# ---- can_msg_fifo_flat ----
$ cat config.mk
export PLATFORM = sky130hd
export DESIGN_NAME = can_msg_fifo_flat
export DESIGN_NICKNAME = d
export VERILOG_FILES = /design/src/rtl/can_fifo_pkg.sv /design/src/rtl/can_msg_fifo_if.sv /design/src/rtl/can_fifo_ram.sv /design/src/rtl/can_msg_fifo.sv /design/src/flat_wrapper.sv
export SDC_FILE = /design/constraint.sdc
export NUM_CORES = 1
export LEC_CHECK = 0
export ABC_AREA = 1
export CAP_MARGIN = 10
export CORE_MARGIN = 1.5
export CORE_UTILIZATION = 55
export DETAILED_ROUTE_END_ITERATION = 12
export PLACE_DENSITY = 0.77
export SYNTH_ARGS = -nofsm -noshare
export SYNTH_HDL_FRONTEND = slang
export SYNTH_SLANG_ARGS = --single-unit
$ cat constraint.sdc
create_clock -name i_sys_clk -period 24.2 [get_ports i_sys_clk]
set_clock_uncertainty 0.1 [all_clocks]
set_input_delay 6.05 -clock i_sys_clk [delete_from_list [all_inputs] [get_ports i_sys_clk]]
set_output_delay 6.05 -clock i_sys_clk [all_outputs]
set_load 0.02 [all_outputs]
$ cat src/rtl/can_fifo_pkg.sv
// Shared constants and helpers for the CAN message FIFO.
package can_fifo_pkg;

    localparam int CAN_FRAME_WIDTH        = 128;
    localparam int CAN_FIFO_DEFAULT_DEPTH = 8;

    function automatic int fifo_cw(input int depth);
        return $clog2(depth + 1);
    endfunction

endpackage

$ cat src/rtl/can_msg_fifo_if.sv
// Host-side port bundle of the CAN message FIFO.
interface can_msg_fifo_if
    import can_fifo_pkg::*;
#(
    parameter int DATA_WIDTH = CAN_FRAME_WIDTH,
    parameter int DEPTH      = CAN_FIFO_DEFAULT_DEPTH
);

    logic                         i_wr_en;
    logic [DATA_WIDTH-1:0]        i_wr_data;
    logic                         i_rd_en;
    logic                         i_clr_err;
    logic [DATA_WIDTH-1:0]        o_rd_data;
    logic                         o_rd_valid;
    logic                         o_full;
    logic                         o_empty;
    logic                         o_almost_full;
    logic                         o_almost_empty;
    logic [fifo_cw(DEPTH)-1:0]    o_count;
    logic                         o_overflow;
    logic                         o_underflow;

    modport master (
        output i_wr_en, i_wr_data, i_rd_en, i_clr_err,
        input  o_rd_data, o_rd_valid, o_full, o_empty, o_almost_full,
               o_almost_empty, o_count, o_overflow, o_underflow
    );

    modport slave (
        input  i_wr_en, i_wr_data, i_rd_en, i_clr_err,
        output o_rd_data, o_rd_valid, o_full, o_empty, o_almost_full,
               o_almost_empty, o_count, o_overflow, o_underflow
    );

endinterface

$ cat src/rtl/can_fifo_ram.sv
// Unreset storage array: one synchronous write port, one asynchronous read port.
module can_fifo_ram #(
    parameter int DATA_WIDTH = 128,
    parameter int DEPTH      = 8,
    localparam int PW        = $clog2(DEPTH)
) (
    input  logic                  i_sys_clk,
    input  logic                  wr_en,
    input  logic [PW-1:0]         wr_addr,
    input  logic [DATA_WIDTH-1:0] wr_data,
    input  logic [PW-1:0]         rd_addr,
    output logic [DATA_WIDTH-1:0] rd_data
);

    logic [DATA_WIDTH-1:0] mem [DEPTH];

    always_ff @(posedge i_sys_clk) begin
        if (wr_en) begin
            mem[wr_addr] <= wr_data;
        end
    end

    assign rd_data = mem[rd_addr];

endmodule

$ cat src/rtl/can_msg_fifo.sv
// Parametrised CAN frame FIFO: pointers, occupancy, threshold flags, sticky errors,
// and a registered or first-word-fall-through read port.
module can_msg_fifo
    import can_fifo_pkg::*;
#(
    parameter int DATA_WIDTH = CAN_FRAME_WIDTH,
    parameter int DEPTH      = CAN_FIFO_DEFAULT_DEPTH,
    parameter int FWFT       = 0,
    parameter int AF_LEVEL   = DEPTH - 1,
    parameter int AE_LEVEL   = 1
) (
    input  logic           i_sys_clk,
    input  logic           i_reset,
    can_msg_fifo_if.slave  bus
);

    localparam int CW = fifo_cw(DEPTH);
    localparam int PW = $clog2(DEPTH);

    logic [PW-1:0]         w_ptr, r_ptr;
    logic [CW-1:0]         count_q, count_nxt;
    logic                  full_q, empty_q, afull_q, aempty_q;
    logic                  ovf_q, unf_q;
    logic                  rd_ok, wr_ok;
    logic [DATA_WIDTH-1:0] ram_rd_data;

    // Wrap at DEPTH-1 rather than relying on binary rollover.
    function automatic logic [PW-1:0] ptr_inc(input logic [PW-1:0] p);
        return (p == PW'(DEPTH - 1)) ? '0 : p + PW'(1);
    endfunction

    assign rd_ok     = bus.i_rd_en & ~empty_q;
    assign wr_ok     = bus.i_wr_en & (~full_q | rd_ok);
    assign count_nxt = count_q + CW'(wr_ok) - CW'(rd_ok);

    always_ff @(posedge i_sys_clk) begin
        if (i_reset) begin
            w_ptr    <= '0;
            r_ptr    <= '0;
            count_q  <= '0;
            full_q   <= 1'b0;
            empty_q  <= 1'b1;
            afull_q  <= 1'b0;
            aempty_q <= 1'b1;
            ovf_q    <= 1'b0;
            unf_q    <= 1'b0;
        end else begin
            if (wr_ok) w_ptr <= ptr_inc(w_ptr);
            if (rd_ok) r_ptr <= ptr_inc(r_ptr);
            count_q  <= count_nxt;
            full_q   <= (count_nxt == CW'(DEPTH));
            empty_q  <= (count_nxt == '0);
            afull_q  <= (count_nxt >= CW'(AF_LEVEL));
            aempty_q <= (count_nxt <= CW'(AE_LEVEL));
            // A new error in the clearing cycle keeps the flag set.
            ovf_q    <= (bus.i_wr_en & ~wr_ok) | (ovf_q & ~bus.i_clr_err);
            unf_q    <= (bus.i_rd_en & ~rd_ok) | (unf_q & ~bus.i_clr_err);
        end
    end

    can_fifo_ram #(
        .DATA_WIDTH (DATA_WIDTH),
        .DEPTH      (DEPTH)
    ) u_ram (
        .i_sys_clk (i_sys_clk),
        .wr_en     (wr_ok),
        .wr_addr   (w_ptr),
        .wr_data   (bus.i_wr_data),
        .rd_addr   (r_ptr),
        .rd_data   (ram_rd_data)
    );

    generate
        if (FWFT != 0) begin : g_fwft
            assign bus.o_rd_data  = ram_rd_data;
            assign bus.o_rd_valid = ~empty_q;
        end else begin : g_reg
            logic [DATA_WIDTH-1:0] rd_data_q;
            logic                  rd_valid_q;

            always_ff @(posedge i_sys_clk) begin
                if (i_reset) begin
                    rd_data_q  <= '0;
                    rd_valid_q <= 1'b0;
                end else begin
                    rd_valid_q <= rd_ok;
                    if (rd_ok) rd_data_q <= ram_rd_data;
                end
            end

            assign bus.o_rd_data  = rd_data_q;
            assign bus.o_rd_valid = rd_valid_q;
        end
    endgenerate

    assign bus.o_count        = count_q;
    assign bus.o_full         = full_q;
    assign bus.o_empty        = empty_q;
    assign bus.o_almost_full  = afull_q;
    assign bus.o_almost_empty = aempty_q;
    assign bus.o_overflow     = ovf_q;
    assign bus.o_underflow    = unf_q;

endmodule
$ cat src/flat_wrapper.sv
// flat-port wrapper written by rule: the top's interface ports become plain ports
module can_msg_fifo_flat import can_fifo_pkg::*;
#(
    parameter int DATA_WIDTH = CAN_FRAME_WIDTH,
    parameter int DEPTH      = CAN_FIFO_DEFAULT_DEPTH,
    parameter int FWFT       = 0,
    parameter int AF_LEVEL   = DEPTH - 1,
    parameter int AE_LEVEL   = 1
)
  (i_sys_clk, i_reset, bus_i_wr_en, bus_i_wr_data, bus_i_rd_en, bus_i_clr_err, bus_o_rd_data, bus_o_rd_valid, bus_o_full, bus_o_empty, bus_o_almost_full, bus_o_almost_empty, bus_o_count, bus_o_overflow, bus_o_underflow);
  can_msg_fifo_if #(.DATA_WIDTH(DATA_WIDTH), .DEPTH(DEPTH)) bus_i ();
  input  logic i_sys_clk;
  input  logic i_reset;
  input wire logic [$bits(bus_i.i_wr_en)-1:0] bus_i_wr_en;
  input wire logic [$bits(bus_i.i_wr_data)-1:0] bus_i_wr_data;
  input wire logic [$bits(bus_i.i_rd_en)-1:0] bus_i_rd_en;
  input wire logic [$bits(bus_i.i_clr_err)-1:0] bus_i_clr_err;
  output wire logic [$bits(bus_i.o_rd_data)-1:0] bus_o_rd_data;
  output wire logic [$bits(bus_i.o_rd_valid)-1:0] bus_o_rd_valid;
  output wire logic [$bits(bus_i.o_full)-1:0] bus_o_full;
  output wire logic [$bits(bus_i.o_empty)-1:0] bus_o_empty;
  output wire logic [$bits(bus_i.o_almost_full)-1:0] bus_o_almost_full;
  output wire logic [$bits(bus_i.o_almost_empty)-1:0] bus_o_almost_empty;
  output wire logic [$bits(bus_i.o_count)-1:0] bus_o_count;
  output wire logic [$bits(bus_i.o_overflow)-1:0] bus_o_overflow;
  output wire logic [$bits(bus_i.o_underflow)-1:0] bus_o_underflow;
  assign bus_i.i_wr_en = bus_i_wr_en;
  assign bus_i.i_wr_data = bus_i_wr_data;
  assign bus_i.i_rd_en = bus_i_rd_en;
  assign bus_i.i_clr_err = bus_i_clr_err;
  assign bus_o_rd_data = bus_i.o_rd_data;
  assign bus_o_rd_valid = bus_i.o_rd_valid;
  assign bus_o_full = bus_i.o_full;
  assign bus_o_empty = bus_i.o_empty;
  assign bus_o_almost_full = bus_i.o_almost_full;
  assign bus_o_almost_empty = bus_i.o_almost_empty;
  assign bus_o_count = bus_i.o_count;
  assign bus_o_overflow = bus_i.o_overflow;
  assign bus_o_underflow = bus_i.o_underflow;
  can_msg_fifo #(.DATA_WIDTH(DATA_WIDTH), .DEPTH(DEPTH), .FWFT(FWFT), .AF_LEVEL(AF_LEVEL), .AE_LEVEL(AE_LEVEL)) u_core (.i_sys_clk(i_sys_clk), .i_reset(i_reset), .bus(bus_i));
endmodule
==> metrics.cfg <==
[synthesis]
yosys.area_share.xor_xnor_pct = 0.0361
ys_chip_area_sq_um = 48600
topCombFamilyByArea = simple AND/OR/NAND/NOR gates

[cts]
cts_sinks = 1169
cts_resized = 0

[drt]
dr_wl_met2_mm = 56.4
dr.first_iter.drc_count = 2728

[floorplanning]
die_outline_area_sq_um = 90100
initCoreUtil_pct = 55.7

[global_route]
gr-usage-met3_pct = 3.76
grt_start_max_net_pins = 240
grt_first_pass_wirelength_mm = 172

[worst_setup_path]
rrSetupSlack_ns = 20.53
cp-start-kind = input port
crit_arrival_ns = 9.15

[sta]
final.setup.worst_slack_ns = 15.25
timing.fmax_mhz = 112
slew_headroom_pct = 25.7
period_needed_ns = 8.95

[run]
openroad.warnings = 39

[power_and_ir_drop]
fin_total_pwr_mw = 5.19
p_per_area_nw_per_um2 = 93.0

[min_path]
worstHoldPathType = reg2reg
worst_hold_path.num_cells = 2

[status]
run_status = finished clean

-- area by class of cell --
cell class / count / area (sq um)
antenna: 3 / 7.51
clock buffer: 158 / 3320
clock inverter: 59 / 523
fill: 6400 / 31300
inverter: 1047 / 3970
multi-input combinational: 2247 / 9900
sequential: 1169 / 33700
tap: 1155 / 1450
timing repair buffer: 306 / 3010
-- worst max-delay path: stages --
cell,delay [ns]
sky130_fd_sc_hd__clkdlybuf4s50_1,0.49
sky130_fd_sc_hd__nand2_2,0.18
sky130_fd_sc_hd__nand2_1,0.10
sky130_fd_sc_hd__nand2_1,0.11
sky130_fd_sc_hd__inv_1,0.14
sky130_fd_sc_hd__nand2_1,0.24
sky130_fd_sc_hd__nor2_4,0.87
sky130_fd_sc_hd__buf_4,0.91
-- metrics by stage --
stage / utilization [%] / area, sq um / std cells
finish: 64.1 / 55800 / 6144
global route: 64.1 / 55800 / 6143
CTS: 64.1 / 55800 / 6141
detailed placement: 59.6 / 52000 / 5924
global placement: 59.6 / 52000 / 5924
floorplan: - / 48600 / 4704
-- power by group --
part | internal, mW | switching, mW | total (mW)
combinational | 0.307 | 0.647 | 0.954
clock | 1.05 | 0.743 | 1.79
sequential | 2.38 | 0.0736 | 2.45
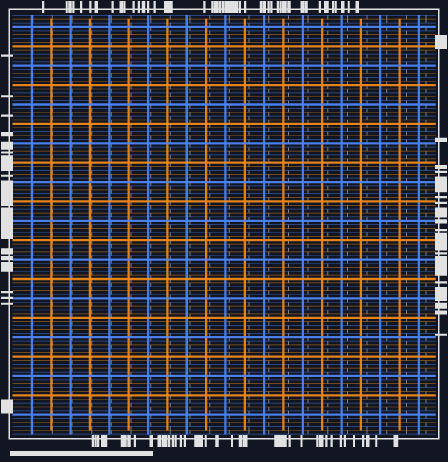
*Supply network, can_msg_fifo_flat*
Scale bar: 100 um. Pins as bars on the die edge. Tap cells in gray.
[VDD] orange
[VSS] blue
met4 straps: 21
rows: 108
signal pins: 272
largest vdd supply drop: 0.0739 mV
core region area: 87200 sq um
die height: 300 um
chip width: 300 um

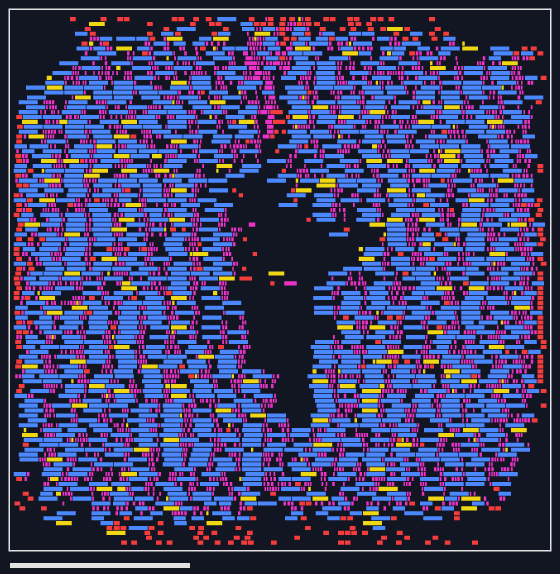
*Cell classes on the final placement, can_msg_fifo_flat*
Scale bar: 100 um.
[clock drivers and dummy loads] yellow | cells: 217
[combinational and other logic] magenta | cells: 3294
[other buffers and delay cells] red | cells: 306
[flops] blue | cells: 1169
count of standard-cell rows: 108
fraction of area in registers: 60.3%


# ---- ram_arbiter ----
### Supply network, ram_arbiter

Scale bar: 20 um. Pins as bars on the die edge. Tap cells in gray.
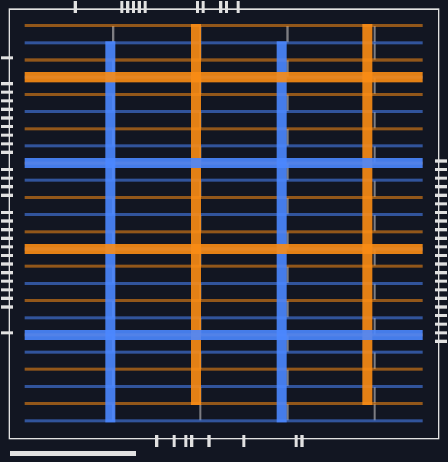
### Cell classes on the final placement, ram_arbiter

Scale bar: 20 um.
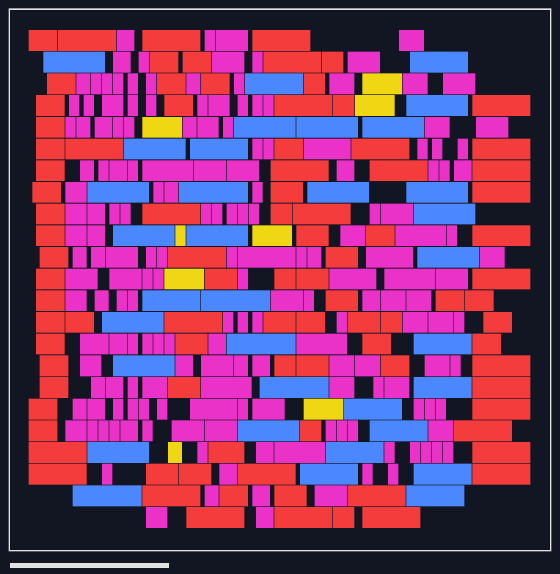
## config.mk

```make
export PLATFORM = sky130hd
export DESIGN_NAME = ram_arbiter
export DESIGN_NICKNAME = d
export VERILOG_FILES = /design/src/rtl/ram_arb_pkg.sv /design/src/rtl/rr_pick2.sv /design/src/rtl/ram_arbiter.sv
export SDC_FILE = /design/constraint.sdc
export NUM_CORES = 1
export LEC_CHECK = 0
export ABC_AREA = 1
export CORE_MARGIN = 2
export CORE_UTILIZATION = 37
export DETAILED_ROUTE_END_ITERATION = 12
export PLACE_DENSITY = 0.75
export SLEW_MARGIN = 20
export SYNTH_ARGS = -nofsm -noshare
export SYNTH_HDL_FRONTEND = slang
export SYNTH_SLANG_ARGS = --single-unit
```

## constraint.sdc

```tcl
create_clock -name clk -period 1 [get_ports clk]
set_input_delay 0.15 -clock clk [delete_from_list [all_inputs] [get_ports clk]]
set_output_delay 0.15 -clock clk [all_outputs]
set_load 0.05 [all_outputs]
```

## src/rtl/ram_arb_pkg.sv

```systemverilog
// Shared definitions for the two-requester RAM arbiter: state encoding and
// default RAM geometry.
package ram_arb_pkg;

  localparam int unsigned DEF_ADDR_W = 3;
  localparam int unsigned DEF_DATA_W = 8;

  localparam logic [1:0] IDLE   = 2'd0;
  localparam logic [1:0] ACCESS = 2'd1;
  localparam logic [1:0] RESP   = 2'd2;

  typedef enum logic [1:0] {
    StIdle   = IDLE,
    StAccess = ACCESS,
    StResp   = RESP
  } state_e;

endpackage

```

## src/rtl/rr_pick2.sv

```systemverilog
// Combinational two-way round-robin selector. On a tie the requester that
// was not picked last wins.
module rr_pick2 (
  input  logic [1:0] elig,
  input  logic       last,
  output logic       valid,
  output logic       sel
);

  // Pick the sole eligible requester, or alternate away from 'last' on a tie
  always_comb begin
    valid = |elig;
    sel   = 1'b0;
    if (&elig) begin
      sel = ~last;
    end else begin
      sel = elig[1];
    end
  end

endmodule

```

## src/rtl/ram_arbiter.sv

```systemverilog
// Round-robin arbiter and access sequencer for a shared single-port RAM.
// Each grant runs IDLE -> ACCESS -> RESP; ack and read data are registered
// and appear in the IDLE cycle that follows RESP.
module ram_arbiter
  import ram_arb_pkg::*;
#(
  parameter int unsigned ADDR_W = DEF_ADDR_W,
  parameter int unsigned DATA_W = DEF_DATA_W
) (
  input  logic              clk,
  input  logic              rst,
  input  logic              req0,
  input  logic              we0,
  input  logic [ADDR_W-1:0] addr0,
  input  logic [DATA_W-1:0] wdata0,
  output logic              ack0,
  output logic [DATA_W-1:0] rdata0,
  input  logic              req1,
  input  logic              we1,
  input  logic [ADDR_W-1:0] addr1,
  input  logic [DATA_W-1:0] wdata1,
  output logic              ack1,
  output logic [DATA_W-1:0] rdata1,
  output logic [ADDR_W-1:0] ram_addr,
  output logic [DATA_W-1:0] ram_data_in,
  output logic              ram_we,
  input  logic [DATA_W-1:0] ram_data_out,
  output logic              busy,
  output logic              owner
);

  state_e            state_q, state_d;
  logic              owner_q;
  // Priority pointer: last granted requester; resets to 1 so 0 wins first tie
  logic              last_q;
  logic              we_q;
  logic [ADDR_W-1:0] addr_q;
  logic [DATA_W-1:0] wdata_q;
  logic              ack0_q, ack1_q;
  logic [DATA_W-1:0] rdata0_q, rdata1_q;

  logic [1:0]        elig;
  logic              pick_valid;
  logic              pick_sel;

  // A requester still seeing its ack is not eligible, so a held req is not re-served
  assign elig = {req1 & ~ack1_q, req0 & ~ack0_q};

  rr_pick2 u_pick (
    .elig  (elig),
    .last  (last_q),
    .valid (pick_valid),
    .sel   (pick_sel)
  );

  // Next-state decode for the access sequence
  always_comb begin
    state_d = state_q;
    unique case (state_q)
      StIdle:   if (pick_valid) state_d = StAccess;
      StAccess: state_d = StResp;
      StResp:   state_d = StIdle;
      default:  state_d = StIdle;
    endcase
  end

  // State, grant latches, ack pulses and read-data capture
  always_ff @(posedge clk) begin
    if (rst) begin
      state_q  <= StIdle;
      owner_q  <= 1'b0;
      last_q   <= 1'b1;
      we_q     <= 1'b0;
      addr_q   <= '0;
      wdata_q  <= '0;
      ack0_q   <= 1'b0;
      ack1_q   <= 1'b0;
      rdata0_q <= '0;
      rdata1_q <= '0;
    end else begin
      state_q <= state_d;
      ack0_q  <= 1'b0;
      ack1_q  <= 1'b0;
      if (state_q == StIdle && pick_valid) begin
        owner_q <= pick_sel;
        last_q  <= pick_sel;
        we_q    <= pick_sel ? we1 : we0;
        addr_q  <= pick_sel ? addr1 : addr0;
        wdata_q <= pick_sel ? wdata1 : wdata0;
      end
      if (state_q == StResp) begin
        if (owner_q) begin
          ack1_q <= 1'b1;
          if (!we_q) rdata1_q <= ram_data_out;
        end else begin
          ack0_q <= 1'b1;
          if (!we_q) rdata0_q <= ram_data_out;
        end
      end
    end
  end

  // RAM pins come straight from the grant latches; write strobe only in ACCESS
  assign ram_addr    = addr_q;
  assign ram_data_in = wdata_q;
  assign ram_we      = (state_q == StAccess) && we_q;

  assign busy   = (state_q != StIdle);
  assign owner  = owner_q;
  assign ack0   = ack0_q;
  assign ack1   = ack1_q;
  assign rdata0 = rdata0_q;
  assign rdata1 = rdata1_q;

endmodule
```

==> metrics.cfg <==
[worst_setup_path]
crit_arrival_ns = 1.48
critPathMaxFanout = 5
cp-start-kind = flip-flop
critical_path.slowest_cell = sky130_fd_sc_hd__dfxtp_4
origin_of_the_critical_flop_to_flop_path = state_q[0]
critPathTopFamily = simple AND/OR/NAND/NOR gates
endpoint_kind = flip-flop
crit_buf_inv = 2

[drt]
top_signal_layer_used = met4
first_pass_iters = 4
routed-via-count = 1833
detail_route.wirelength_mm = 5.70
wire_per_inst_um = 15.8
wl_met3_um = 404
dr_wl_met2_mm = 3.30
drt-met1-wl_mm = 1.90
antenna_left = 0

[floorplanning]
initCoreUtil_pct = 38.1
floorplan.rows = 23
die_outline_area_sq_um = 4590
io_pins = 68

[synthesis]
synth_largest_type_area_fraction_pct = 45.3
synthesis.area_per_instance_sq_um = 6.90
synth.largest_area_cell = sky130_fd_sc_hd__dfxtp_1
enable_flop_cells = 0
ys_cells = 218
synth-seq-area-share_pct = 45.3
ys_seq_elements = 34
post-synth-top-count-cell = sky130_fd_sc_hd__nor2_1
synth.cells.most_frequent = sky130_fd_sc_hd__nor2_1, sky130_fd_sc_hd__nand2_1, sky130_fd_sc_hd__dfxtp_1

[sta]
timing.fmax_mhz = 763
hold_slack_ns = 0.496
timing.setup.tns_ns = -7.02
clock_skew_ns = 0.00916
hold_viol = 0
period_needed_ns = 1.31
tightest_slew_ns = 0.317
setup_viol_count_final = 35
finalCritPeriodShare_pct = 131
final.setup.worst_slack_ns = -0.311

[cts]
cts_htree_levels = 2
clock_tree_from_tritoncts = built
clk_transition_reported_paths_ns = 0.06
worstSkewPairLatency_ns = 0.29
clk_path_buf_depth = 2

[final_layout]
commonest_cells_after_routing_fill_and_taps_aside = sky130_fd_sc_hd__nor2_1, sky130_fd_sc_hd__clkdlybuf4s50_1, sky130_fd_sc_hd__buf_12
layout.cells.most_common = sky130_fd_sc_hd__nor2_1
flop_area_sq_um = 721
antenna_cells = 0
stdcell_area_sq_um = 3260
final.fill_count = 213
final_layout_size_suffix_gt1_share_pct = 49.5

[global_route]
global_route.usage.met1_pct = 23.9
use_met2_pct = 43.1
gr-usage-all-layers_pct = 23.0
grt_first_pass_wirelength_mm = 7.67

[power_and_ir_drop]
power_switching_mw = 1.50
power.combinational.fraction_pct = 38.7
power.internal_mw = 2.81
power.clock.total_mw = 1.05
fraction_of_power_spent_switching_nets_pct = 34.9
seq_power_share_pct = 36.8
fin_total_pwr_mw = 4.31
power_leader = combinational cells

[placed_design]
finalWeightedCongestion = 0.727
placed_cells_incl_taps = 339
place.port_buffers = 67

[status]
run_status = finished with violations
violated_checks = negative setup slack

[run]
openroad.warnings = 29

Notes on 'Supply network' of ram_arbiter above:
[VSS] blue
[VDD] orange
met5 straps: 4
rows: 23
tap cells: 50
met4 straps: 4
signal pins: 68
die height: 67.8 um
chip width: 67.8 um
largest vdd supply drop: 0.824 mV
core region area: 3940 sq um

Notes on 'Cell classes on the final placement' of ram_arbiter above:
[clock drivers and dummy loads] yellow | cells: 8
[combinational and other logic] magenta | cells: 178
[other buffers and delay cells] red | cells: 91
[flops] blue | cells: 34
fraction of area in registers: 22.1%
core occupancy in the finished layout: 82.7%

[layout make-up]
type                    instances  area share [%]
repair buffers                 91            38.0
multi-input cells             156            31.7
flip-flops and latches         34            22.1
inverters                      22            3.53
clock buffers                   7            2.65
well taps                      50            1.92
clock inverters                 1           0.153
[sequential cells by signal, summed over array words and instances (netlist names)]
register,count
ack0,1
ack1,1
last_q,1
owner,1
ram_addr,3
ram_data_in,8
rdata0,8
rdata1,8
state_q,2
we_q,1
[worst max path at each step]
stage / end / slack [ns] / cells past startpoint
floorplan: ram_addr[2] / -0.13 / 7
global placement: we_q / -0.41 / 7
detailed placement: ram_data_in[5] / -0.42 / 7
CTS: ram_we / -0.29 / 4
global route: ram_we / -0.34 / 3
finish: rdata0[7] / -0.31 / 6
[kinds of logic (layout without fill, tap and decap cells)]
kind of cell,after synthesis,after routing,share of synthesized area [%]
AND/OR/NAND/NOR,123,126,33.5
flip-flops,34,34,45.3
buffers and inverters,31,121,8.99
AND-OR/OR-AND,30,30,12.2
[repair_timing]
item | CTS | global route
gates resized | 51 | 73
endpoints found under the setup margin | 36 | 47
buffers inserted | 10 | 3
hold buffers | 0 | 0
endpoints found under the hold margin | 0 | 0
pin swaps | 13 | 27
gates cloned | 3 | 1

# ---- fos_out_quant ----
### Supply network, fos_out_quant

Scale bar: 20 um. Pins as bars on the die edge. Tap cells in gray.
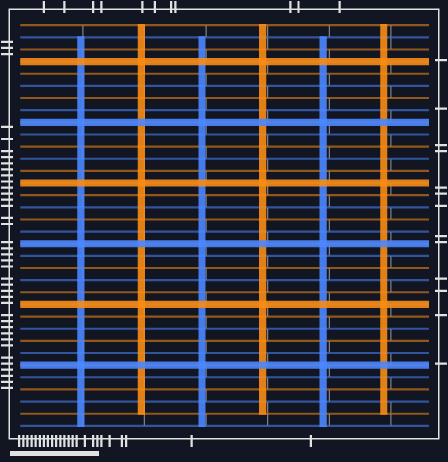
### Cell classes on the final placement, fos_out_quant

Scale bar: 20 um.
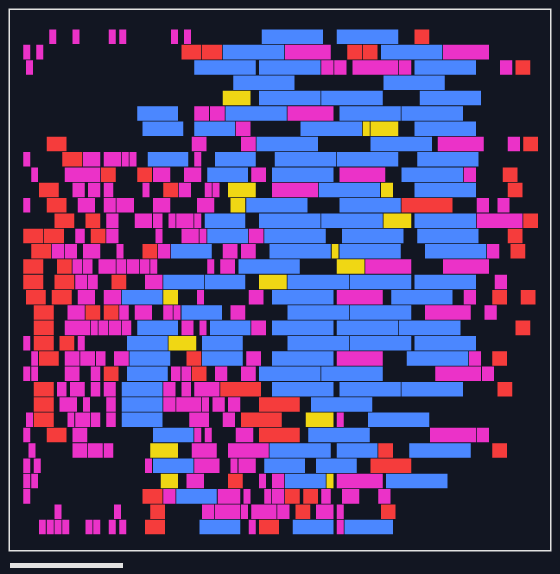
### Cell placement, fos_out_quant

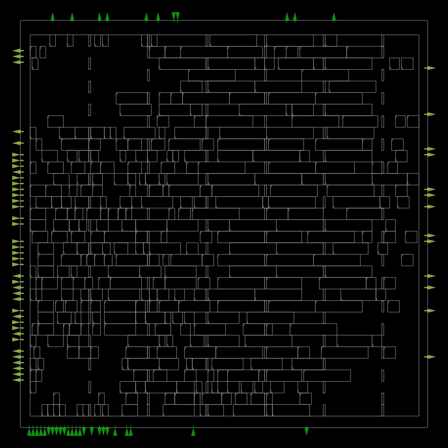
### src/rtl/fos_pkg.sv
// rtl/fos_pkg.sv - shared defaults and quantiser helper for the IIR output stage
//
// Purpose: default widths for the first-order-section output stage and the
//          sat_round() helper that rounds a wide signed value half-up and
//          saturates it to a narrower signed sample, returning a saturation bit.
// Ports:   none (package).
// Build:   FOS_QUANT_STATS_EN is consumed by fos_out_quant, not by this package.

package fos_pkg;

    localparam int FOS_IN_W  = 32;
    localparam int FOS_OUT_W = 16;
    localparam int FOS_SHIFT = 10;
    localparam int FOS_CNT_W = 16;
    localparam int FOS_DEPTH = 4;

    // sample holds the saturated result sign-extended to 64 bits.
    typedef struct packed {
        logic               sat;
        logic signed [63:0] sample;
    } fos_q_t;

    // Round half-up (toward +inf) by dropping `shift` fraction bits, then clamp
    // to the signed range of `out_w` bits. A shift of 0 only clamps.
    function automatic fos_q_t sat_round(input logic signed [63:0] value,
                                         input int                 shift,
                                         input int                 out_w);
        fos_q_t             q;
        logic signed [63:0] r;
        logic signed [63:0] maxv;
        logic signed [63:0] minv;
        r = value;
        if (shift > 0) begin
            r = (value + (64'sd1 <<< (shift - 1))) >>> shift;
        end
        maxv     = (64'sd1 <<< (out_w - 1)) - 64'sd1;
        minv     = -maxv - 64'sd1;
        q.sat    = 1'b0;
        q.sample = r;
        if (r > maxv) begin
            q.sat    = 1'b1;
            q.sample = maxv;
        end else if (r < minv) begin
            q.sat    = 1'b1;
            q.sample = minv;
        end
        return q;
    endfunction

endpackage

### src/rtl/fos_sync_fifo.sv
// rtl/fos_sync_fifo.sv - parameterised synchronous FIFO with push-while-full-and-pop
//
// Purpose: single-clock FIFO. A push is accepted when not full, or when full
//          and a pop happens in the same cycle (count then stays at DEPTH).
//          Pops on an empty FIFO and unacceptable pushes are ignored.
// Ports:   clk, reset (sync, active-high)
//          i_push/i_data  write request and data
//          i_pop          read request (head is consumed at the clock edge)
//          o_data         head entry, 0 while empty
//          o_full/o_empty occupancy flags
//          o_count        number of stored entries (0..DEPTH)

module fos_sync_fifo #(
    parameter  int W     = 16,
    parameter  int DEPTH = 4,
    localparam int AW    = $clog2(DEPTH)
) (
    input  logic         clk,
    input  logic         reset,
    input  logic         i_push,
    input  logic [W-1:0] i_data,
    input  logic         i_pop,
    output logic [W-1:0] o_data,
    output logic         o_full,
    output logic         o_empty,
    output logic [AW:0]  o_count
);

    logic [W-1:0]  r_mem [DEPTH];
    logic [AW-1:0] r_wr_ptr;
    logic [AW-1:0] r_rd_ptr;
    logic [AW:0]   r_count;
    logic          w_do_push;
    logic          w_do_pop;

    assign o_full    = (r_count == (AW+1)'(DEPTH));
    assign o_empty   = (r_count == '0);
    assign o_count   = r_count;
    assign w_do_pop  = i_pop && !o_empty;
    assign w_do_push = i_push && (!o_full || w_do_pop);
    assign o_data    = o_empty ? '0 : r_mem[r_rd_ptr];

    // Pointers are exactly log2(DEPTH) bits wide so they wrap on their own.
    always_ff @(posedge clk) begin
        if (reset) begin
            r_wr_ptr <= '0;
            r_rd_ptr <= '0;
            r_count  <= '0;
        end else begin
            if (w_do_push) begin
                r_wr_ptr <= r_wr_ptr + 1'b1;
            end
            if (w_do_pop) begin
                r_rd_ptr <= r_rd_ptr + 1'b1;
            end
            r_count <= r_count + (AW+1)'(w_do_push) - (AW+1)'(w_do_pop);
        end
    end

    always_ff @(posedge clk) begin
        if (w_do_push) begin
            r_mem[r_wr_ptr] <= i_data;
        end
    end

endmodule

### src/rtl/fos_out_quant.sv
// rtl/fos_out_quant.sv - round/saturate output stage with sample FIFO and statistics
//
// Purpose: takes the IIR section's signed result every cycle, removes SHIFT
//          fraction bits with round-half-up, saturates to OUT_W bits and
//          queues the samples for a valid/ready sink. Samples arriving while
//          the FIFO is full and not being drained are dropped.
// Ports:   clk, reset (sync, active-high)
//          in_valid/in_data     filter result (no backpressure)
//          out_valid/out_ready  sink handshake, out_data = FIFO head
//          sat_flag/sat_count   sticky flag and saturating count of clamped samples
//          drop_flag/drop_count sticky flag and saturating count of dropped samples
// Build:   FOS_QUANT_STATS_EN builds the flag/counter logic; without it the four
//          statistics outputs are constant 0.

module fos_out_quant
    import fos_pkg::*;
#(
    parameter int IN_W  = FOS_IN_W,
    parameter int OUT_W = FOS_OUT_W,
    parameter int SHIFT = FOS_SHIFT,
    parameter int DEPTH = FOS_DEPTH,
    parameter int CNT_W = FOS_CNT_W
) (
    input  logic             clk,
    input  logic             reset,
    input  logic             in_valid,
    input  logic [IN_W-1:0]  in_data,
    output logic             out_valid,
    input  logic             out_ready,
    output logic [OUT_W-1:0] out_data,
    output logic             sat_flag,
    output logic             drop_flag,
    output logic [CNT_W-1:0] sat_count,
    output logic [CNT_W-1:0] drop_count
);

    localparam int AW = $clog2(DEPTH);

    // One guard bit above IN_W so that adding the rounding constant to the
    // largest positive input cannot wrap negative.
    localparam logic signed [IN_W:0] RND  = $signed((IN_W+1)'(1) << (SHIFT - 1));
    localparam logic signed [IN_W:0] MAXV = $signed((IN_W+1)'((1 << (OUT_W - 1)) - 1));
    localparam logic signed [IN_W:0] MINV = -MAXV - 1;

    logic signed [IN_W:0] w_s1_sum;
    logic signed [IN_W:0] r_s1_val;
    logic                 r_s1_valid;
    logic [OUT_W-1:0]     w_s2_data;
    logic                 w_s2_sat;
    logic                 w_push;
    logic                 w_pop;
    logic                 w_full;
    logic                 w_empty;
    logic [AW:0]          w_fifo_count;

    // Stage 1: round half-up by adding half an output LSB before the shift.
    assign w_s1_sum = $signed({in_data[IN_W-1], in_data}) + RND;

    always_ff @(posedge clk) begin
        if (reset) begin
            r_s1_valid <= 1'b0;
            r_s1_val   <= '0;
        end else begin
            r_s1_valid <= in_valid;
            r_s1_val   <= w_s1_sum >>> SHIFT;
        end
    end

    // Stage 2: clamp to the output range; the FIFO write is its register.
    always_comb begin
        w_s2_sat  = 1'b0;
        w_s2_data = r_s1_val[OUT_W-1:0];
        if (r_s1_val > MAXV) begin
            w_s2_sat  = 1'b1;
            w_s2_data = MAXV[OUT_W-1:0];
        end else if (r_s1_val < MINV) begin
            w_s2_sat  = 1'b1;
            w_s2_data = MINV[OUT_W-1:0];
        end
    end

    assign out_valid = !w_empty;
    assign w_pop     = out_valid && out_ready;
    assign w_push    = r_s1_valid && (!w_full || w_pop);

    fos_sync_fifo #(
        .W     (OUT_W),
        .DEPTH (DEPTH)
    ) u_fifo (
        .clk     (clk),
        .reset   (reset),
        .i_push  (w_push),
        .i_data  (w_s2_data),
        .i_pop   (w_pop),
        .o_data  (out_data),
        .o_full  (w_full),
        .o_empty (w_empty),
        .o_count (w_fifo_count)
    );

`ifdef FOS_QUANT_STATS_EN
    logic             w_drop;
    logic             r_sat_flag;
    logic             r_drop_flag;
    logic [CNT_W-1:0] r_sat_count;
    logic [CNT_W-1:0] r_drop_count;

    assign w_drop = r_s1_valid && (w_fifo_count == (AW+1)'(DEPTH)) && !w_pop;

    // A clamped sample counts whether it was stored or dropped.
    always_ff @(posedge clk) begin
        if (reset) begin
            r_sat_flag   <= 1'b0;
            r_drop_flag  <= 1'b0;
            r_sat_count  <= '0;
            r_drop_count <= '0;
        end else begin
            if (r_s1_valid && w_s2_sat) begin
                r_sat_flag <= 1'b1;
                if (r_sat_count != '1) begin
                    r_sat_count <= r_sat_count + CNT_W'(1);
                end
            end
            if (w_drop) begin
                r_drop_flag <= 1'b1;
                if (r_drop_count != '1) begin
                    r_drop_count <= r_drop_count + CNT_W'(1);
                end
            end
        end
    end

    assign sat_flag   = r_sat_flag;
    assign drop_flag  = r_drop_flag;
    assign sat_count  = r_sat_count;
    assign drop_count = r_drop_count;
`else
    logic w_unused;
    assign w_unused   = ^{w_fifo_count, w_s2_sat};
    assign sat_flag   = 1'b0;
    assign drop_flag  = 1'b0;
    assign sat_count  = '0;
    assign drop_count = '0;
`endif

endmodule

### config.mk
export PLATFORM = sky130hd
export DESIGN_NAME = fos_out_quant
export DESIGN_NICKNAME = d
export VERILOG_FILES = /design/src/rtl/fos_pkg.sv /design/src/rtl/fos_sync_fifo.sv /design/src/rtl/fos_out_quant.sv
export SDC_FILE = /design/constraint.sdc
export NUM_CORES = 1
export LEC_CHECK = 0
export CORE_MARGIN = 2
export CORE_UTILIZATION = 51
export DETAILED_ROUTE_END_ITERATION = 6
export GPL_ROUTABILITY_DRIVEN = 0
export HOLD_SLACK_MARGIN = 0.15
export PLACE_DENSITY = 0.79
export SYNTH_ARGS = -nofsm -noshare
export SYNTH_HDL_FRONTEND = slang
export SYNTH_SLANG_ARGS = --single-unit
### constraint.sdc
create_clock -name clk -period 2.65 [get_ports clk]
set_input_delay 0.795 -clock clk [delete_from_list [all_inputs] [get_ports clk]]
set_output_delay 0.795 -clock clk [all_outputs]
set_load 0.05 [all_outputs]
==> metrics.cfg <==
[status]
run_status = finished clean

[synthesis]
synthDistinctLibCells = 33
synth-seq-area-share_pct = 60.0
ys_seq_elements = 97
synth.cells.most_frequent = sky130_fd_sc_hd__edfxtp_1, sky130_fd_sc_hd__buf_4, sky130_fd_sc_hd__dfxtp_1
synth.largest_area_cell = sky130_fd_sc_hd__edfxtp_1
topCombFamilyByArea = simple AND/OR/NAND/NOR gates
mux_frac_synth_pct = 8.60
netlist_area_sq_um = 4310
synthesis.area_per_instance_sq_um = 13.5
post-synth-top-count-cell = sky130_fd_sc_hd__edfxtp_1
synth.yosys.warnings = 0

[floorplanning]
die_outline_area_sq_um = 9190

[sta]
clock_skew_ns = 0.0116
rsz_0062_raised_after_global_routing = no
report.final.slew_viol_count = 0
timing.setup.tns_ns = 0
final.setup.worst_slack_ns = 0.0894

[drt]
first_pass_iters = 4
drt-vias-per-instance = 4.96
wire_per_inst_um = 14.1
antenna_left = 0
dr.first_iter.drc_count = 129

[min_path]
hold-path-endpoint = u_fifo.r_mem[1][15]
hold_path.startpoint = r_s1_val[22]

[run]
openroad.warnings = 38

[cts]
postCtsSetupRepairBufs = 0
clock_tree.root_cell = sky130_fd_sc_hd__clkbuf_8
cts_sinks = 97
clk_transition_reported_paths_ns = 0.09
clock_tree_from_tritoncts = built

[power_and_ir_drop]
seq_power_mw = 1.78
p_per_area_nw_per_um2 = 878
fin_total_pwr_mw = 4.45
power.clock.total_mw = 0.809
power_switching_mw = 1.68
power.static_leakage_nw = 1.85

[final_layout]
flop_area_sq_um = 2590
layout.cells.most_common = sky130_fd_sc_hd__edfxtp_1
stdcell_area_sq_um = 5070
comb_area_share_pct = 29.5
buffer_area_share_pct = 13.1
logic_area_sq_um = 1500
nonClockBufferCount = 69

[worst_setup_path]
cell_count_of_the_worst_reg_to_reg_path = 9
regToRegEndpoint = u_fifo.o_count[2]

[global_route]
grt_pass1_vias = 2317
grt_antenna_before_repair = 0

[placed_design]
placed_cells_incl_taps = 477
preCtsSetupSlack_ns = -0.146

About 'Supply network' of fos_out_quant:
[VSS] blue
[VDD] orange
signal pins: 87
rows: 33
core region area: 8220 sq um
die height: 95.9 um
chip width: 95.9 um

About 'Cell classes on the final placement' of fos_out_quant:
[flops] blue | cells: 97
[clock drivers and dummy loads] yellow | cells: 16
[other buffers and delay cells] red | cells: 69
[combinational and other logic] magenta | cells: 207
count of standard-cell rows: 33
fraction of area in registers: 51.0%

About 'Cell placement' of fos_out_quant:
Seq Cell Count: 97
tapcell count: 105
post-route insts no fill: 494
core occupancy in the finished layout: 61.7%
Filler Cells Inserted: 625

## timing repair
action	4_1_cts	5_1_grt
endpoints found under the setup margin	0	9
hold buffers	0	0
gates resized	0	2
## how the worst max path moves through the flow
| stage | startpoint | slack [ns] | to | cells past startpoint |
|---|---|---|---|---|
| global route | flip-flop | 0.008 | out_data[10] | 4 |
| floorplan | u_fifo.o_count[1] | 0.09 | out_data[10] | 4 |
| global placement | out_ready | -0.08 | u_fifo.o_count[2] | 9 |
| finish | flip-flop | 0.09 | out_data[10] | 4 |
| detailed placement | out_ready | -0.15 | u_fifo.o_count[2] | 7 |
| CTS | flip-flop | 0.01 | out_data[10] | 4 |
## critical path, cell delays in order, from the launching register on
cell	delay, ns
sky130_fd_sc_hd__dfxtp_4	0.39
sky130_fd_sc_hd__buf_12	0.15
sky130_fd_sc_hd__mux4_2	0.52
sky130_fd_sc_hd__and2_1	0.17
sky130_fd_sc_hd__buf_4	0.18
## routing by layer
metal	vias to the layer above	track usage (%)	wire (um)
met3	6	3.21	359
met1	1151	21.5	3170
li1	1222	-	-
met4	0	6.67	72
met5	-	0	0
met2	72	26.6	3380

# ---- multi_ch_clkdiv_flat ----
`src/rtl/multi_ch_clkdiv_if.sv`:
```
// multi_ch_clkdiv_if: control and status bundle for the multi-channel clock divider
interface multi_ch_clkdiv_if #(parameter int NUM_CH = 4, parameter int WIDTH = 8);
    logic [NUM_CH-1:0]       en;
    logic [NUM_CH*WIDTH-1:0] div_in;
    logic [NUM_CH*WIDTH-1:0] high_in;
    logic [NUM_CH-1:0]       load;
    logic                    sync;
    logic [NUM_CH-1:0]       clk_out;
    logic [NUM_CH-1:0]       tick;
    logic [NUM_CH-1:0]       pending;
    modport master (output en, div_in, high_in, load, sync, input clk_out, tick, pending);
    modport slave  (input en, div_in, high_in, load, sync, output clk_out, tick, pending);
endinterface

```
`src/rtl/multi_ch_clkdiv.sv`:
```
// multi_ch_clkdiv: NUM_CH glitch-free programmable dividers; settings are shadowed and
// only take effect at a period boundary, and a common sync forces a boundary on all channels.
module multi_ch_clkdiv #(
    parameter int NUM_CH = 4,
    parameter int WIDTH  = 8
) (
    input logic clk,
    input logic reset,
    multi_ch_clkdiv_if.slave bus
);
    localparam logic [WIDTH-1:0] ONE = WIDTH'(1);
    for (genvar g = 0; g < NUM_CH; g++) begin : g_ch
        logic [WIDTH-1:0] r_div_a, r_high_a, r_div_s, r_high_s, r_cnt;
        logic             r_clk, r_tick, r_pend;
        logic [WIDTH-1:0] w_cnt_next, w_cnt_n, w_div_n, w_high_n, w_h_eff;
        logic             w_stop, w_bnd, w_take;
        always_comb begin
            w_stop     = r_div_a == '0;
            w_cnt_next = (r_cnt == r_div_a - ONE) ? '0 : r_cnt + ONE;
            w_bnd      = bus.sync | (w_cnt_next == '0);
            w_take     = bus.en[g] & r_pend & (w_stop | w_bnd);
            w_div_n    = w_take ? r_div_s : r_div_a;
            w_high_n   = w_take ? r_high_s : r_high_a;
            w_h_eff    = (w_high_n < w_div_n) ? w_high_n : w_div_n;
            w_cnt_n    = w_bnd ? '0 : w_cnt_next;
        end
        always_ff @(posedge clk) begin
            if (reset) begin
                r_div_a  <= WIDTH'(2);
                r_high_a <= ONE;
                r_div_s  <= WIDTH'(2);
                r_high_s <= ONE;
                r_cnt    <= '0;
                r_clk    <= 1'b0;
                r_tick   <= 1'b0;
                r_pend   <= 1'b0;
            end else begin
                if (bus.load[g]) begin
                    r_div_s  <= bus.div_in[g*WIDTH +: WIDTH];
                    r_high_s <= bus.high_in[g*WIDTH +: WIDTH];
                end
                r_pend <= bus.load[g] | (r_pend & ~w_take);
                if (w_take) begin
                    r_div_a  <= r_div_s;
                    r_high_a <= r_high_s;
                end
                // parking cnt at N-1 makes the first enabled edge a boundary
                if (!bus.en[g]) begin
                    r_clk  <= 1'b0;
                    r_tick <= 1'b0;
                    r_cnt  <= w_stop ? '0 : r_div_a - ONE;
                end else if (w_stop) begin
                    r_clk  <= 1'b0;
                    r_tick <= 1'b0;
                    r_cnt  <= (w_take && r_div_s != '0) ? r_div_s - ONE : '0;
                end else begin
                    r_cnt  <= w_cnt_n;
                    r_tick <= w_bnd;
                    r_clk  <= w_cnt_n < w_h_eff;
                end
            end
        end
        assign bus.clk_out[g] = r_clk;
        assign bus.tick[g]    = r_tick;
        assign bus.pending[g] = r_pend;
    end
endmodule

```
`src/flat_wrapper.sv`:
```
// flat-port wrapper written by rule: the top's interface ports become plain ports
module multi_ch_clkdiv_flat 
#(
    parameter int NUM_CH = 4,
    parameter int WIDTH  = 8
)
  (clk, reset, bus_en, bus_div_in, bus_high_in, bus_load, bus_sync, bus_clk_out, bus_tick, bus_pending);
  multi_ch_clkdiv_if #(.NUM_CH(NUM_CH), .WIDTH(WIDTH)) bus_i ();
  input logic clk;
  input logic reset;
  input wire logic [$bits(bus_i.en)-1:0] bus_en;
  input wire logic [$bits(bus_i.div_in)-1:0] bus_div_in;
  input wire logic [$bits(bus_i.high_in)-1:0] bus_high_in;
  input wire logic [$bits(bus_i.load)-1:0] bus_load;
  input wire logic [$bits(bus_i.sync)-1:0] bus_sync;
  output wire logic [$bits(bus_i.clk_out)-1:0] bus_clk_out;
  output wire logic [$bits(bus_i.tick)-1:0] bus_tick;
  output wire logic [$bits(bus_i.pending)-1:0] bus_pending;
  assign bus_i.en = bus_en;
  assign bus_i.div_in = bus_div_in;
  assign bus_i.high_in = bus_high_in;
  assign bus_i.load = bus_load;
  assign bus_i.sync = bus_sync;
  assign bus_clk_out = bus_i.clk_out;
  assign bus_tick = bus_i.tick;
  assign bus_pending = bus_i.pending;
  multi_ch_clkdiv #(.NUM_CH(NUM_CH), .WIDTH(WIDTH)) u_core (.clk(clk), .reset(reset), .bus(bus_i));
endmodule
```
`config.mk`:
```
export PLATFORM = sky130hd
export DESIGN_NAME = multi_ch_clkdiv_flat
export DESIGN_NICKNAME = d
export VERILOG_FILES = /design/src/rtl/multi_ch_clkdiv_if.sv /design/src/rtl/multi_ch_clkdiv.sv /design/src/flat_wrapper.sv
export SDC_FILE = /design/constraint.sdc
export NUM_CORES = 1
export LEC_CHECK = 0
export ABC_AREA = 1
export CAP_MARGIN = 20
export CORE_ASPECT_RATIO = 0.75
export CORE_MARGIN = 2
export CORE_UTILIZATION = 55
export CTS_BUF_LIST = sky130_fd_sc_hd__clkbuf_8
export CTS_CLUSTER_SIZE = 25
export DETAILED_ROUTE_END_ITERATION = 8
export GPL_ROUTABILITY_DRIVEN = 0
export PLACE_DENSITY = 0.72
export SYNTH_ARGS = -nofsm -noshare
export SYNTH_HDL_FRONTEND = slang
export SYNTH_SLANG_ARGS = --single-unit
```
`constraint.sdc`:
```
create_clock -name clk -period 5.8 [get_ports clk]
set_clock_uncertainty 0.05 [all_clocks]
set_input_delay 0.58 -clock clk [delete_from_list [all_inputs] [get_ports clk]]
set_output_delay 0.58 -clock clk [all_outputs]
set_load 0.05 [all_outputs]
```
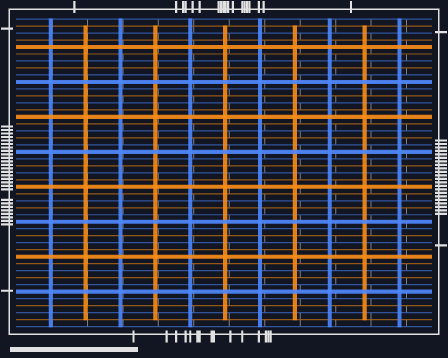
*Supply network, multi_ch_clkdiv_flat*
Scale bar: 50 um. Pins as bars on the die edge. Tap cells in gray.
[VSS] blue
[VDD] orange
tap cells: 253
signal pins: 87
met5 straps: 8
chip width: 167 um
core region area: 19400 sq um
largest vdd supply drop: 0.126 mV
die height: 126 um

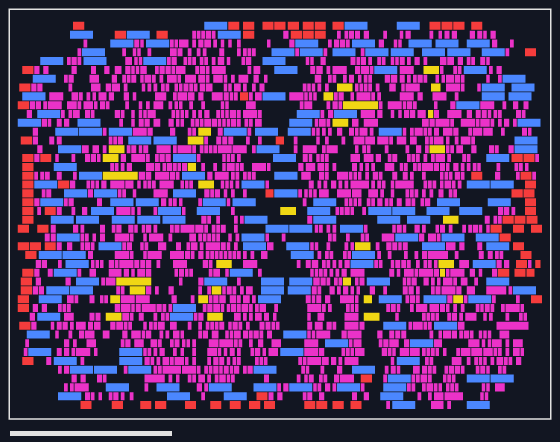
*Cell classes on the final placement, multi_ch_clkdiv_flat*
Scale bar: 50 um.
[flops] blue | cells: 172
[other buffers and delay cells] red | cells: 90
[combinational and other logic] magenta | cells: 1429
[clock drivers and dummy loads] yellow | cells: 32
post-route design area: 12200 sq um
core occupancy in the finished layout: 63.1%
fraction of area in registers: 28.2%

==> metrics.cfg <==
[synthesis]
ys_cells = 1658
synth_largest_type_area_fraction_pct = 31.6
netlist_area_sq_um = 10900
floorplan.nets = 1800
mux_frac_synth_pct = 0
ys_sh_aoi_pct = 15.4
post_synth_top_flop = sky130_fd_sc_hd__dfxtp_1
synth.largest_area_cell = sky130_fd_sc_hd__dfxtp_1
synthesis.area_per_instance_sq_um = 6.57
synth.cells.most_frequent = sky130_fd_sc_hd__nand2_1, sky130_fd_sc_hd__nor2_1, sky130_fd_sc_hd__inv_1

[cts]
clock_tree.root_cell = sky130_fd_sc_hd__clkbuf_8
cts_resized = 0
postCtsHoldBufs = 0

[sta]
report.final.slew_viol_count = 0
finalCritPeriodShare_pct = 89.3
tightest_slew_ns = 1.02

[drt]
routed-via-count = 10800
wl_met3_mm = 2.61
first_pass_iters = 6
antenna_left = 0

[final_layout]
largest_class = multi-input combinational cells
area_growth_pct = 12.2
commonest_cells_after_routing_fill_and_taps_aside = sky130_fd_sc_hd__nand2_1, sky130_fd_sc_hd__nor2_1, sky130_fd_sc_hd__inv_1
comb_area_share_pct = 51.8
nonClockBufferCount = 90
nets = 1852

[power_and_ir_drop]
p_per_area_nw_per_um2 = 251
fraction_of_power_spent_switching_nets_pct = 35.2
power.combinational.fraction_pct = 27.5

[min_path]
hold-path-endpoint = u_core.g_ch[3].r_high_s[5]

[placed_design]
dpl.hpwl_mm = 22.9

[worst_setup_path]
critPathTopFamily = simple AND/OR/NAND/NOR gates
critPathMaxFanout = 29
cp_common_cell = sky130_fd_sc_hd__nand2_1
endpoint_kind = flip-flop
cell_count_of_the_worst_reg_to_reg_path = 26

[floorplanning]
initCoreUtil_pct = 56.2
die_outline_area_sq_um = 21000

[global_route]
grt_start_max_net_pins = 84
grt.busiest_layer = met2
use_met2_pct = 41.6

[status]
run_status = finished clean

through the flow:
step	power, mW	hold slack (ns)	worst slack (ns)	util (%)	cells
after floorplan	1.95	0.370	1.55	-	1658
after global placement	2.14	0.390	0.825	60.9	1944
after detailed placement	2.16	0.393	0.830	60.9	1944
after CTS	3.07	0.406	0.761	63.1	1976
after global routing	3.26	0.423	0.139	63.1	1976
final	3.07	0.403	0.620	63.1	1976
registers in the layout, indices dropped and copies added, names as in the netlist:
name                  cells
u_core.g_ch.r_pend        4
u_core.g_ch.r_clk         4
u_core.g_ch.r_tick        4
u_core.g_ch.r_high_s     32
u_core.g_ch.r_cnt        32
u_core.g_ch.r_high_a     32
u_core.g_ch.r_div_s      32
u_core.g_ch.r_div_a      32
power by group through the flow:
stage | clock network (mW) | registers, mW | logic [mW]
floorplan | 0 | 1.31 | 0.637
global placement | 0 | 1.33 | 0.807
detailed placement | 0 | 1.33 | 0.827
CTS | 0.930 | 1.31 | 0.834
global route | 0.979 | 1.32 | 0.962
finish | 0.915 | 1.31 | 0.842

# ---- inta_sequencer ----
===== src/rtl/inta_sequencer.sv =====
// 8259A INTA sequencer: masks and prioritises IRR requests, raises INT, runs the two-pulse
// 8086 acknowledge handshake, maintains the ISR and drives the interrupt vector.

module inta_sequencer_chk (
    input logic       clk,
    input logic       resetN,
    input logic       INT,
    input logic       dataOutEnable,
    input logic [7:0] clearRequest,
    input logic [7:0] inServiceRegister
);

    a_clear_onehot : assert property (@(posedge clk) disable iff (!resetN)
        $onehot0(clearRequest));

    a_clear_in_isr : assert property (@(posedge clk) disable iff (!resetN)
        (clearRequest & ~inServiceRegister) == 8'h00);

    a_int_not_during_vector : assert property (@(posedge clk) disable iff (!resetN)
        !(INT && dataOutEnable));

endmodule

module inta_sequencer #(
    parameter int INTA_TIMEOUT = 16
) (
    input  logic       clk,
    input  logic       resetN,
    input  logic [7:0] interruptRequest,
    input  logic [7:0] interruptMask,
    input  logic [4:0] vectorBase,
    input  logic       autoEOI,
    input  logic       nonSpecificEOI,
    input  logic       specificEOI,
    input  logic [2:0] eoiLevel,
    input  logic       interruptAcknowledgeN,
    output logic       INT,
    output logic [7:0] dataOut,
    output logic       dataOutEnable,
    output logic [7:0] inServiceRegister,
    output logic [7:0] clearRequest
);

    localparam int                CNT_W    = $clog2(INTA_TIMEOUT + 1);
    localparam logic [CNT_W-1:0]  CNT_LAST = CNT_W'(INTA_TIMEOUT - 1);
    localparam logic [CNT_W-1:0]  CNT_ONE  = CNT_W'(1);

    typedef enum logic [2:0] {
        ST_IDLE  = 3'd0,
        ST_REQ   = 3'd1,
        ST_ACK1  = 3'd2,
        ST_WAIT2 = 3'd3,
        ST_ACK2  = 3'd4
    } state_t;

    // Returns {found, index} of the lowest set bit (IR0 is the highest priority).
    function automatic logic [3:0] lowest_one(input logic [7:0] v);
        logic [3:0] r;
        r = 4'b0000;
        for (int i = 7; i >= 0; i--) begin
            r = v[i] ? {1'b1, 3'(i)} : r;
        end
        return r;
    endfunction

    function automatic logic [7:0] onehot8(input logic [2:0] idx);
        return 8'b0000_0001 << idx;
    endfunction

    // Levels strictly above every in-service level (fully nested mode).
    function automatic logic [7:0] priority_window(input logic [7:0] isr);
        logic [7:0] win;
        logic       blocked;
        win     = 8'h00;
        blocked = 1'b0;
        for (int i = 0; i < 8; i++) begin
            blocked = blocked | isr[i];
            win[i]  = ~blocked;
        end
        return win;
    endfunction

    state_t           state_q, state_d;
    logic             int_q, int_d;
    logic [7:0]       dout_q, dout_d;
    logic             oe_q, oe_d;
    logic [7:0]       isr_q, isr_d;
    logic [7:0]       clr_q, clr_d;
    logic             prev_q;
    logic [2:0]       lvl_q, lvl_d;
    logic             spur_q, spur_d;
    logic [CNT_W-1:0] cnt_q, cnt_d;

    logic             fall_s, rise_s;
    logic [7:0]       cand_s;
    logic [3:0]       win_s;
    logic [3:0]       isr_low_s;
    logic [7:0]       eoi_clr_s;
    logic [7:0]       auto_clr_s;
    logic [7:0]       set_s;

    assign fall_s    = prev_q & ~interruptAcknowledgeN;
    assign rise_s    = ~prev_q & interruptAcknowledgeN;
    assign cand_s    = interruptRequest & ~interruptMask & priority_window(isr_q);
    assign win_s     = lowest_one(cand_s);
    assign isr_low_s = lowest_one(isr_q);

    // EOI clears act on the ISR as it stood before this cycle's set.
    always_comb begin
        eoi_clr_s = 8'h00;
        if (nonSpecificEOI && isr_low_s[3]) begin
            eoi_clr_s = eoi_clr_s | onehot8(isr_low_s[2:0]);
        end else begin
            eoi_clr_s = eoi_clr_s;
        end
        if (specificEOI) begin
            eoi_clr_s = eoi_clr_s | onehot8(eoiLevel);
        end else begin
            eoi_clr_s = eoi_clr_s;
        end
    end

    // Handshake FSM next-state and registered-output logic.
    always_comb begin
        state_d    = state_q;
        int_d      = int_q;
        dout_d     = dout_q;
        oe_d       = oe_q;
        lvl_d      = lvl_q;
        spur_d     = spur_q;
        cnt_d      = cnt_q;
        clr_d      = 8'h00;
        set_s      = 8'h00;
        auto_clr_s = 8'h00;

        case (state_q)
            ST_IDLE: begin
                if (win_s[3]) begin
                    state_d = ST_REQ;
                    int_d   = 1'b1;
                end else begin
                    int_d   = 1'b0;
                end
            end
            ST_REQ: begin
                if (fall_s) begin
                    state_d = ST_ACK1;
                    int_d   = 1'b0;
                    if (win_s[3]) begin
                        lvl_d  = win_s[2:0];
                        spur_d = 1'b0;
                        set_s  = onehot8(win_s[2:0]);
                        clr_d  = onehot8(win_s[2:0]);
                    end else begin
                        // Request vanished before the acknowledge: spurious IR7 vector.
                        lvl_d  = 3'd7;
                        spur_d = 1'b1;
                    end
                end else begin
                    int_d = 1'b1;
                end
            end
            ST_ACK1: begin
                if (rise_s) begin
                    state_d = ST_WAIT2;
                    cnt_d   = {CNT_W{1'b0}};
                end else begin
                    cnt_d   = cnt_q;
                end
            end
            ST_WAIT2: begin
                if (fall_s) begin
                    state_d = ST_ACK2;
                    dout_d  = {vectorBase, lvl_q};
                    oe_d    = 1'b1;
                end else if (cnt_q == CNT_LAST) begin
                    state_d = ST_IDLE;
                end else begin
                    cnt_d   = cnt_q + CNT_ONE;
                end
            end
            ST_ACK2: begin
                if (rise_s) begin
                    state_d = ST_IDLE;
                    oe_d    = 1'b0;
                    dout_d  = 8'h00;
                    if (autoEOI && !spur_q) begin
                        auto_clr_s = onehot8(lvl_q);
                    end else begin
                        auto_clr_s = 8'h00;
                    end
                end else begin
                    oe_d = 1'b1;
                end
            end
            default: begin
                state_d = ST_IDLE;
                int_d   = 1'b0;
                oe_d    = 1'b0;
                dout_d  = 8'h00;
            end
        endcase

        // A set on the same bit as a clear wins.
        isr_d = (isr_q & ~(eoi_clr_s | auto_clr_s)) | set_s;
    end

    // State and output registers.
    always_ff @(posedge clk or negedge resetN) begin
        if (!resetN) begin
            state_q <= ST_IDLE;
            int_q   <= 1'b0;
            dout_q  <= 8'h00;
            oe_q    <= 1'b0;
            isr_q   <= 8'h00;
            clr_q   <= 8'h00;
            prev_q  <= 1'b1;
            lvl_q   <= 3'd0;
            spur_q  <= 1'b0;
            cnt_q   <= {CNT_W{1'b0}};
        end else begin
            state_q <= state_d;
            int_q   <= int_d;
            dout_q  <= dout_d;
            oe_q    <= oe_d;
            isr_q   <= isr_d;
            clr_q   <= clr_d;
            prev_q  <= interruptAcknowledgeN;
            lvl_q   <= lvl_d;
            spur_q  <= spur_d;
            cnt_q   <= cnt_d;
        end
    end

    assign INT               = int_q;
    assign dataOut           = dout_q;
    assign dataOutEnable     = oe_q;
    assign inServiceRegister = isr_q;
    assign clearRequest      = clr_q;

    inta_sequencer_chk u_chk (
        .clk               (clk),
        .resetN            (resetN),
        .INT               (int_q),
        .dataOutEnable     (oe_q),
        .clearRequest      (clr_q),
        .inServiceRegister (isr_q)
    );

endmodule

===== config.mk =====
export PLATFORM = sky130hd
export DESIGN_NAME = inta_sequencer
export DESIGN_NICKNAME = d
export VERILOG_FILES = /design/src/rtl/inta_sequencer.sv
export SDC_FILE = /design/constraint.sdc
export NUM_CORES = 1
export LEC_CHECK = 0
export CAP_MARGIN = 20
export CORE_MARGIN = 5
export CORE_UTILIZATION = 48
export CTS_CLUSTER_DIAMETER = 80
export DETAILED_ROUTE_END_ITERATION = 16
export MAX_ROUTING_LAYER = met4
export PLACE_DENSITY_LB_ADDON = 0.25
export SLEW_MARGIN = 20
export SYNTH_ARGS = -nofsm -noshare
export SYNTH_HDL_FRONTEND = slang
export SYNTH_SLANG_ARGS = --single-unit

===== constraint.sdc =====
create_clock -name clk -period 2.26 [get_ports clk]
set_input_delay 0.452 -clock clk [delete_from_list [all_inputs] [get_ports clk]]
set_output_delay 0.452 -clock clk [all_outputs]
set_load 0.01 [all_outputs]

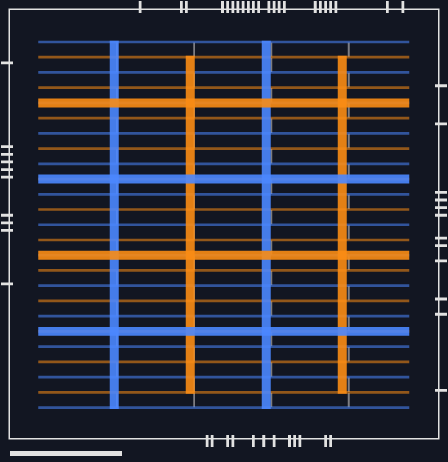
*Supply network, inta_sequencer*
Scale bar: 20 um. Pins as bars on the die edge. Tap cells in gray.
[VSS] blue
[VDD] orange
met5 straps: 4
tap cells: 52
signal pins: 56
met1 rails: 25
rows: 24
largest vdd supply drop: 0.625 mV
chip width: 76.4 um
die height: 76.4 um

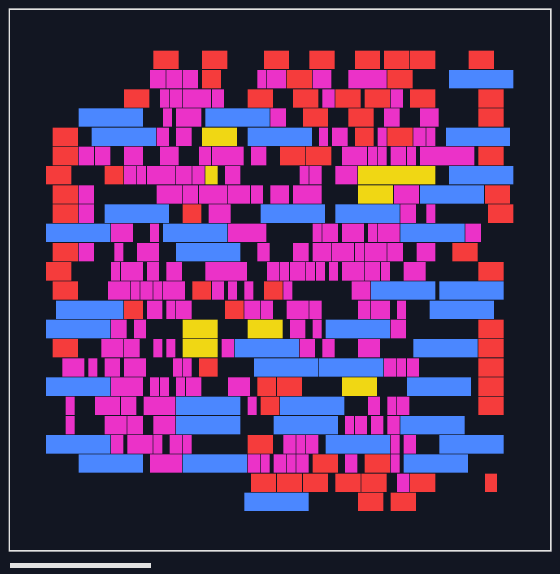
*Cell classes on the final placement, inta_sequencer*
Scale bar: 20 um.
[other buffers and delay cells] red | cells: 66
[flops] blue | cells: 39
[clock drivers and dummy loads] yellow | cells: 8
[combinational and other logic] magenta | cells: 178
count of standard-cell rows: 24
post-route design area: 2900 sq um
core region area: 4320 sq um

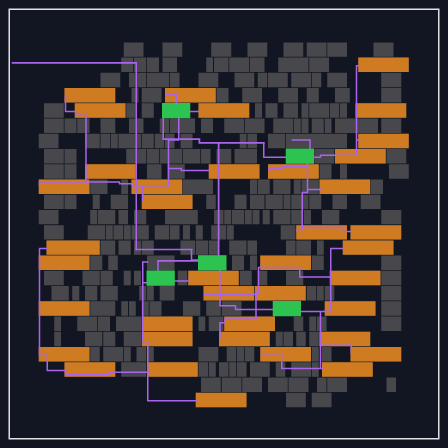
*Clock wires, drivers and flops, inta_sequencer*
[clock drivers] green | count: 5
[clock wires] purple | length: 483 um
[flip-flops] orange | count: 39
routed clock nets: 6
clock power share: 22.9%
clk_skew: 0.00527 ns
clock network power: 0.598 mW
Late-Pin Clk Latency: 0.29 ns

==> metrics.cfg <==
[drt]
detail_route.wirelength_mm = 5.61
routed-via-count = 1960
antenna_left = 0
dr.first_iter.drc_count = 114
first_pass_iters = 4
drc_violation_count_after_routing = 0

[sta]
slew_headroom_pct = 42.9
setup_viol_count_final = 0
rsz_0062_raised_after_global_routing = no
finalCritPeriodShare_pct = 87.1
report.final.slew_viol_count = 0
timing.fmax_mhz = 508
period_needed_ns = 1.97
timing.setup.tns_ns = 0

[placed_design]
placed_cells_incl_taps = 335
finalWeightedCongestion = 0.878
dpl.hpwl_mm = 4.32
post_dp_cell_area_sq_um = 2780

[global_route]
grt_start_max_net_pins = 40

[synthesis]
netlist_instances = 223
post-synth-top-count-cell = sky130_fd_sc_hd__dfrtp_1
enable_flop_cells = 0
synth_largest_type_area_fraction_pct = 44.9
netlist_area_sq_um = 2120
ys_seq_elements = 39
synth.cells.most_frequent = sky130_fd_sc_hd__dfrtp_1, sky130_fd_sc_hd__nand2_1, sky130_fd_sc_hd__nand3_1

[final_layout]
area_growth_pct = 36.9
nets = 322
fin_cells = 343
final_layout_size_suffix_gt1_share_pct = 15.1
commonest_cells_after_routing_fill_and_taps_aside = sky130_fd_sc_hd__clkdlybuf4s50_1, sky130_fd_sc_hd__dfrtp_1, sky130_fd_sc_hd__nand2_1
layout.cells.most_common = sky130_fd_sc_hd__clkdlybuf4s50_1

[power_and_ir_drop]
seq_power_mw = 1.07
fraction_of_power_spent_switching_nets_pct = 35.4
power.static_leakage_nw = 1.25
seq_power_share_pct = 41.1

[cts]
postCtsSetupRepairBufs = 0
clk_path_buf_depth = 2
cts_sinks = 39
cts_made_buffers = 5
clock_tree.root_cell = sky130_fd_sc_hd__clkbuf_8

[worst_setup_path]
worst-path-stages = 5
crit_path_cell_trace = nor2_1 -> nand4_1 -> or4_1 -> o311ai_0 -> o2bb2ai_1
timing.critical_path.required_ns = 2.43
origin_of_the_critical_flop_to_flop_path = state_q[1]
critPathMaxFanout = 14
worstSetupStartpoint = state_q[1]
rrSetupSlack_ns = 0.29
critical_path.slowest_cell = sky130_fd_sc_hd__dfrtp_1
critPathTopFamily = simple AND/OR/NAND/NOR gates
regToRegEndpoint = inServiceRegister[4]
timing.critical_path.slowest_cell_delay_ns = 0.54

[min_path]
worstHoldPathType = in2async

[status]
run_status = finished clean

[floorplanning]
die_outline_area_sq_um = 5840

[routing by layer]
layer	GRT usage (%)	wire [um]
met2	30.2	2570
met1	27.9	2640
met5	-	0
met4	7.69	104
met3	4.49	291
[flip-flops by register name, indices dropped and copies added (netlist names)]
| register | count |
|---|---|
| dataOutEnable | 1 |
| inServiceRegister | 8 |
| state_q | 3 |
| clearRequest | 8 |
| lvl_q | 3 |
| prev_q | 1 |
| cnt_q | 5 |
| dataOut | 8 |
| spur_q | 1 |
| INT | 1 |
[logic make-up (layout without fill, tap and decap cells)]
group           after synthesis  count (layout)  synth area share, %
simple gates                117             117                 31.2
compound gates               50              50                 18.0
flops                        39              39                 46.1
buf+inv                      13              81                 2.60
fa+ha+maj                     2               2                 1.18
xor+xnor                      2               2                0.827
[per-stage QoR]
stage	total power, mW	worst slack [ns]	utilization [%]
global route	2.78	0.149	67.1
global placement	2.00	0.122	64.4
finish	2.61	0.292	67.1
detailed placement	2.02	0.0997	64.4
floorplan	1.61	0.451	-
CTS	2.63	0.309	67.1
[cell type report]
cell class	count	area share [%]
tap	52	2.24
clock inverter	2	1.21
sequential	39	33.7
clock buffer	6	2.85
timing repair buffer	66	21.7
multi-input combinational	171	37.4
inverter	7	0.906

# ---- alu_cmd_sequencer_flat ----
### Cell placement, alu_cmd_sequencer_flat

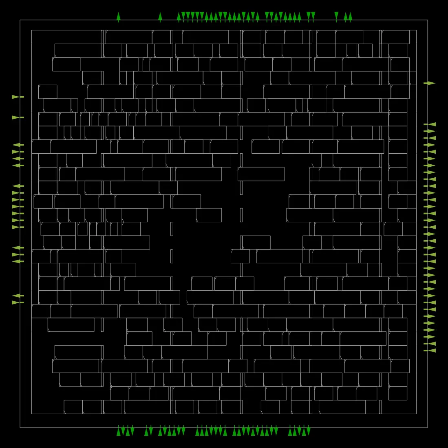
### Clock wires, drivers and flops, alu_cmd_sequencer_flat

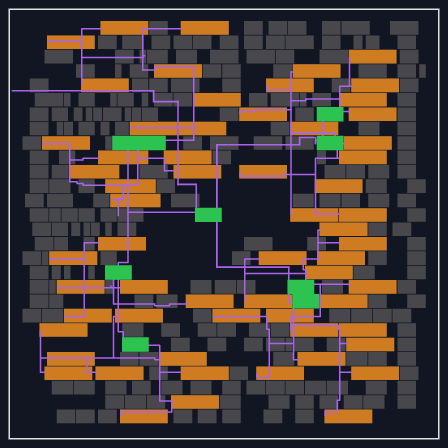
## config.mk

```make
export PLATFORM = sky130hd
export DESIGN_NAME = alu_cmd_sequencer_flat
export DESIGN_NICKNAME = d
export VERILOG_FILES = /design/src/rtl/alu_seq_pkg.sv /design/src/rtl/alu_cmd_sequencer_if.sv /design/src/rtl/alu_flag_checker.sv /design/src/rtl/alu_cmd_sequencer.sv /design/src/flat_wrapper.sv
export SDC_FILE = /design/constraint.sdc
export NUM_CORES = 1
export LEC_CHECK = 0
export CORE_MARGIN = 2
export CORE_UTILIZATION = 44
export DETAILED_ROUTE_END_ITERATION = 6
export GPL_ROUTABILITY_DRIVEN = 1
export HOLD_SLACK_MARGIN = 0.05
export PLACE_DENSITY = 0.95
export SLEW_MARGIN = 20
export SYNTH_ARGS = -nofsm -noshare
export SYNTH_HDL_FRONTEND = slang
export SYNTH_SLANG_ARGS = --single-unit
```

## constraint.sdc

```tcl
create_clock -name CLK -period 4.1 [get_ports CLK]
set_input_delay 0.41 -clock CLK [delete_from_list [all_inputs] [get_ports CLK]]
set_output_delay 0.41 -clock CLK [all_outputs]
set_load 0.05 [all_outputs]
```

## src/rtl/alu_seq_pkg.sv

```systemverilog
// Shared opcodes, flag-class one-hots and FSM encoding for the ALU command sequencer.
package alu_seq_pkg;

  localparam logic [3:0] OP_ADD   = 4'd0;
  localparam logic [3:0] OP_SUB   = 4'd1;
  localparam logic [3:0] OP_MUL   = 4'd2;
  localparam logic [3:0] OP_DIV   = 4'd3;
  localparam logic [3:0] OP_AND   = 4'd4;
  localparam logic [3:0] OP_OR    = 4'd5;
  localparam logic [3:0] OP_NAND  = 4'd6;
  localparam logic [3:0] OP_NOR   = 4'd7;
  localparam logic [3:0] OP_XOR   = 4'd8;
  localparam logic [3:0] OP_XNOR  = 4'd9;
  localparam logic [3:0] OP_CMPEQ = 4'd10;
  localparam logic [3:0] OP_CMPGT = 4'd11;
  localparam logic [3:0] OP_CMPLT = 4'd12;
  localparam logic [3:0] OP_SHR   = 4'd13;
  localparam logic [3:0] OP_SHL   = 4'd14;
  localparam logic [3:0] OP_NOP   = 4'd15;

  // Flag order everywhere is {Arith, Logic, CMP, Shift}
  localparam logic [3:0] FLG_ARITH = 4'b1000;
  localparam logic [3:0] FLG_LOGIC = 4'b0100;
  localparam logic [3:0] FLG_CMP   = 4'b0010;
  localparam logic [3:0] FLG_SHIFT = 4'b0001;
  localparam logic [3:0] FLG_NONE  = 4'b0000;

  typedef enum logic [1:0] {S_IDLE, S_WAIT, S_RESP} state_e;

  function automatic logic [3:0] exp_class(input logic [3:0] fun);
    if (fun <= OP_DIV)       return FLG_ARITH;
    else if (fun <= OP_XNOR) return FLG_LOGIC;
    else if (fun <= OP_CMPLT) return FLG_CMP;
    else if (fun <= OP_SHL)  return FLG_SHIFT;
    else                     return FLG_NONE;
  endfunction

endpackage

```

## src/rtl/alu_cmd_sequencer_if.sv

```systemverilog
// Command, ALU-drive and response signals of the sequencer; master = sequencer side.
interface alu_cmd_sequencer_if #(parameter int WIDTH = 16);
  logic             cmd_valid, cmd_ready;
  logic [WIDTH-1:0] cmd_a, cmd_b;
  logic [3:0]       cmd_fun;
  logic [WIDTH-1:0] A, B;
  logic [3:0]       ALU_FUN;
  logic [WIDTH-1:0] ALU_OUT;
  logic             Arith_Flag, Logic_Flag, CMP_Flag, Shift_Flag;
  logic             rsp_valid, rsp_ready;
  logic [WIDTH-1:0] rsp_data;
  logic [3:0]       rsp_flags;
  logic             flag_err, div0;

  modport master (
    input  cmd_valid, cmd_a, cmd_b, cmd_fun, ALU_OUT,
           Arith_Flag, Logic_Flag, CMP_Flag, Shift_Flag, rsp_ready,
    output cmd_ready, A, B, ALU_FUN, rsp_valid, rsp_data, rsp_flags, flag_err, div0
  );

  modport slave (
    output cmd_valid, cmd_a, cmd_b, cmd_fun, ALU_OUT,
           Arith_Flag, Logic_Flag, CMP_Flag, Shift_Flag, rsp_ready,
    input  cmd_ready, A, B, ALU_FUN, rsp_valid, rsp_data, rsp_flags, flag_err, div0
  );
endinterface

```

## src/rtl/alu_flag_checker.sv

```systemverilog
// Flags raised by the ALU must be exactly the one-hot class of the issued opcode.
module alu_flag_checker
  import alu_seq_pkg::*;
(
  input  logic [3:0] fun,
  input  logic [3:0] flags,
  output logic       err
);
  assign err = (flags != exp_class(fun));
endmodule

```

## src/rtl/alu_cmd_sequencer.sv

```systemverilog
// Issues commands to a registered ALU, waits ALU_LAT edges and returns result + flags.
// Optional macro ALU_DIV0_GUARD_EN intercepts DIV by zero without touching the ALU.
module alu_cmd_sequencer
  import alu_seq_pkg::*;
#(
  parameter int WIDTH   = 16,
  parameter int ALU_LAT = 1
) (
  input logic                 CLK,
  input logic                 RST,
  alu_cmd_sequencer_if.master bus
);
  localparam int CW = (ALU_LAT < 2) ? 1 : $clog2(ALU_LAT + 1);

  state_e           state_q, state_d;
  logic [CW-1:0]    cnt_q, cnt_d;
  logic [WIDTH-1:0] a_q, a_d, b_q, b_d, data_q, data_d;
  logic [3:0]       fun_q, fun_d, flags_q, flags_d;
  logic             vld_q, vld_d, ferr_q, ferr_d;
  logic [3:0]       alu_flags;
  logic             chk_err;
`ifdef ALU_DIV0_GUARD_EN
  logic             dz_q, dz_d, div0_q, div0_d;
`endif

  assign alu_flags = {bus.Arith_Flag, bus.Logic_Flag, bus.CMP_Flag, bus.Shift_Flag};

  // fun_q still holds the issued opcode while in WAIT
  alu_flag_checker u_chk (.fun(fun_q), .flags(alu_flags), .err(chk_err));

  always_comb begin
    state_d = state_q;
    cnt_d   = cnt_q;
    a_d     = a_q;
    b_d     = b_q;
    fun_d   = fun_q;
    vld_d   = vld_q;
    data_d  = data_q;
    flags_d = flags_q;
    ferr_d  = ferr_q;
`ifdef ALU_DIV0_GUARD_EN
    dz_d    = dz_q;
    div0_d  = div0_q;
`endif
    case (state_q)
      S_IDLE: if (bus.cmd_valid) begin
        state_d = S_WAIT;
        cnt_d   = CW'(ALU_LAT);
`ifdef ALU_DIV0_GUARD_EN
        dz_d    = 1'b0;
        // Zero wait count gives the intercepted divide a one-edge turnaround
        if (bus.cmd_fun == OP_DIV && bus.cmd_b == '0) begin
          cnt_d = '0;
          dz_d  = 1'b1;
        end else
`endif
        begin
          a_d   = bus.cmd_a;
          b_d   = bus.cmd_b;
          fun_d = bus.cmd_fun;
        end
      end
      S_WAIT: if (cnt_q != '0) begin
        cnt_d = cnt_q - CW'(1);
      end else begin
        state_d = S_RESP;
        vld_d   = 1'b1;
        fun_d   = OP_NOP;
        data_d  = bus.ALU_OUT;
        flags_d = alu_flags;
        ferr_d  = chk_err;
`ifdef ALU_DIV0_GUARD_EN
        div0_d  = dz_q;
        if (dz_q) begin
          data_d  = '1;
          flags_d = FLG_ARITH;
          ferr_d  = 1'b0;
        end
`endif
      end
      S_RESP: if (bus.rsp_ready) begin
        state_d = S_IDLE;
        vld_d   = 1'b0;
`ifdef ALU_DIV0_GUARD_EN
        div0_d  = 1'b0;
`endif
      end
      default: state_d = S_IDLE;
    endcase
  end

  always_ff @(posedge CLK or negedge RST) begin
    if (!RST) begin
      state_q <= S_IDLE;
      cnt_q   <= '0;
      a_q     <= '0;
      b_q     <= '0;
      fun_q   <= OP_NOP;
      vld_q   <= 1'b0;
      data_q  <= '0;
      flags_q <= '0;
      ferr_q  <= 1'b0;
`ifdef ALU_DIV0_GUARD_EN
      dz_q    <= 1'b0;
      div0_q  <= 1'b0;
`endif
    end else begin
      state_q <= state_d;
      cnt_q   <= cnt_d;
      a_q     <= a_d;
      b_q     <= b_d;
      fun_q   <= fun_d;
      vld_q   <= vld_d;
      data_q  <= data_d;
      flags_q <= flags_d;
      ferr_q  <= ferr_d;
`ifdef ALU_DIV0_GUARD_EN
      dz_q    <= dz_d;
      div0_q  <= div0_d;
`endif
    end
  end

  assign bus.cmd_ready = (state_q == S_IDLE);
  assign bus.A         = a_q;
  assign bus.B         = b_q;
  assign bus.ALU_FUN   = fun_q;
  assign bus.rsp_valid = vld_q;
  assign bus.rsp_data  = data_q;
  assign bus.rsp_flags = flags_q;
  assign bus.flag_err  = ferr_q;
`ifdef ALU_DIV0_GUARD_EN
  assign bus.div0      = div0_q;
`else
  assign bus.div0      = 1'b0;
`endif

endmodule
```

## src/flat_wrapper.sv

```systemverilog
// flat-port wrapper written by rule: the top's interface ports become plain ports
module alu_cmd_sequencer_flat import alu_seq_pkg::*;
#(
  parameter int WIDTH   = 16,
  parameter int ALU_LAT = 1
)
  (CLK, RST, bus_cmd_valid, bus_cmd_a, bus_cmd_b, bus_cmd_fun, bus_ALU_OUT, bus_Arith_Flag, bus_Logic_Flag, bus_CMP_Flag, bus_Shift_Flag, bus_rsp_ready, bus_cmd_ready, bus_A, bus_B, bus_ALU_FUN, bus_rsp_valid, bus_rsp_data, bus_rsp_flags, bus_flag_err, bus_div0);
  alu_cmd_sequencer_if #(.WIDTH(WIDTH)) bus_i ();
  input logic CLK;
  input logic RST;
  input wire logic [$bits(bus_i.cmd_valid)-1:0] bus_cmd_valid;
  input wire logic [$bits(bus_i.cmd_a)-1:0] bus_cmd_a;
  input wire logic [$bits(bus_i.cmd_b)-1:0] bus_cmd_b;
  input wire logic [$bits(bus_i.cmd_fun)-1:0] bus_cmd_fun;
  input wire logic [$bits(bus_i.ALU_OUT)-1:0] bus_ALU_OUT;
  input wire logic [$bits(bus_i.Arith_Flag)-1:0] bus_Arith_Flag;
  input wire logic [$bits(bus_i.Logic_Flag)-1:0] bus_Logic_Flag;
  input wire logic [$bits(bus_i.CMP_Flag)-1:0] bus_CMP_Flag;
  input wire logic [$bits(bus_i.Shift_Flag)-1:0] bus_Shift_Flag;
  input wire logic [$bits(bus_i.rsp_ready)-1:0] bus_rsp_ready;
  output wire logic [$bits(bus_i.cmd_ready)-1:0] bus_cmd_ready;
  output wire logic [$bits(bus_i.A)-1:0] bus_A;
  output wire logic [$bits(bus_i.B)-1:0] bus_B;
  output wire logic [$bits(bus_i.ALU_FUN)-1:0] bus_ALU_FUN;
  output wire logic [$bits(bus_i.rsp_valid)-1:0] bus_rsp_valid;
  output wire logic [$bits(bus_i.rsp_data)-1:0] bus_rsp_data;
  output wire logic [$bits(bus_i.rsp_flags)-1:0] bus_rsp_flags;
  output wire logic [$bits(bus_i.flag_err)-1:0] bus_flag_err;
  output wire logic [$bits(bus_i.div0)-1:0] bus_div0;
  assign bus_i.cmd_valid = bus_cmd_valid;
  assign bus_i.cmd_a = bus_cmd_a;
  assign bus_i.cmd_b = bus_cmd_b;
  assign bus_i.cmd_fun = bus_cmd_fun;
  assign bus_i.ALU_OUT = bus_ALU_OUT;
  assign bus_i.Arith_Flag = bus_Arith_Flag;
  assign bus_i.Logic_Flag = bus_Logic_Flag;
  assign bus_i.CMP_Flag = bus_CMP_Flag;
  assign bus_i.Shift_Flag = bus_Shift_Flag;
  assign bus_i.rsp_ready = bus_rsp_ready;
  assign bus_cmd_ready = bus_i.cmd_ready;
  assign bus_A = bus_i.A;
  assign bus_B = bus_i.B;
  assign bus_ALU_FUN = bus_i.ALU_FUN;
  assign bus_rsp_valid = bus_i.rsp_valid;
  assign bus_rsp_data = bus_i.rsp_data;
  assign bus_rsp_flags = bus_i.rsp_flags;
  assign bus_flag_err = bus_i.flag_err;
  assign bus_div0 = bus_i.div0;
  alu_cmd_sequencer #(.WIDTH(WIDTH), .ALU_LAT(ALU_LAT)) u_core (.CLK(CLK), .RST(RST), .bus(bus_i));
endmodule
```

==> metrics.cfg <==
[synthesis]
yosys.area_share.xor_xnor_pct = 0
top_cells_by_area = sky130_fd_sc_hd__dfrtp_1, sky130_fd_sc_hd__mux2_2, sky130_fd_sc_hd__mux2_4, sky130_fd_sc_hd__dfstp_2, sky130_fd_sc_hd__o22a_1
synth.yosys.warnings = 0
synthDistinctLibCells = 32
ys_sh_aoi_pct = 6.20
mux_frac_synth_pct = 25.3
ys_cells = 171
netlist_instances = 171
post-synth-top-count-cell = sky130_fd_sc_hd__dfrtp_1
netlist_area_sq_um = 2600
floorplan.nets = 231
synth.largest_area_cell = sky130_fd_sc_hd__dfrtp_1
ys_async_sr_fraction_pct = 100
topCombFamilyByArea = multiplexers

[floorplanning]
die_w_um = 80.9
io_pins = 120
floorplan.rows = 28

[global_route]
gr-usage-all-layers_pct = 18.4
grt_overflow_total = 0
grt_first_pass_wirelength_mm = 9.12
grt_pass1_vias = 1858

[status]
run_status = finished clean

[min_path]
worstHoldPathType = in2async

[final_layout]
final_layout_size_suffix_gt1_share_pct = 24.4
antenna_cells = 0
nets = 351
area_growth_pct = 51.3
stdcell_area_sq_um = 3940

[sta]
timing.fmax_mhz = 447
finalCritPeriodShare_pct = 54.6
clock_skew_ns = 0.00404
final.setup.worst_slack_ns = 1.86
hold_slack_ns = 0.228
tightest_slew_ns = 0.883
timing.setup.tns_ns = 0
period_needed_ns = 2.24

[worst_setup_path]
crit_arrival_ns = 1.83
timing.critical_path.slowest_cell_delay_ns = 0.81
timing_worst_setup_path_type = reg2out
timing.critical_path.required_ns = 3.69
crit_path_cell_trace = nor2_1 -> clkdlybuf4s50_1
crit_buf_inv = 1
worstSetupStartpoint = u_core.state_q[0]

[drt]
drc_violation_count_after_routing = 0
dr_wl_met2_mm = 3.05
wl_met3_um = 352
drt-met1-wl_mm = 2.38
first_pass_iters = 4
dr.first_iter.drc_count = 40
routed-via-count = 1801
antenna_left = 0
detail_route.wirelength_mm = 5.85
wire_per_inst_um = 15.8

[cts]
postCtsSetupRepairBufs = 0
clk_path_buf_depth = 2
cts_resized = 0
clock_tree_from_tritoncts = built
clock_tree.root_cell = sky130_fd_sc_hd__clkbuf_8

[run]
maxCapViolations = 0

[placed_design]
dpl.hpwl_mm = 4.23
finalWeightedCongestion = 0.769
preCtsSetupSlack_ns = 1.70
place.port_buffers = 118

## Picture notes: 'Cell placement' of alu_cmd_sequencer_flat
core occupancy in the finished layout: 67.7%
Seq Cell Count: 61
core region area: 5820 sq um
post-route insts no fill: 370
tapcell count: 75

## Picture notes: 'Clock wires, drivers and flops' of alu_cmd_sequencer_flat
[clock wires] purple | length: 745 um
[clock drivers] green | count: 9
[flip-flops] orange | count: 61
flops lie: widely spread
Late-Pin Clk Latency: 0.32 ns

area by class of cell:
| cell class | count | area, sq um |
|---|---|---|
| fill | 460 | 1880 |
| sequential | 61 | 1530 |
| clock buffer | 13 | 149 |
| timing repair buffer | 119 | 1180 |
| clock inverter | 2 | 10.0 |
| multi-input combinational | 98 | 960 |
| tap | 75 | 93.8 |
| inverter | 2 | 7.51 |
path summary, 6_finish.rpt:
kind | to | slack (ns) | depth (start not counted)
hold reg to reg | u_core.bus.B[6] | 0.50 | 1
setup / recovery | bus_cmd_ready | 1.86 | 2
setup reg to reg | u_core.bus.A[14] | 2.20 | 3
hold / removal | u_core.bus.rsp_data[5] | 0.23 | 2
min in group CLK | u_core.bus.B[6] | 0.50 | 1
max in group asynchronous | u_core.bus.rsp_data[3] | 3.35 | 2
flip-flops by register name (all words and copies together) (netlist names):
register and cells:
u_core.bus.rsp_data 16, u_core.bus.B 16, u_core.bus.flag_err 1, u_core.bus.ALU_FUN 4, u_core.cnt_q 1, u_core.bus.A 16, u_core.state_q 2, u_core.bus.rsp_flags 4
u_core.bus.rsp_valid 1

# ---- watch_set_ctrl ----
### Supply network, watch_set_ctrl

Scale bar: 20 um. Pins as bars on the die edge. Tap cells in gray.
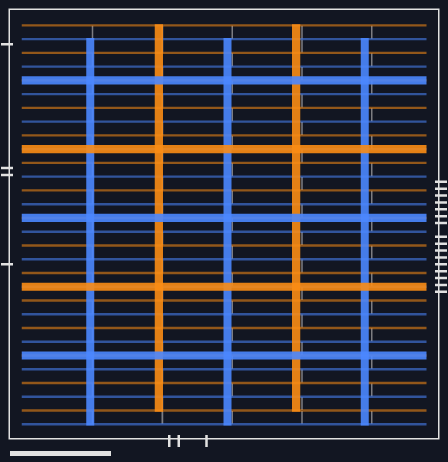
### Cell classes on the final placement, watch_set_ctrl

Scale bar: 20 um.
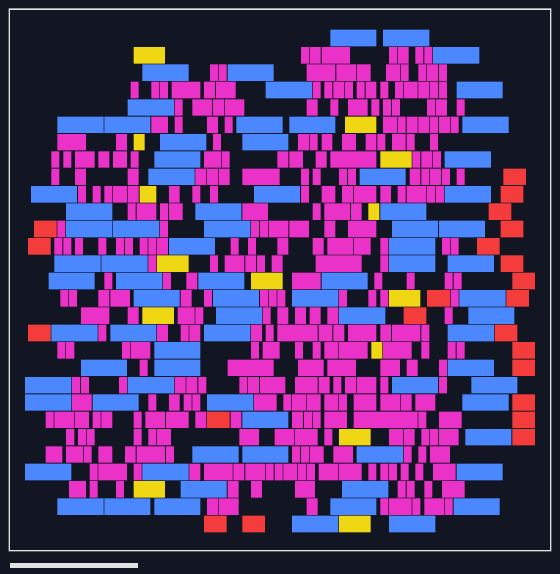
**config.mk**
```make
export PLATFORM = sky130hd
export DESIGN_NAME = watch_set_ctrl
export DESIGN_NICKNAME = d
export VERILOG_FILES = /design/src/rtl/watch_set_ctrl.sv
export SDC_FILE = /design/constraint.sdc
export NUM_CORES = 1
export LEC_CHECK = 0
export ABC_AREA = 1
export CORE_MARGIN = 2
export CORE_UTILIZATION = 55
export DETAILED_ROUTE_END_ITERATION = 10
export HOLD_SLACK_MARGIN = 0.06
export PLACE_DENSITY = 0.77
export SYNTH_ARGS = -nofsm -noshare
export SYNTH_HDL_FRONTEND = slang
export SYNTH_SLANG_ARGS = --single-unit
export TNS_END_PERCENT = 100
```
**constraint.sdc**
```tcl
create_clock -name clk -period 4.99 [get_ports clk]
set_input_delay 0.998 -clock clk [delete_from_list [all_inputs] [get_ports clk]]
set_output_delay 0.998 -clock clk [all_outputs]
set_load 0.1 [all_outputs]
```
**src/rtl/watch_set_ctrl.sv**
```systemverilog
// watch_set_ctrl
//   Button front-end for the watch's time-setting mode. Conditions the raw
//   mode/up/down buttons (2-flop synchroniser + debounce), walks a field-select
//   FSM on mode presses and issues single-cycle increment/decrement pulses
//   (with auto-repeat) towards the datetimes block.
// Ports
//   clk        system clock (1 kHz, same as datetimes)
//   rst        synchronous, active-low reset
//   btn_mode   raw mode button, active-high, asynchronous
//   btn_up     raw up button, active-high, asynchronous
//   btn_down   raw down button, active-high, asynchronous
//   set_mode   high in any SET state
//   sel_field  0=RUN 1=YEAR 2=MONTH 3=DAY 4=AP 5=HOUR 6=MIN 7=SEC
//   blink      toggles every BLINK_HALF cycles in SET states, 0 in RUN
//   i_*        increment pulses (y, mo, d, a, h, m, s)
//   d_*        decrement pulses (y, mo, d, h, m, s)
module watch_set_ctrl #(
  parameter int DEBOUNCE     = 20,
  parameter int REPEAT_DELAY = 500,
  parameter int REPEAT_RATE  = 100,
  parameter int TIMEOUT      = 30000,
  parameter int BLINK_HALF   = 250
) (
  input  logic       clk,
  input  logic       rst,
  input  logic       btn_mode,
  input  logic       btn_up,
  input  logic       btn_down,
  output logic       set_mode,
  output logic [2:0] sel_field,
  output logic       blink,
  output logic       i_y,
  output logic       i_mo,
  output logic       i_d,
  output logic       i_a,
  output logic       i_h,
  output logic       i_m,
  output logic       i_s,
  output logic       d_y,
  output logic       d_mo,
  output logic       d_d,
  output logic       d_h,
  output logic       d_m,
  output logic       d_s
);

  localparam int REP_MAX = (REPEAT_DELAY > REPEAT_RATE) ? REPEAT_DELAY : REPEAT_RATE;
  localparam int DBW = $clog2(DEBOUNCE + 1);
  localparam int RPW = $clog2(REP_MAX + 1);
  localparam int TOW = $clog2(TIMEOUT + 1);
  localparam int BKW = $clog2(BLINK_HALF + 1);

  localparam logic [DBW-1:0] DB_LAST  = DBW'(DEBOUNCE - 1);
  localparam logic [RPW-1:0] RP_DELAY = RPW'(REPEAT_DELAY);
  localparam logic [RPW-1:0] RP_RATE  = RPW'(REPEAT_RATE);
  localparam logic [TOW-1:0] TO_LAST  = TOW'(TIMEOUT - 1);
  localparam logic [BKW-1:0] BK_LAST  = BKW'(BLINK_HALF - 1);

  typedef enum logic [2:0] {
    RUN   = 3'd0,
    YEAR  = 3'd1,
    MONTH = 3'd2,
    DAY   = 3'd3,
    AP    = 3'd4,
    HOUR  = 3'd5,
    MIN   = 3'd6,
    SEC   = 3'd7
  } state_e;

  // Button index: 0 = mode, 1 = up, 2 = down
  logic [2:0]     raw;
  logic [2:0]     sync1_q, sync1_d, sync2_q, sync2_d;
  logic [2:0]     lvl_q, lvl_d, press_q, press_d;
  logic [DBW-1:0] db_cnt_q [3];
  logic [DBW-1:0] db_cnt_d [3];

  state_e         state_q, state_d;
  logic [TOW-1:0] to_cnt_q, to_cnt_d;
  logic [BKW-1:0] bk_cnt_q, bk_cnt_d;
  logic           blink_q, blink_d;
  logic           blk_q, blk_d;
  logic           rep_act_q, rep_act_d;
  logic           rep_up_q, rep_up_d;
  logic           rep_first_q, rep_first_d;
  logic [RPW-1:0] rep_cnt_q, rep_cnt_d;
  logic [12:0]    adj_q, adj_d;

  logic up_lvl, dn_lvl, both, any_press, in_set, chg, fire, fire_up;

  assign raw = {btn_down, btn_up, btn_mode};

  always_comb begin
    sync1_d = raw;
    sync2_d = sync1_q;
    lvl_d   = lvl_q;
    press_d = '0;
    for (int unsigned b = 0; b < 3; b++) begin
      db_cnt_d[b] = '0;
      if (sync2_q[b] != lvl_q[b]) begin
        if (db_cnt_q[b] == DB_LAST) begin
          lvl_d[b]   = sync2_q[b];
          press_d[b] = sync2_q[b];
        end else begin
          db_cnt_d[b] = db_cnt_q[b] + DBW'(1);
        end
      end
    end
  end

  always_comb begin
    up_lvl    = lvl_q[1];
    dn_lvl    = lvl_q[2];
    both      = up_lvl & dn_lvl;
    any_press = |press_q;
    in_set    = (state_q != RUN);

    state_d = state_q;
    chg     = 1'b0;
    // SEC + 1 wraps the 3-bit encoding back to RUN
    if (press_q[0]) begin
      state_d = state_e'(state_q + 3'd1);
      chg     = 1'b1;
    end else if (in_set && !any_press && to_cnt_q == TO_LAST) begin
      state_d = RUN;
      chg     = 1'b1;
    end

    to_cnt_d = '0;
    if (in_set && !chg && !any_press && to_cnt_q != '1)
      to_cnt_d = to_cnt_q + TOW'(1);

    bk_cnt_d = '0;
    blink_d  = 1'b0;
    if (chg) begin
      blink_d = (state_d != RUN);
    end else if (in_set) begin
      if (bk_cnt_q == BK_LAST) begin
        blink_d = ~blink_q;
      end else begin
        blink_d  = blink_q;
        bk_cnt_d = bk_cnt_q + BKW'(1);
      end
    end

    // A held button is locked out after a field change or an up+down overlap
    // until both buttons are released.
    blk_d = (up_lvl | dn_lvl) & (blk_q | both | chg);

    fire        = 1'b0;
    fire_up     = 1'b0;
    rep_act_d   = rep_act_q;
    rep_up_d    = rep_up_q;
    rep_first_d = rep_first_q;
    rep_cnt_d   = rep_cnt_q;
    if (chg || both || blk_q || !in_set) begin
      rep_act_d = 1'b0;
      rep_cnt_d = '0;
    end else if (press_q[1] || press_q[2]) begin
      fire        = 1'b1;
      fire_up     = press_q[1];
      rep_act_d   = 1'b1;
      rep_up_d    = press_q[1];
      rep_first_d = 1'b1;
      rep_cnt_d   = RPW'(1);
    end else if (rep_act_q) begin
      if (rep_up_q ? up_lvl : dn_lvl) begin
        if (rep_cnt_q == (rep_first_q ? RP_DELAY : RP_RATE)) begin
          fire        = 1'b1;
          fire_up     = rep_up_q;
          rep_first_d = 1'b0;
          rep_cnt_d   = RPW'(1);
        end else if (rep_cnt_q != '1) begin
          rep_cnt_d = rep_cnt_q + RPW'(1);
        end
      end else begin
        rep_act_d = 1'b0;
        rep_cnt_d = '0;
      end
    end

    // adj bit order: i_y i_mo i_d i_a i_h i_m i_s d_y d_mo d_d d_h d_m d_s
    adj_d = '0;
    if (fire) begin
      case (state_q)
        YEAR:    adj_d[fire_up ? 0 : 7]  = 1'b1;
        MONTH:   adj_d[fire_up ? 1 : 8]  = 1'b1;
        DAY:     adj_d[fire_up ? 2 : 9]  = 1'b1;
        AP:      adj_d[3]                = 1'b1;
        HOUR:    adj_d[fire_up ? 4 : 10] = 1'b1;
        MIN:     adj_d[fire_up ? 5 : 11] = 1'b1;
        SEC:     adj_d[fire_up ? 6 : 12] = 1'b1;
        default: adj_d = '0;
      endcase
    end
  end

  always_ff @(posedge clk) begin
    if (!rst) begin
      sync1_q     <= '0;
      sync2_q     <= '0;
      lvl_q       <= '0;
      press_q     <= '0;
      for (int unsigned b = 0; b < 3; b++) db_cnt_q[b] <= '0;
      state_q     <= RUN;
      to_cnt_q    <= '0;
      bk_cnt_q    <= '0;
      blink_q     <= 1'b0;
      blk_q       <= 1'b0;
      rep_act_q   <= 1'b0;
      rep_up_q    <= 1'b0;
      rep_first_q <= 1'b0;
      rep_cnt_q   <= '0;
      adj_q       <= '0;
    end else begin
      sync1_q     <= sync1_d;
      sync2_q     <= sync2_d;
      lvl_q       <= lvl_d;
      press_q     <= press_d;
      for (int unsigned b = 0; b < 3; b++) db_cnt_q[b] <= db_cnt_d[b];
      state_q     <= state_d;
      to_cnt_q    <= to_cnt_d;
      bk_cnt_q    <= bk_cnt_d;
      blink_q     <= blink_d;
      blk_q       <= blk_d;
      rep_act_q   <= rep_act_d;
      rep_up_q    <= rep_up_d;
      rep_first_q <= rep_first_d;
      rep_cnt_q   <= rep_cnt_d;
      adj_q       <= adj_d;
    end
  end

  assign set_mode  = (state_q != RUN);
  assign sel_field = state_q;
  assign blink     = blink_q;
  assign {d_s, d_m, d_h, d_d, d_mo, d_y, i_s, i_m, i_h, i_a, i_d, i_mo, i_y} = adj_q;

endmodule

```
==> metrics.cfg <==
[synthesis]
ys_cells = 425
yosys.area_share.simple_pct = 29.5
ys_sh_aoi_pct = 8.47
floorplan.nets = 445
synth.largest_area_cell = sky130_fd_sc_hd__dfxtp_1
ys_async_sr_fraction_pct = 0
yosys.area_share.xor_xnor_pct = 5.88
synth-seq-area-share_pct = 44.8
netlist_instances = 425
synth.cells.most_frequent = sky130_fd_sc_hd__dfxtp_1, sky130_fd_sc_hd__nor2_1, sky130_fd_sc_hd__nand2_1
ys_chip_area_sq_um = 3580
enable_flop_cells = 0

[drt]
drt-vias-per-instance = 5.15
top_signal_layer_used = met4
drc_violation_count_after_routing = 0
dr.first_iter.drc_count = 132
wl_met3_um = 190
routed-via-count = 2751

[status]
run_status = finished clean

[final_layout]
largest_class = multi-input combinational cells
clockNetworkAreaShare_pct = 3.98
nonClockBufferCount = 22
buffer_area_share_pct = 5.47
final.fill_count = 561
n_all_inverters = 52
area_growth_pct = 12.6
logic_area_sq_um = 1750

[placed_design]
finalWeightedCongestion = 0.835
preCtsSetupSlack_ns = 1.87
dpl.hpwl_mm = 4.56

[cts]
clock_tree_from_tritoncts = built
cts_resized = 0
cts_made_buffers = 9
cts_htree_levels = 3

[sta]
final.setup.worst_slack_ns = 1.59

[worst_setup_path]
endpoint_kind = primary output
timing_worst_setup_path_type = reg2out
timing.critical_path.required_ns = 3.99
crit_path_cell_trace = inv_1 -> ha_1 -> nand2_4 -> clkdlybuf4s50_1
crit_buf_inv = 2

[global_route]
gr-usage-all-layers_pct = 19.3

[min_path]
hold_path.startpoint = sync1_q[1]
hold-path-endpoint = sync2_q[1]

## Picture notes: 'Supply network' of watch_set_ctrl
[VSS] blue
[VDD] orange
signal pins: 23
met4 straps: 5
met1 rails: 30
rows: 29
tap cells: 77
chip width: 84.6 um
core region area: 6310 sq um

## Picture notes: 'Cell classes on the final placement' of watch_set_ctrl
[other buffers and delay cells] red | cells: 22
[flops] blue | cells: 80
[clock drivers and dummy loads] yellow | cells: 14
[combinational and other logic] magenta | cells: 341
post-route design area: 4030 sq um
count of standard-cell rows: 29
core occupancy in the finished layout: 63.8%

==> report_power, final <==
| group | leakage, nW | total (mW) | internal, mW | switching, mW |
|---|---|---|---|---|
| sequential | 0.646 | 0.643 | 0.641 | 0.00168 |
| clock | 0.0838 | 0.409 | 0.186 | 0.223 |
| combinational | 0.732 | 0.0147 | 0.00498 | 0.00970 |
==> sequential cells by signal, indices dropped and copies added (netlist names) <==
| signal | flops |
|---|---|
| blink | 1 |
| db_cnt_q | 15 |
| lvl_q | 3 |
| rep_cnt_q | 9 |
| sync1_q | 3 |
| bk_cnt_q | 8 |
| blk_q | 1 |
| rep_first_q | 1 |
| adj_q | 13 |
| rep_act_q | 1 |
| press_q | 3 |
| sync2_q | 3 |
| rep_up_q | 1 |
| to_cnt_q | 15 |
| sel_field | 3 |
==> per-stage QoR <==
| step | cell area [sq um] | hold slack (ns) | util (%) |
|---|---|---|---|
| 2_1_floorplan | 3580 | 0.390 | - |
| 3_3_place_gp | 3870 | 0.394 | 61.3 |
| 3_5_place_dp | 3870 | 0.401 | 61.3 |
| 4_1_cts | 4030 | 0.418 | 63.8 |
| 5_1_grt | 4030 | 0.445 | 63.8 |
| 6_report | 4030 | 0.415 | 63.8 |

# ---- apb2ahb_bridge ----
### Supply network, apb2ahb_bridge

Scale bar: 20 um. Pins as bars on the die edge. Tap cells in gray.
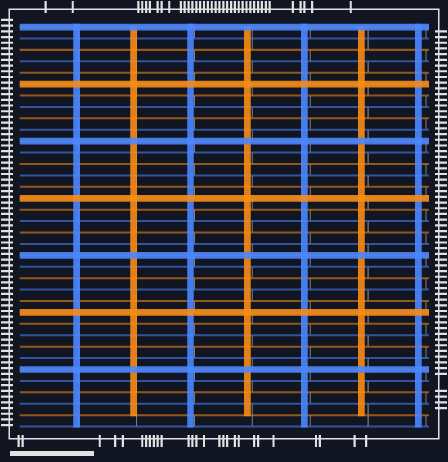
### Cell classes on the final placement, apb2ahb_bridge

Scale bar: 20 um.
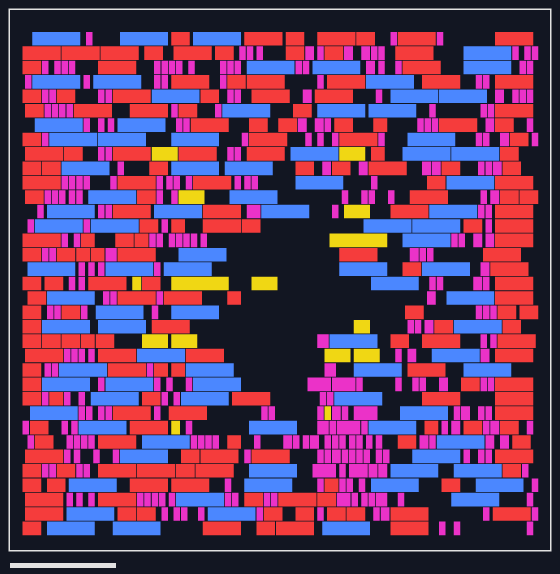
`config.mk`:
```
export PLATFORM = sky130hd
export DESIGN_NAME = apb2ahb_bridge
export DESIGN_NICKNAME = d
export VERILOG_FILES = /design/src/rtl/apb2ahb_bridge.sv
export SDC_FILE = /design/constraint.sdc
export NUM_CORES = 1
export LEC_CHECK = 0
export ABC_AREA = 1
export CAP_MARGIN = 5
export CORE_MARGIN = 2
export CORE_UTILIZATION = 40
export CTS_CLUSTER_SIZE = 16
export DETAILED_ROUTE_END_ITERATION = 12
export PLACE_DENSITY = 0.78
export SYNTH_ARGS = -nofsm -noshare
export SYNTH_HDL_FRONTEND = slang
export SYNTH_SLANG_ARGS = --single-unit
```
`constraint.sdc`:
```
create_clock -name hclk -period 1.97 [get_ports hclk]
set_input_delay 0.4925 -clock hclk [delete_from_list [all_inputs] [get_ports hclk]]
set_output_delay 0.4925 -clock hclk [all_outputs]
set_load 0.1 [all_outputs]
```
`src/rtl/apb2ahb_bridge.sv`:
```
`default_nettype none
// ============================================================================
// Module   : apb2ahb_bridge
// Purpose  : APB completer that turns each APB transfer into a single AHB-Lite
//            SINGLE NONSEQ transfer into a fixed address window.
// Revision : 1.0 - initial release
// ============================================================================
module apb2ahb_bridge #(
    parameter int                    PADDR_WIDTH = 16,
    parameter int                    HADDR_WIDTH = 32,
    parameter int                    DATA_WIDTH  = 32,
    parameter logic [HADDR_WIDTH-1:0] HADDR_BASE = 32'h4000_0000
) (
    input  logic                    hclk,
    input  logic                    hresetn,
    // APB completer side
    input  logic                    psel,
    input  logic                    penable,
    input  logic                    pwrite,
    input  logic [PADDR_WIDTH-1:0]  paddr,
    input  logic [DATA_WIDTH-1:0]   pwdata,
    input  logic [DATA_WIDTH/8-1:0] pstrb,
    output logic                    pready,
    output logic [DATA_WIDTH-1:0]   prdata,
    output logic                    pslverr,
    // AHB-Lite master side
    output logic [HADDR_WIDTH-1:0]  haddr,
    output logic [1:0]              htrans,
    output logic                    hwrite,
    output logic [2:0]              hsize,
    output logic [2:0]              hburst,
    output logic [DATA_WIDTH-1:0]   hwdata,
    output logic [DATA_WIDTH/8-1:0] hwstrb,
    input  logic                    hready,
    input  logic                    hresp,
    input  logic [DATA_WIDTH-1:0]   hrdata
);

    localparam int                     ALIGN_BITS = $clog2(DATA_WIDTH / 8);
    localparam logic [PADDR_WIDTH-1:0] ALIGN_MASK = PADDR_WIDTH'((1 << ALIGN_BITS) - 1);
    localparam logic [2:0]             HSIZE_VAL  = 3'(ALIGN_BITS);
    localparam logic [1:0]             HTRANS_IDLE   = 2'b00;
    localparam logic [1:0]             HTRANS_NONSEQ = 2'b10;

    typedef enum logic [1:0] {
        ST_IDLE = 2'd0,
        ST_ADDR = 2'd1,
        ST_DATA = 2'd2,
        ST_RESP = 2'd3
    } state_t;

    state_t state;
    logic   err;     // AHB ERROR seen during the current data phase
    logic   abort;   // APB requester dropped psel before completion

    // Every transfer is a full-width single beat.
    assign hsize  = HSIZE_VAL;
    assign hburst = 3'b000;

    // Bridge FSM: capture APB setup, run one AHB transfer, answer on APB.
    always_ff @(posedge hclk or negedge hresetn) begin
        if (!hresetn) begin
            state   <= ST_IDLE;
            err     <= 1'b0;
            abort   <= 1'b0;
            pready  <= 1'b0;
            pslverr <= 1'b0;
            prdata  <= '0;
            haddr   <= '0;
            htrans  <= HTRANS_IDLE;
            hwrite  <= 1'b0;
            hwdata  <= '0;
            hwstrb  <= '0;
        end else begin
            case (state)
                ST_IDLE: begin
                    if (psel && !penable) begin
                        // APB inputs are only looked at here; the AHB side
                        // then works from these registered copies.
                        haddr  <= {HADDR_BASE[HADDR_WIDTH-1:PADDR_WIDTH], paddr & ~ALIGN_MASK};
                        hwrite <= pwrite;
                        hwdata <= pwdata;
                        hwstrb <= pwrite ? pstrb : '0;
                        htrans <= HTRANS_NONSEQ;
                        err    <= 1'b0;
                        abort  <= 1'b0;
                        state  <= ST_ADDR;
                    end
                end
                ST_ADDR: begin
                    if (!psel) begin
                        abort <= 1'b1;
                    end
                    if (hready) begin
                        htrans <= HTRANS_IDLE;
                        state  <= ST_DATA;
                    end
                end
                ST_DATA: begin
                    if (!psel) begin
                        abort <= 1'b1;
                    end
                    if (hready) begin
                        if (!hwrite) begin
                            prdata <= hrdata;
                        end
                        // An abandoned APB transfer still finishes on AHB
                        // (it cannot be cancelled) but is never answered.
                        pready  <= psel && !abort;
                        pslverr <= psel && !abort && (err || hresp);
                        err     <= err || hresp;
                        state   <= ST_RESP;
                    end else if (hresp) begin
                        // First cycle of the two-cycle ERROR response.
                        err <= 1'b1;
                    end
                end
                ST_RESP: begin
                    pready  <= 1'b0;
                    pslverr <= 1'b0;
                    err     <= 1'b0;
                    abort   <= 1'b0;
                    state   <= ST_IDLE;
                end
                default: begin
                    state <= ST_IDLE;
                end
            endcase
        end
    end

endmodule
`default_nettype wire

```
==> metrics.cfg <==
[cts]
cts_resized = 0
clock_tree_from_tritoncts = built
postCtsHoldBufs = 1
clk_path_buf_depth = 2
clock_tree.root_cell = sky130_fd_sc_hd__clkbuf_8
postCtsSetupRepairBufs = 0
worstSkewPairLatency_ns = 0.35

[min_path]
worstHoldPathType = reg2reg
hold-path-endpoint = err
worst_hold_path.num_cells = 2
hold_path.startpoint = err

[drt]
wire_per_inst_um = 13.9
first_pass_iters = 4
detail_route.wirelength_mm = 10.6
routed-via-count = 3420
dr.first_iter.drc_count = 73

[global_route]
grt_antenna_before_repair = 0
gr-usage-all-layers_pct = 21.1
grt_pass1_vias = 3561
grt_start_max_net_pins = 48

[sta]
report.final.slew_viol_count = 0
period_needed_ns = 1.58
timing.fmax_mhz = 634
hold_slack_ns = 0.507
setup_viol_count_final = 0
finalCritPeriodShare_pct = 80.1

[worst_setup_path]
cp_common_cell = sky130_fd_sc_hd__nand2_1
worst-path-stages = 8
timing.critical_path.slowest_cell_delay_ns = 0.42
origin_of_the_critical_flop_to_flop_path = state[0]
cell_count_of_the_worst_reg_to_reg_path = 8
crit_buf_inv = 3
critPathMaxFanout = 32
endpoint_kind = flip-flop
cp-start-kind = flip-flop
crit_path_cell_trace = inv_1 -> ha_1 -> nand2_1 -> inv_2 -> nand2_1 -> buf_12 -> nand2_1 -> nand2_1
crit_arrival_ns = 1.79
regToRegEndpoint = prdata[18]

[floorplanning]
initCoreUtil_pct = 41.4
io_pins = 202

[synthesis]
synth.yosys.warnings = 0
ys_async_sr_fraction_pct = 100
ys_seq_elements = 91
ys_cells = 443
netlist_instances = 443
synthesis.area_per_instance_sq_um = 8.67
ys_chip_area_sq_um = 3840
top_cells_by_area = sky130_fd_sc_hd__dfrtp_1, sky130_fd_sc_hd__nand2_1, sky130_fd_sc_hd__nand3_1, sky130_fd_sc_hd__buf_4, sky130_fd_sc_hd__ha_1
post-synth-top-count-cell = sky130_fd_sc_hd__nand2_1
synth_largest_type_area_fraction_pct = 59.3
enable_flop_cells = 0

[final_layout]
final_layout_size_suffix_gt1_share_pct = 19.6
commonest_cells_after_routing_fill_and_taps_aside = sky130_fd_sc_hd__nand2_1, sky130_fd_sc_hd__dfrtp_1, sky130_fd_sc_hd__buf_12
layout.cells.most_common = sky130_fd_sc_hd__nand2_1
logic_area_sq_um = 1300
area_growth_pct = 76.6
flop_area_sq_um = 2280
final.fill_count = 648
antenna_cells = 0

[run]
openroad.warnings = 32

[status]
run_status = finished clean

[placed_design]
place.port_buffers = 175
finalWeightedCongestion = 0.779
dpl.hpwl_mm = 8.22
post_dp_cell_area_sq_um = 6570

Notes on 'Supply network' of apb2ahb_bridge above:
[VSS] blue
[VDD] orange
signal pins: 202
met5 straps: 7
met4 straps: 7
met1 rails: 36
rows: 35
die height: 102 um
chip width: 102 um
core region area: 9280 sq um

Notes on 'Cell classes on the final placement' of apb2ahb_bridge above:
[other buffers and delay cells] red | cells: 192
[combinational and other logic] magenta | cells: 331
[clock drivers and dummy loads] yellow | cells: 15
[flops] blue | cells: 91
fraction of area in registers: 33.6%
post-route design area: 6780 sq um
core occupancy in the finished layout: 73.0%
count of standard-cell rows: 35

-- layout make-up --
type                            instances  share of cell area [%]
Timing Repair Buffer                  192                    40.9
Sequential cell                        91                    33.6
Multi-Input combinational cell        315                    19.2
Tap cell                              129                    2.38
Clock buffer                           10                    1.88
Clock inverter                          5                    1.16
Inverter                               16                   0.886
-- through the flow --
step / worst slack (ns)
after floorplan: 0.124
after global placement: 0.141
after detailed placement: 0.110
after CTS: 0.391
after global routing: 0.243
final: 0.392
-- kinds of logic after synthesis --
kind of cell | share of synthesized area [%]
AOI/OAI and AO/OA | 0.945
DFF | 59.3
adders and majority gates | 1.63
and+or+nand+nor | 29.0
other | 0.196
buffers and inverters | 8.96
-- routing by layer --
metal / vias to the layer above / global-route usage, % / part of all wire, %
li1: 1670 / - / -
met1: 1577 / 24.4 / 38
met2: 161 / 35.0 / 48
met3: 12 / 11.2 / 12
met4: 0 / 5.13 / 1.4
met5: - / 0 / 0
-- flip-flops by register name, summed over array words and instances, names as in the netlist --
name,cells
hwrite,1
prdata,32
hwdata,32
pslverr,1
hwstrb,4
htrans,1
pready,1
err,1
state,2
haddr,15
abort,1

# ---- food_eat_ctrl ----
### src/rtl/food_eat_ctrl.sv
// -----------------------------------------------------------------------------
// food_eat_ctrl
// Consumer side of the food-box generator. Requests a candidate box with a
// one-cycle drive pulse and lets the generator settle. It then checks the box
// against the playfield bounds and the snake head. An illegal box is requested
// again, up to MAX_RETRY times, after which a fixed fallback position is used.
// The accepted food is held until the head lands on it during a move tick.
// That eat bumps a saturating score and immediately starts the next request.
//
// Ports
//   clk        in   1        system clock, rising edge
//   rst        in   1        synchronous active-high reset
//   game_en    in   1        enables eat detection (refills always proceed)
//   tick       in   1        one-cycle pulse per snake move step
//   head_x/y   in   10       snake head position
//   box_x/y    in   10       candidate food position from the generator
//   drive      out  1        one-cycle request pulse to the generator
//   food_x/y   out  10       accepted food position
//   food_valid out  1        food_x/food_y are valid and eatable
//   eat_pulse  out  1        one-cycle pulse when the food is eaten
//   score      out  SCORE_W  foods eaten, saturating at all-ones
// -----------------------------------------------------------------------------
module food_eat_ctrl #(
  parameter logic [3:0] SETTLE    = 4'd4,
  parameter logic [3:0] MAX_RETRY = 4'd15,
  parameter logic [9:0] X_MAX     = 10'd630,
  parameter logic [9:0] Y_MAX     = 10'd470,
  parameter logic [9:0] FALL_X    = 10'd320,
  parameter logic [9:0] FALL_Y    = 10'd240,
  parameter int         SCORE_W   = 16
) (
  input  logic               clk,
  input  logic               rst,
  input  logic               game_en,
  input  logic               tick,
  input  logic [9:0]         head_x,
  input  logic [9:0]         head_y,
  input  logic [9:0]         box_x,
  input  logic [9:0]         box_y,
  output logic               drive,
  output logic [9:0]         food_x,
  output logic [9:0]         food_y,
  output logic               food_valid,
  output logic               eat_pulse,
  output logic [SCORE_W-1:0] score
);

  typedef enum logic [2:0] {
    INIT  = 3'd0,
    REQ   = 3'd1,
    WAIT  = 3'd2,
    CHECK = 3'd3,
    HOLD  = 3'd4
  } state_t;

  state_t     state;
  logic [3:0] wait_cnt;
  logic [3:0] retry_cnt;

  logic box_in_field;
  logic box_on_head;
  logic box_legal;
  logic head_on_food;
  logic eat_now;

  // All comparisons are unsigned 10-bit.
  assign box_in_field = (box_x <= X_MAX) && (box_y <= Y_MAX);
  assign box_on_head  = (box_x == head_x) && (box_y == head_y);
  assign box_legal    = box_in_field && !box_on_head;
  assign head_on_food = (head_x == food_x) && (head_y == food_y);
  assign eat_now      = tick && game_en && head_on_food;

  // The request pulse is a pure decode of the registered state, so it is high
  // for exactly the single cycle spent in REQ.
  assign drive = (state == REQ);

  // NOTE: sequential state uses non-blocking assignments so every register
  // samples pre-edge values; blocking here would create order-dependent races.
  always_ff @(posedge clk) begin
    if (rst) begin
      // NOTE: reset is synchronous; every register, including the held food
      // coordinates, returns to a known value so a reset mid-request abandons it.
      state      <= INIT;
      wait_cnt   <= 4'd0;
      retry_cnt  <= 4'd0;
      food_x     <= 10'd0;
      food_y     <= 10'd0;
      food_valid <= 1'b0;
      eat_pulse  <= 1'b0;
      score      <= '0;
    end else begin
      eat_pulse <= 1'b0;

      case (state)
        INIT: begin
          state <= REQ;
        end

        REQ: begin
          wait_cnt <= SETTLE;
          state    <= WAIT;
        end

        // Counting down from SETTLE and leaving when the count hits zero gives
        // exactly SETTLE cycles in WAIT.
        WAIT: begin
          wait_cnt <= wait_cnt - 4'd1;
          if (wait_cnt <= 4'd1) begin
            state <= CHECK;
          end
        end

        CHECK: begin
          if (box_legal) begin
            food_x     <= box_x;
            food_y     <= box_y;
            food_valid <= 1'b1;
            retry_cnt  <= 4'd0;
            state      <= HOLD;
          end else if (retry_cnt < MAX_RETRY) begin
            retry_cnt <= retry_cnt + 4'd1;
            state     <= REQ;
          end else begin
            // Retries exhausted: the fallback is accepted without checking it.
            food_x     <= FALL_X;
            food_y     <= FALL_Y;
            food_valid <= 1'b1;
            retry_cnt  <= 4'd0;
            state      <= HOLD;
          end
        end

        HOLD: begin
          if (eat_now) begin
            eat_pulse  <= 1'b1;
            food_valid <= 1'b0;
            if (score != '1) begin
              score <= score + 1'b1;
            end
            state <= REQ;
          end
        end

        default: begin
          state <= INIT;
        end
      endcase
    end
  end

endmodule

### config.mk
export PLATFORM = sky130hd
export DESIGN_NAME = food_eat_ctrl
export DESIGN_NICKNAME = d
export VERILOG_FILES = /design/src/rtl/food_eat_ctrl.sv
export SDC_FILE = /design/constraint.sdc
export NUM_CORES = 1
export LEC_CHECK = 0
export ABC_AREA = 1
export CORE_MARGIN = 1
export CORE_UTILIZATION = 49
export CTS_BUF_LIST = sky130_fd_sc_hd__clkbuf_2
export CTS_CLUSTER_SIZE = 14
export DETAILED_ROUTE_END_ITERATION = 10
export GPL_ROUTABILITY_DRIVEN = 0
export PLACE_DENSITY_LB_ADDON = 0.2
export SETUP_SLACK_MARGIN = 0.05
export SYNTH_ARGS = -nofsm -noshare
export SYNTH_HDL_FRONTEND = slang
export SYNTH_SLANG_ARGS = --single-unit
### constraint.sdc
create_clock -name clk -period 3.7 [get_ports clk]
set_input_delay 1.11 -clock clk [delete_from_list [all_inputs] [get_ports clk]]
set_output_delay 1.11 -clock clk [all_outputs]
set_load 0.005 [all_outputs]
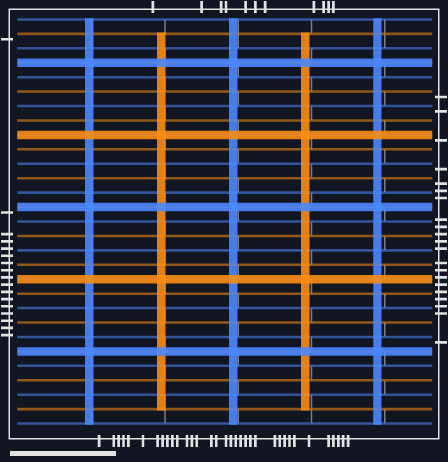
*Supply network, food_eat_ctrl*
Scale bar: 20 um. Pins as bars on the die edge. Tap cells in gray.
[VSS] blue
[VDD] orange
signal pins: 83
met5 straps: 5
met4 straps: 5
chip width: 80.7 um
core region area: 5960 sq um
die height: 80.7 um
largest vdd supply drop: 0.215 mV

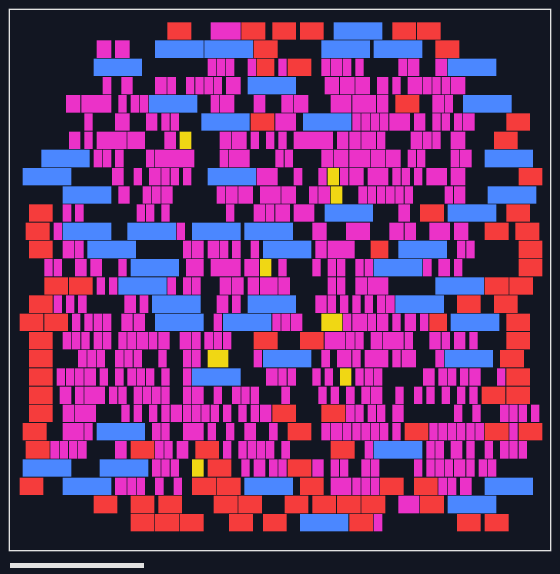
*Cell classes on the final placement, food_eat_ctrl*
Scale bar: 20 um.
[other buffers and delay cells] red | cells: 85
[flops] blue | cells: 49
[clock drivers and dummy loads] yellow | cells: 8
[combinational and other logic] magenta | cells: 432
count of standard-cell rows: 28
fraction of area in registers: 24.8%
post-route design area: 3960 sq um
core occupancy in the finished layout: 66.4%

==> metrics.cfg <==
[final_layout]
seq_cell_count = 49
final.fill_count = 583
largest_class = multi-input combinational cells
nets = 621
n_all_inverters = 72
area_growth_pct = 30.5

[synthesis]
synth.cells.most_frequent = sky130_fd_sc_hd__nand2_1, sky130_fd_sc_hd__inv_1, sky130_fd_sc_hd__nor2_1
yosys.area_share.xor_xnor_pct = 5.78
synth.largest_area_cell = sky130_fd_sc_hd__dfxtp_1
topCombFamilyByArea = simple AND/OR/NAND/NOR gates
synthDistinctLibCells = 26
enable_flop_cells = 0
yosys.area_share.simple_pct = 39.9
post_synth_top_flop = sky130_fd_sc_hd__dfxtp_1
netlist_area_sq_um = 3030
netlist_instances = 493

[drt]
drt-vias-per-instance = 5.06
routed-via-count = 3282

[global_route]
grt_pass1_vias = 3034
grt_antenna_before_repair = 0
gr-usage-all-layers_pct = 25.6

[worst_setup_path]
critPathMaxFanout = 4
regToRegEndpoint = score[1]

[sta]
setup_viol_count_final = 0
rsz_0062_raised_after_global_routing = no
period_needed_ns = 2.86
hold_slack_ns = 0.476
timing.setup.tns_ns = 0
slew_headroom_pct = 57.6

[placed_design]
preCtsSetupSlack_ns = 0.654

[min_path]
worstHoldPathType = reg2reg
worst_hold_path.num_cells = 2

[power_and_ir_drop]
power.static_leakage_nw = 1.72

[cts]
cts_made_buffers = 5
clk_path_buf_depth = 2

[status]
run_status = finished clean

==> flip-flops by register name, summed over array words and instances, names as in the netlist <==
register	cells
state	3
score	16
food_x	10
wait_cnt	4
eat_pulse	1
food_valid	1
food_y	10
retry_cnt	4
==> worst register-to-register path, cell delays in order, from the launching register on <==
cell                      delay, ns
sky130_fd_sc_hd__dfxtp_1       0.47
sky130_fd_sc_hd__ha_1          0.22
sky130_fd_sc_hd__nand2_1       0.12
sky130_fd_sc_hd__nor3_4        0.25
sky130_fd_sc_hd__nand2_2       0.10
sky130_fd_sc_hd__nor3_2        0.14
sky130_fd_sc_hd__nand2_2       0.23
sky130_fd_sc_hd__nand3_2       0.32
sky130_fd_sc_hd__inv_1         0.10
sky130_fd_sc_hd__nor2_1        0.09
sky130_fd_sc_hd__nor2_1        0.04
==> metal layers <==
layer  track usage, %  up-vias
met5                0        -
met1             30.7     1488
met4             6.79        0
met2             45.9       82
met3             5.11        7
li1                 -     1705
==> power by group <==
| part | internal [mW] | switching, mW |
|---|---|---|
| clock | 0.0485 | 0.189 |
| combinational | 0.147 | 0.178 |
| sequential | 0.566 | 0.0263 |


==> layout pictures side by side <==
Routed metal, one color a layer.
image #1
Scale bar: 20 um. Only two layers are drawn.
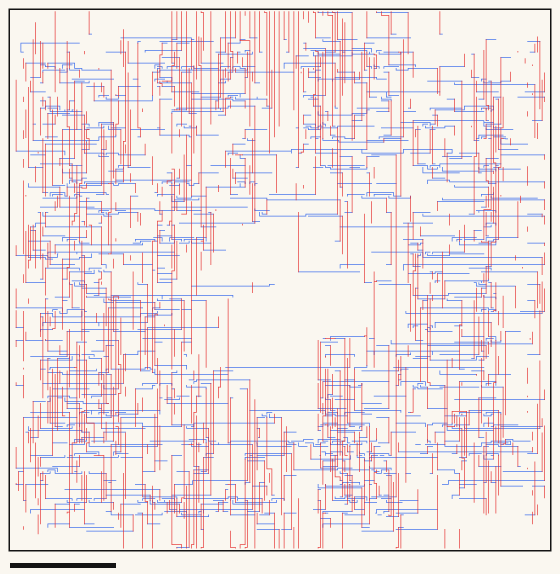
image #2
Scale bar: 50 um. Only two layers are drawn.
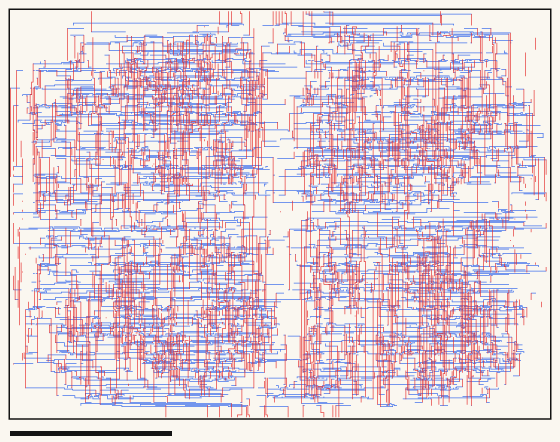
image #3
Scale bar: 20 um. Only two layers are drawn.
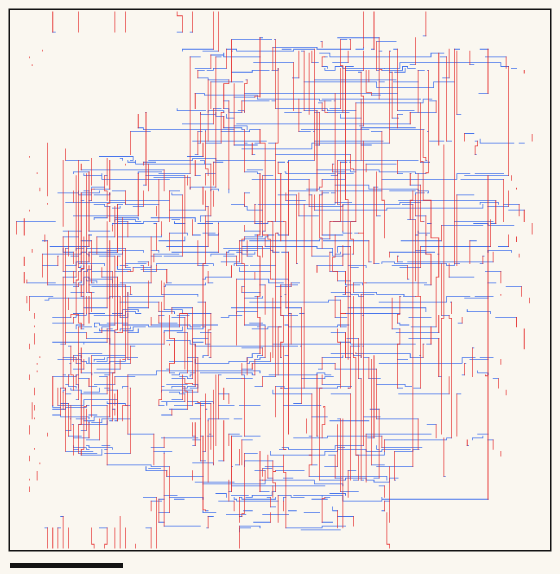
image #4
Scale bar: 20 um. Only two layers are drawn.
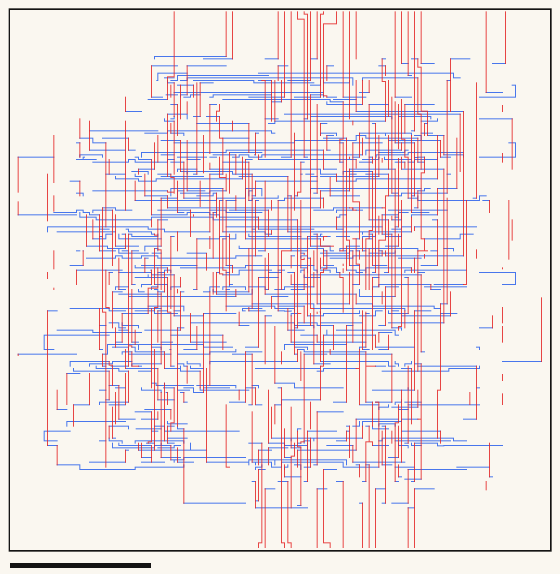
image #5
Scale bar: 20 um. Only two layers are drawn.
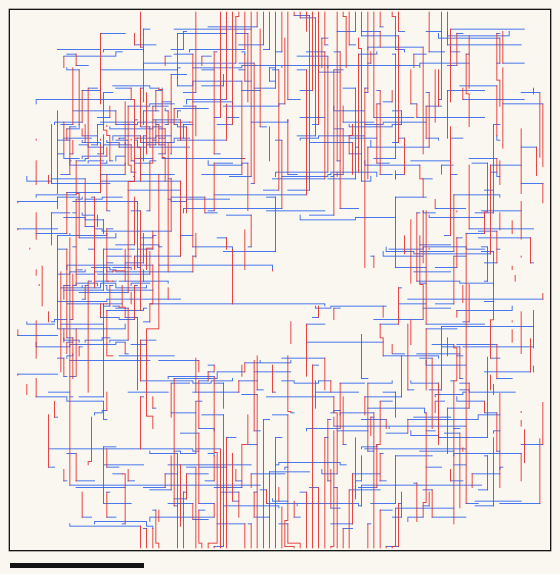
image #6
Scale bar: 20 um. Only two layers are drawn.
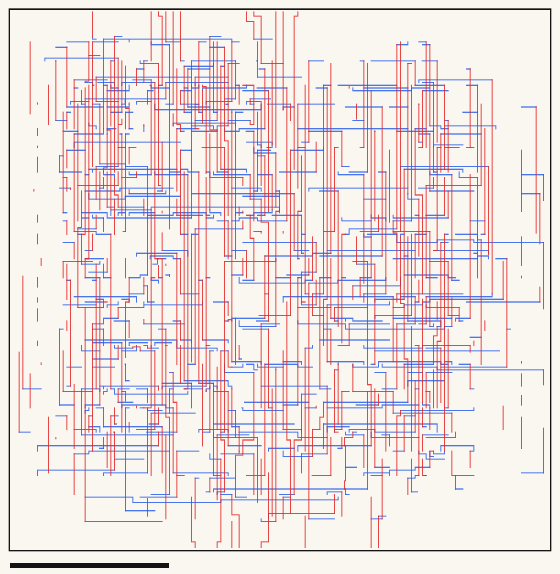
Image #2 comes from multi_ch_clkdiv_flat.
Image #4 comes from inta_sequencer.
Image #3 comes from fos_out_quant.
Image #1 comes from apb2ahb_bridge.
Image #5 comes from alu_cmd_sequencer_flat.
Image #6 comes from ram_arbiter.
- most wire: image #2
- smallest die: image #6


==> gallery <==
Routed metal, one color a layer.
panel A
Scale bar: 20 um. Only two layers are drawn.
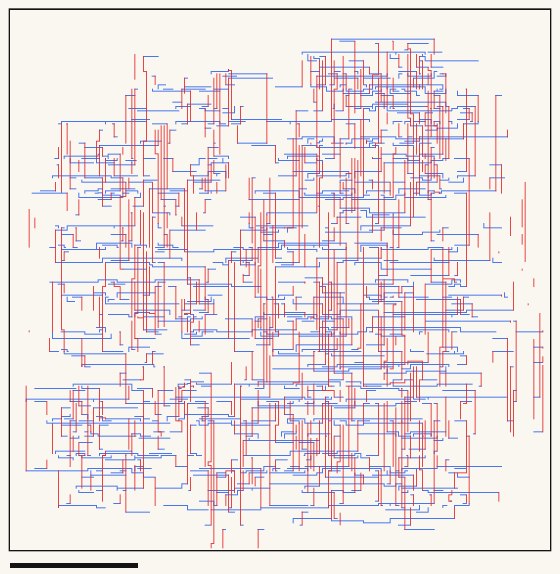
panel B
Scale bar: 100 um. Only two layers are drawn.
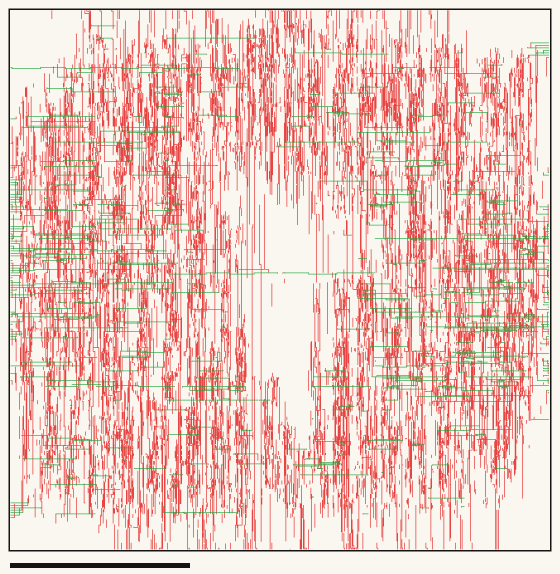
panel C
Scale bar: 20 um. Only two layers are drawn.
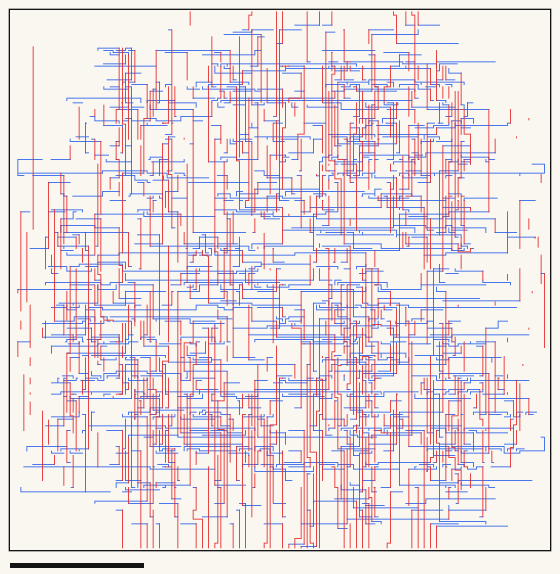
| picture | from |
|---|---|
| panel B | can_msg_fifo_flat |
| panel A | watch_set_ctrl |
| panel C | food_eat_ctrl |
The one with the most wire is panel B.
The one with the largest die is panel B.

Key to panel C:
[metal 1] blue | wire length: 3540 um
[metal 2] red | wire length: 3810 um

Power is estimated from default activity; no workload was simulated.
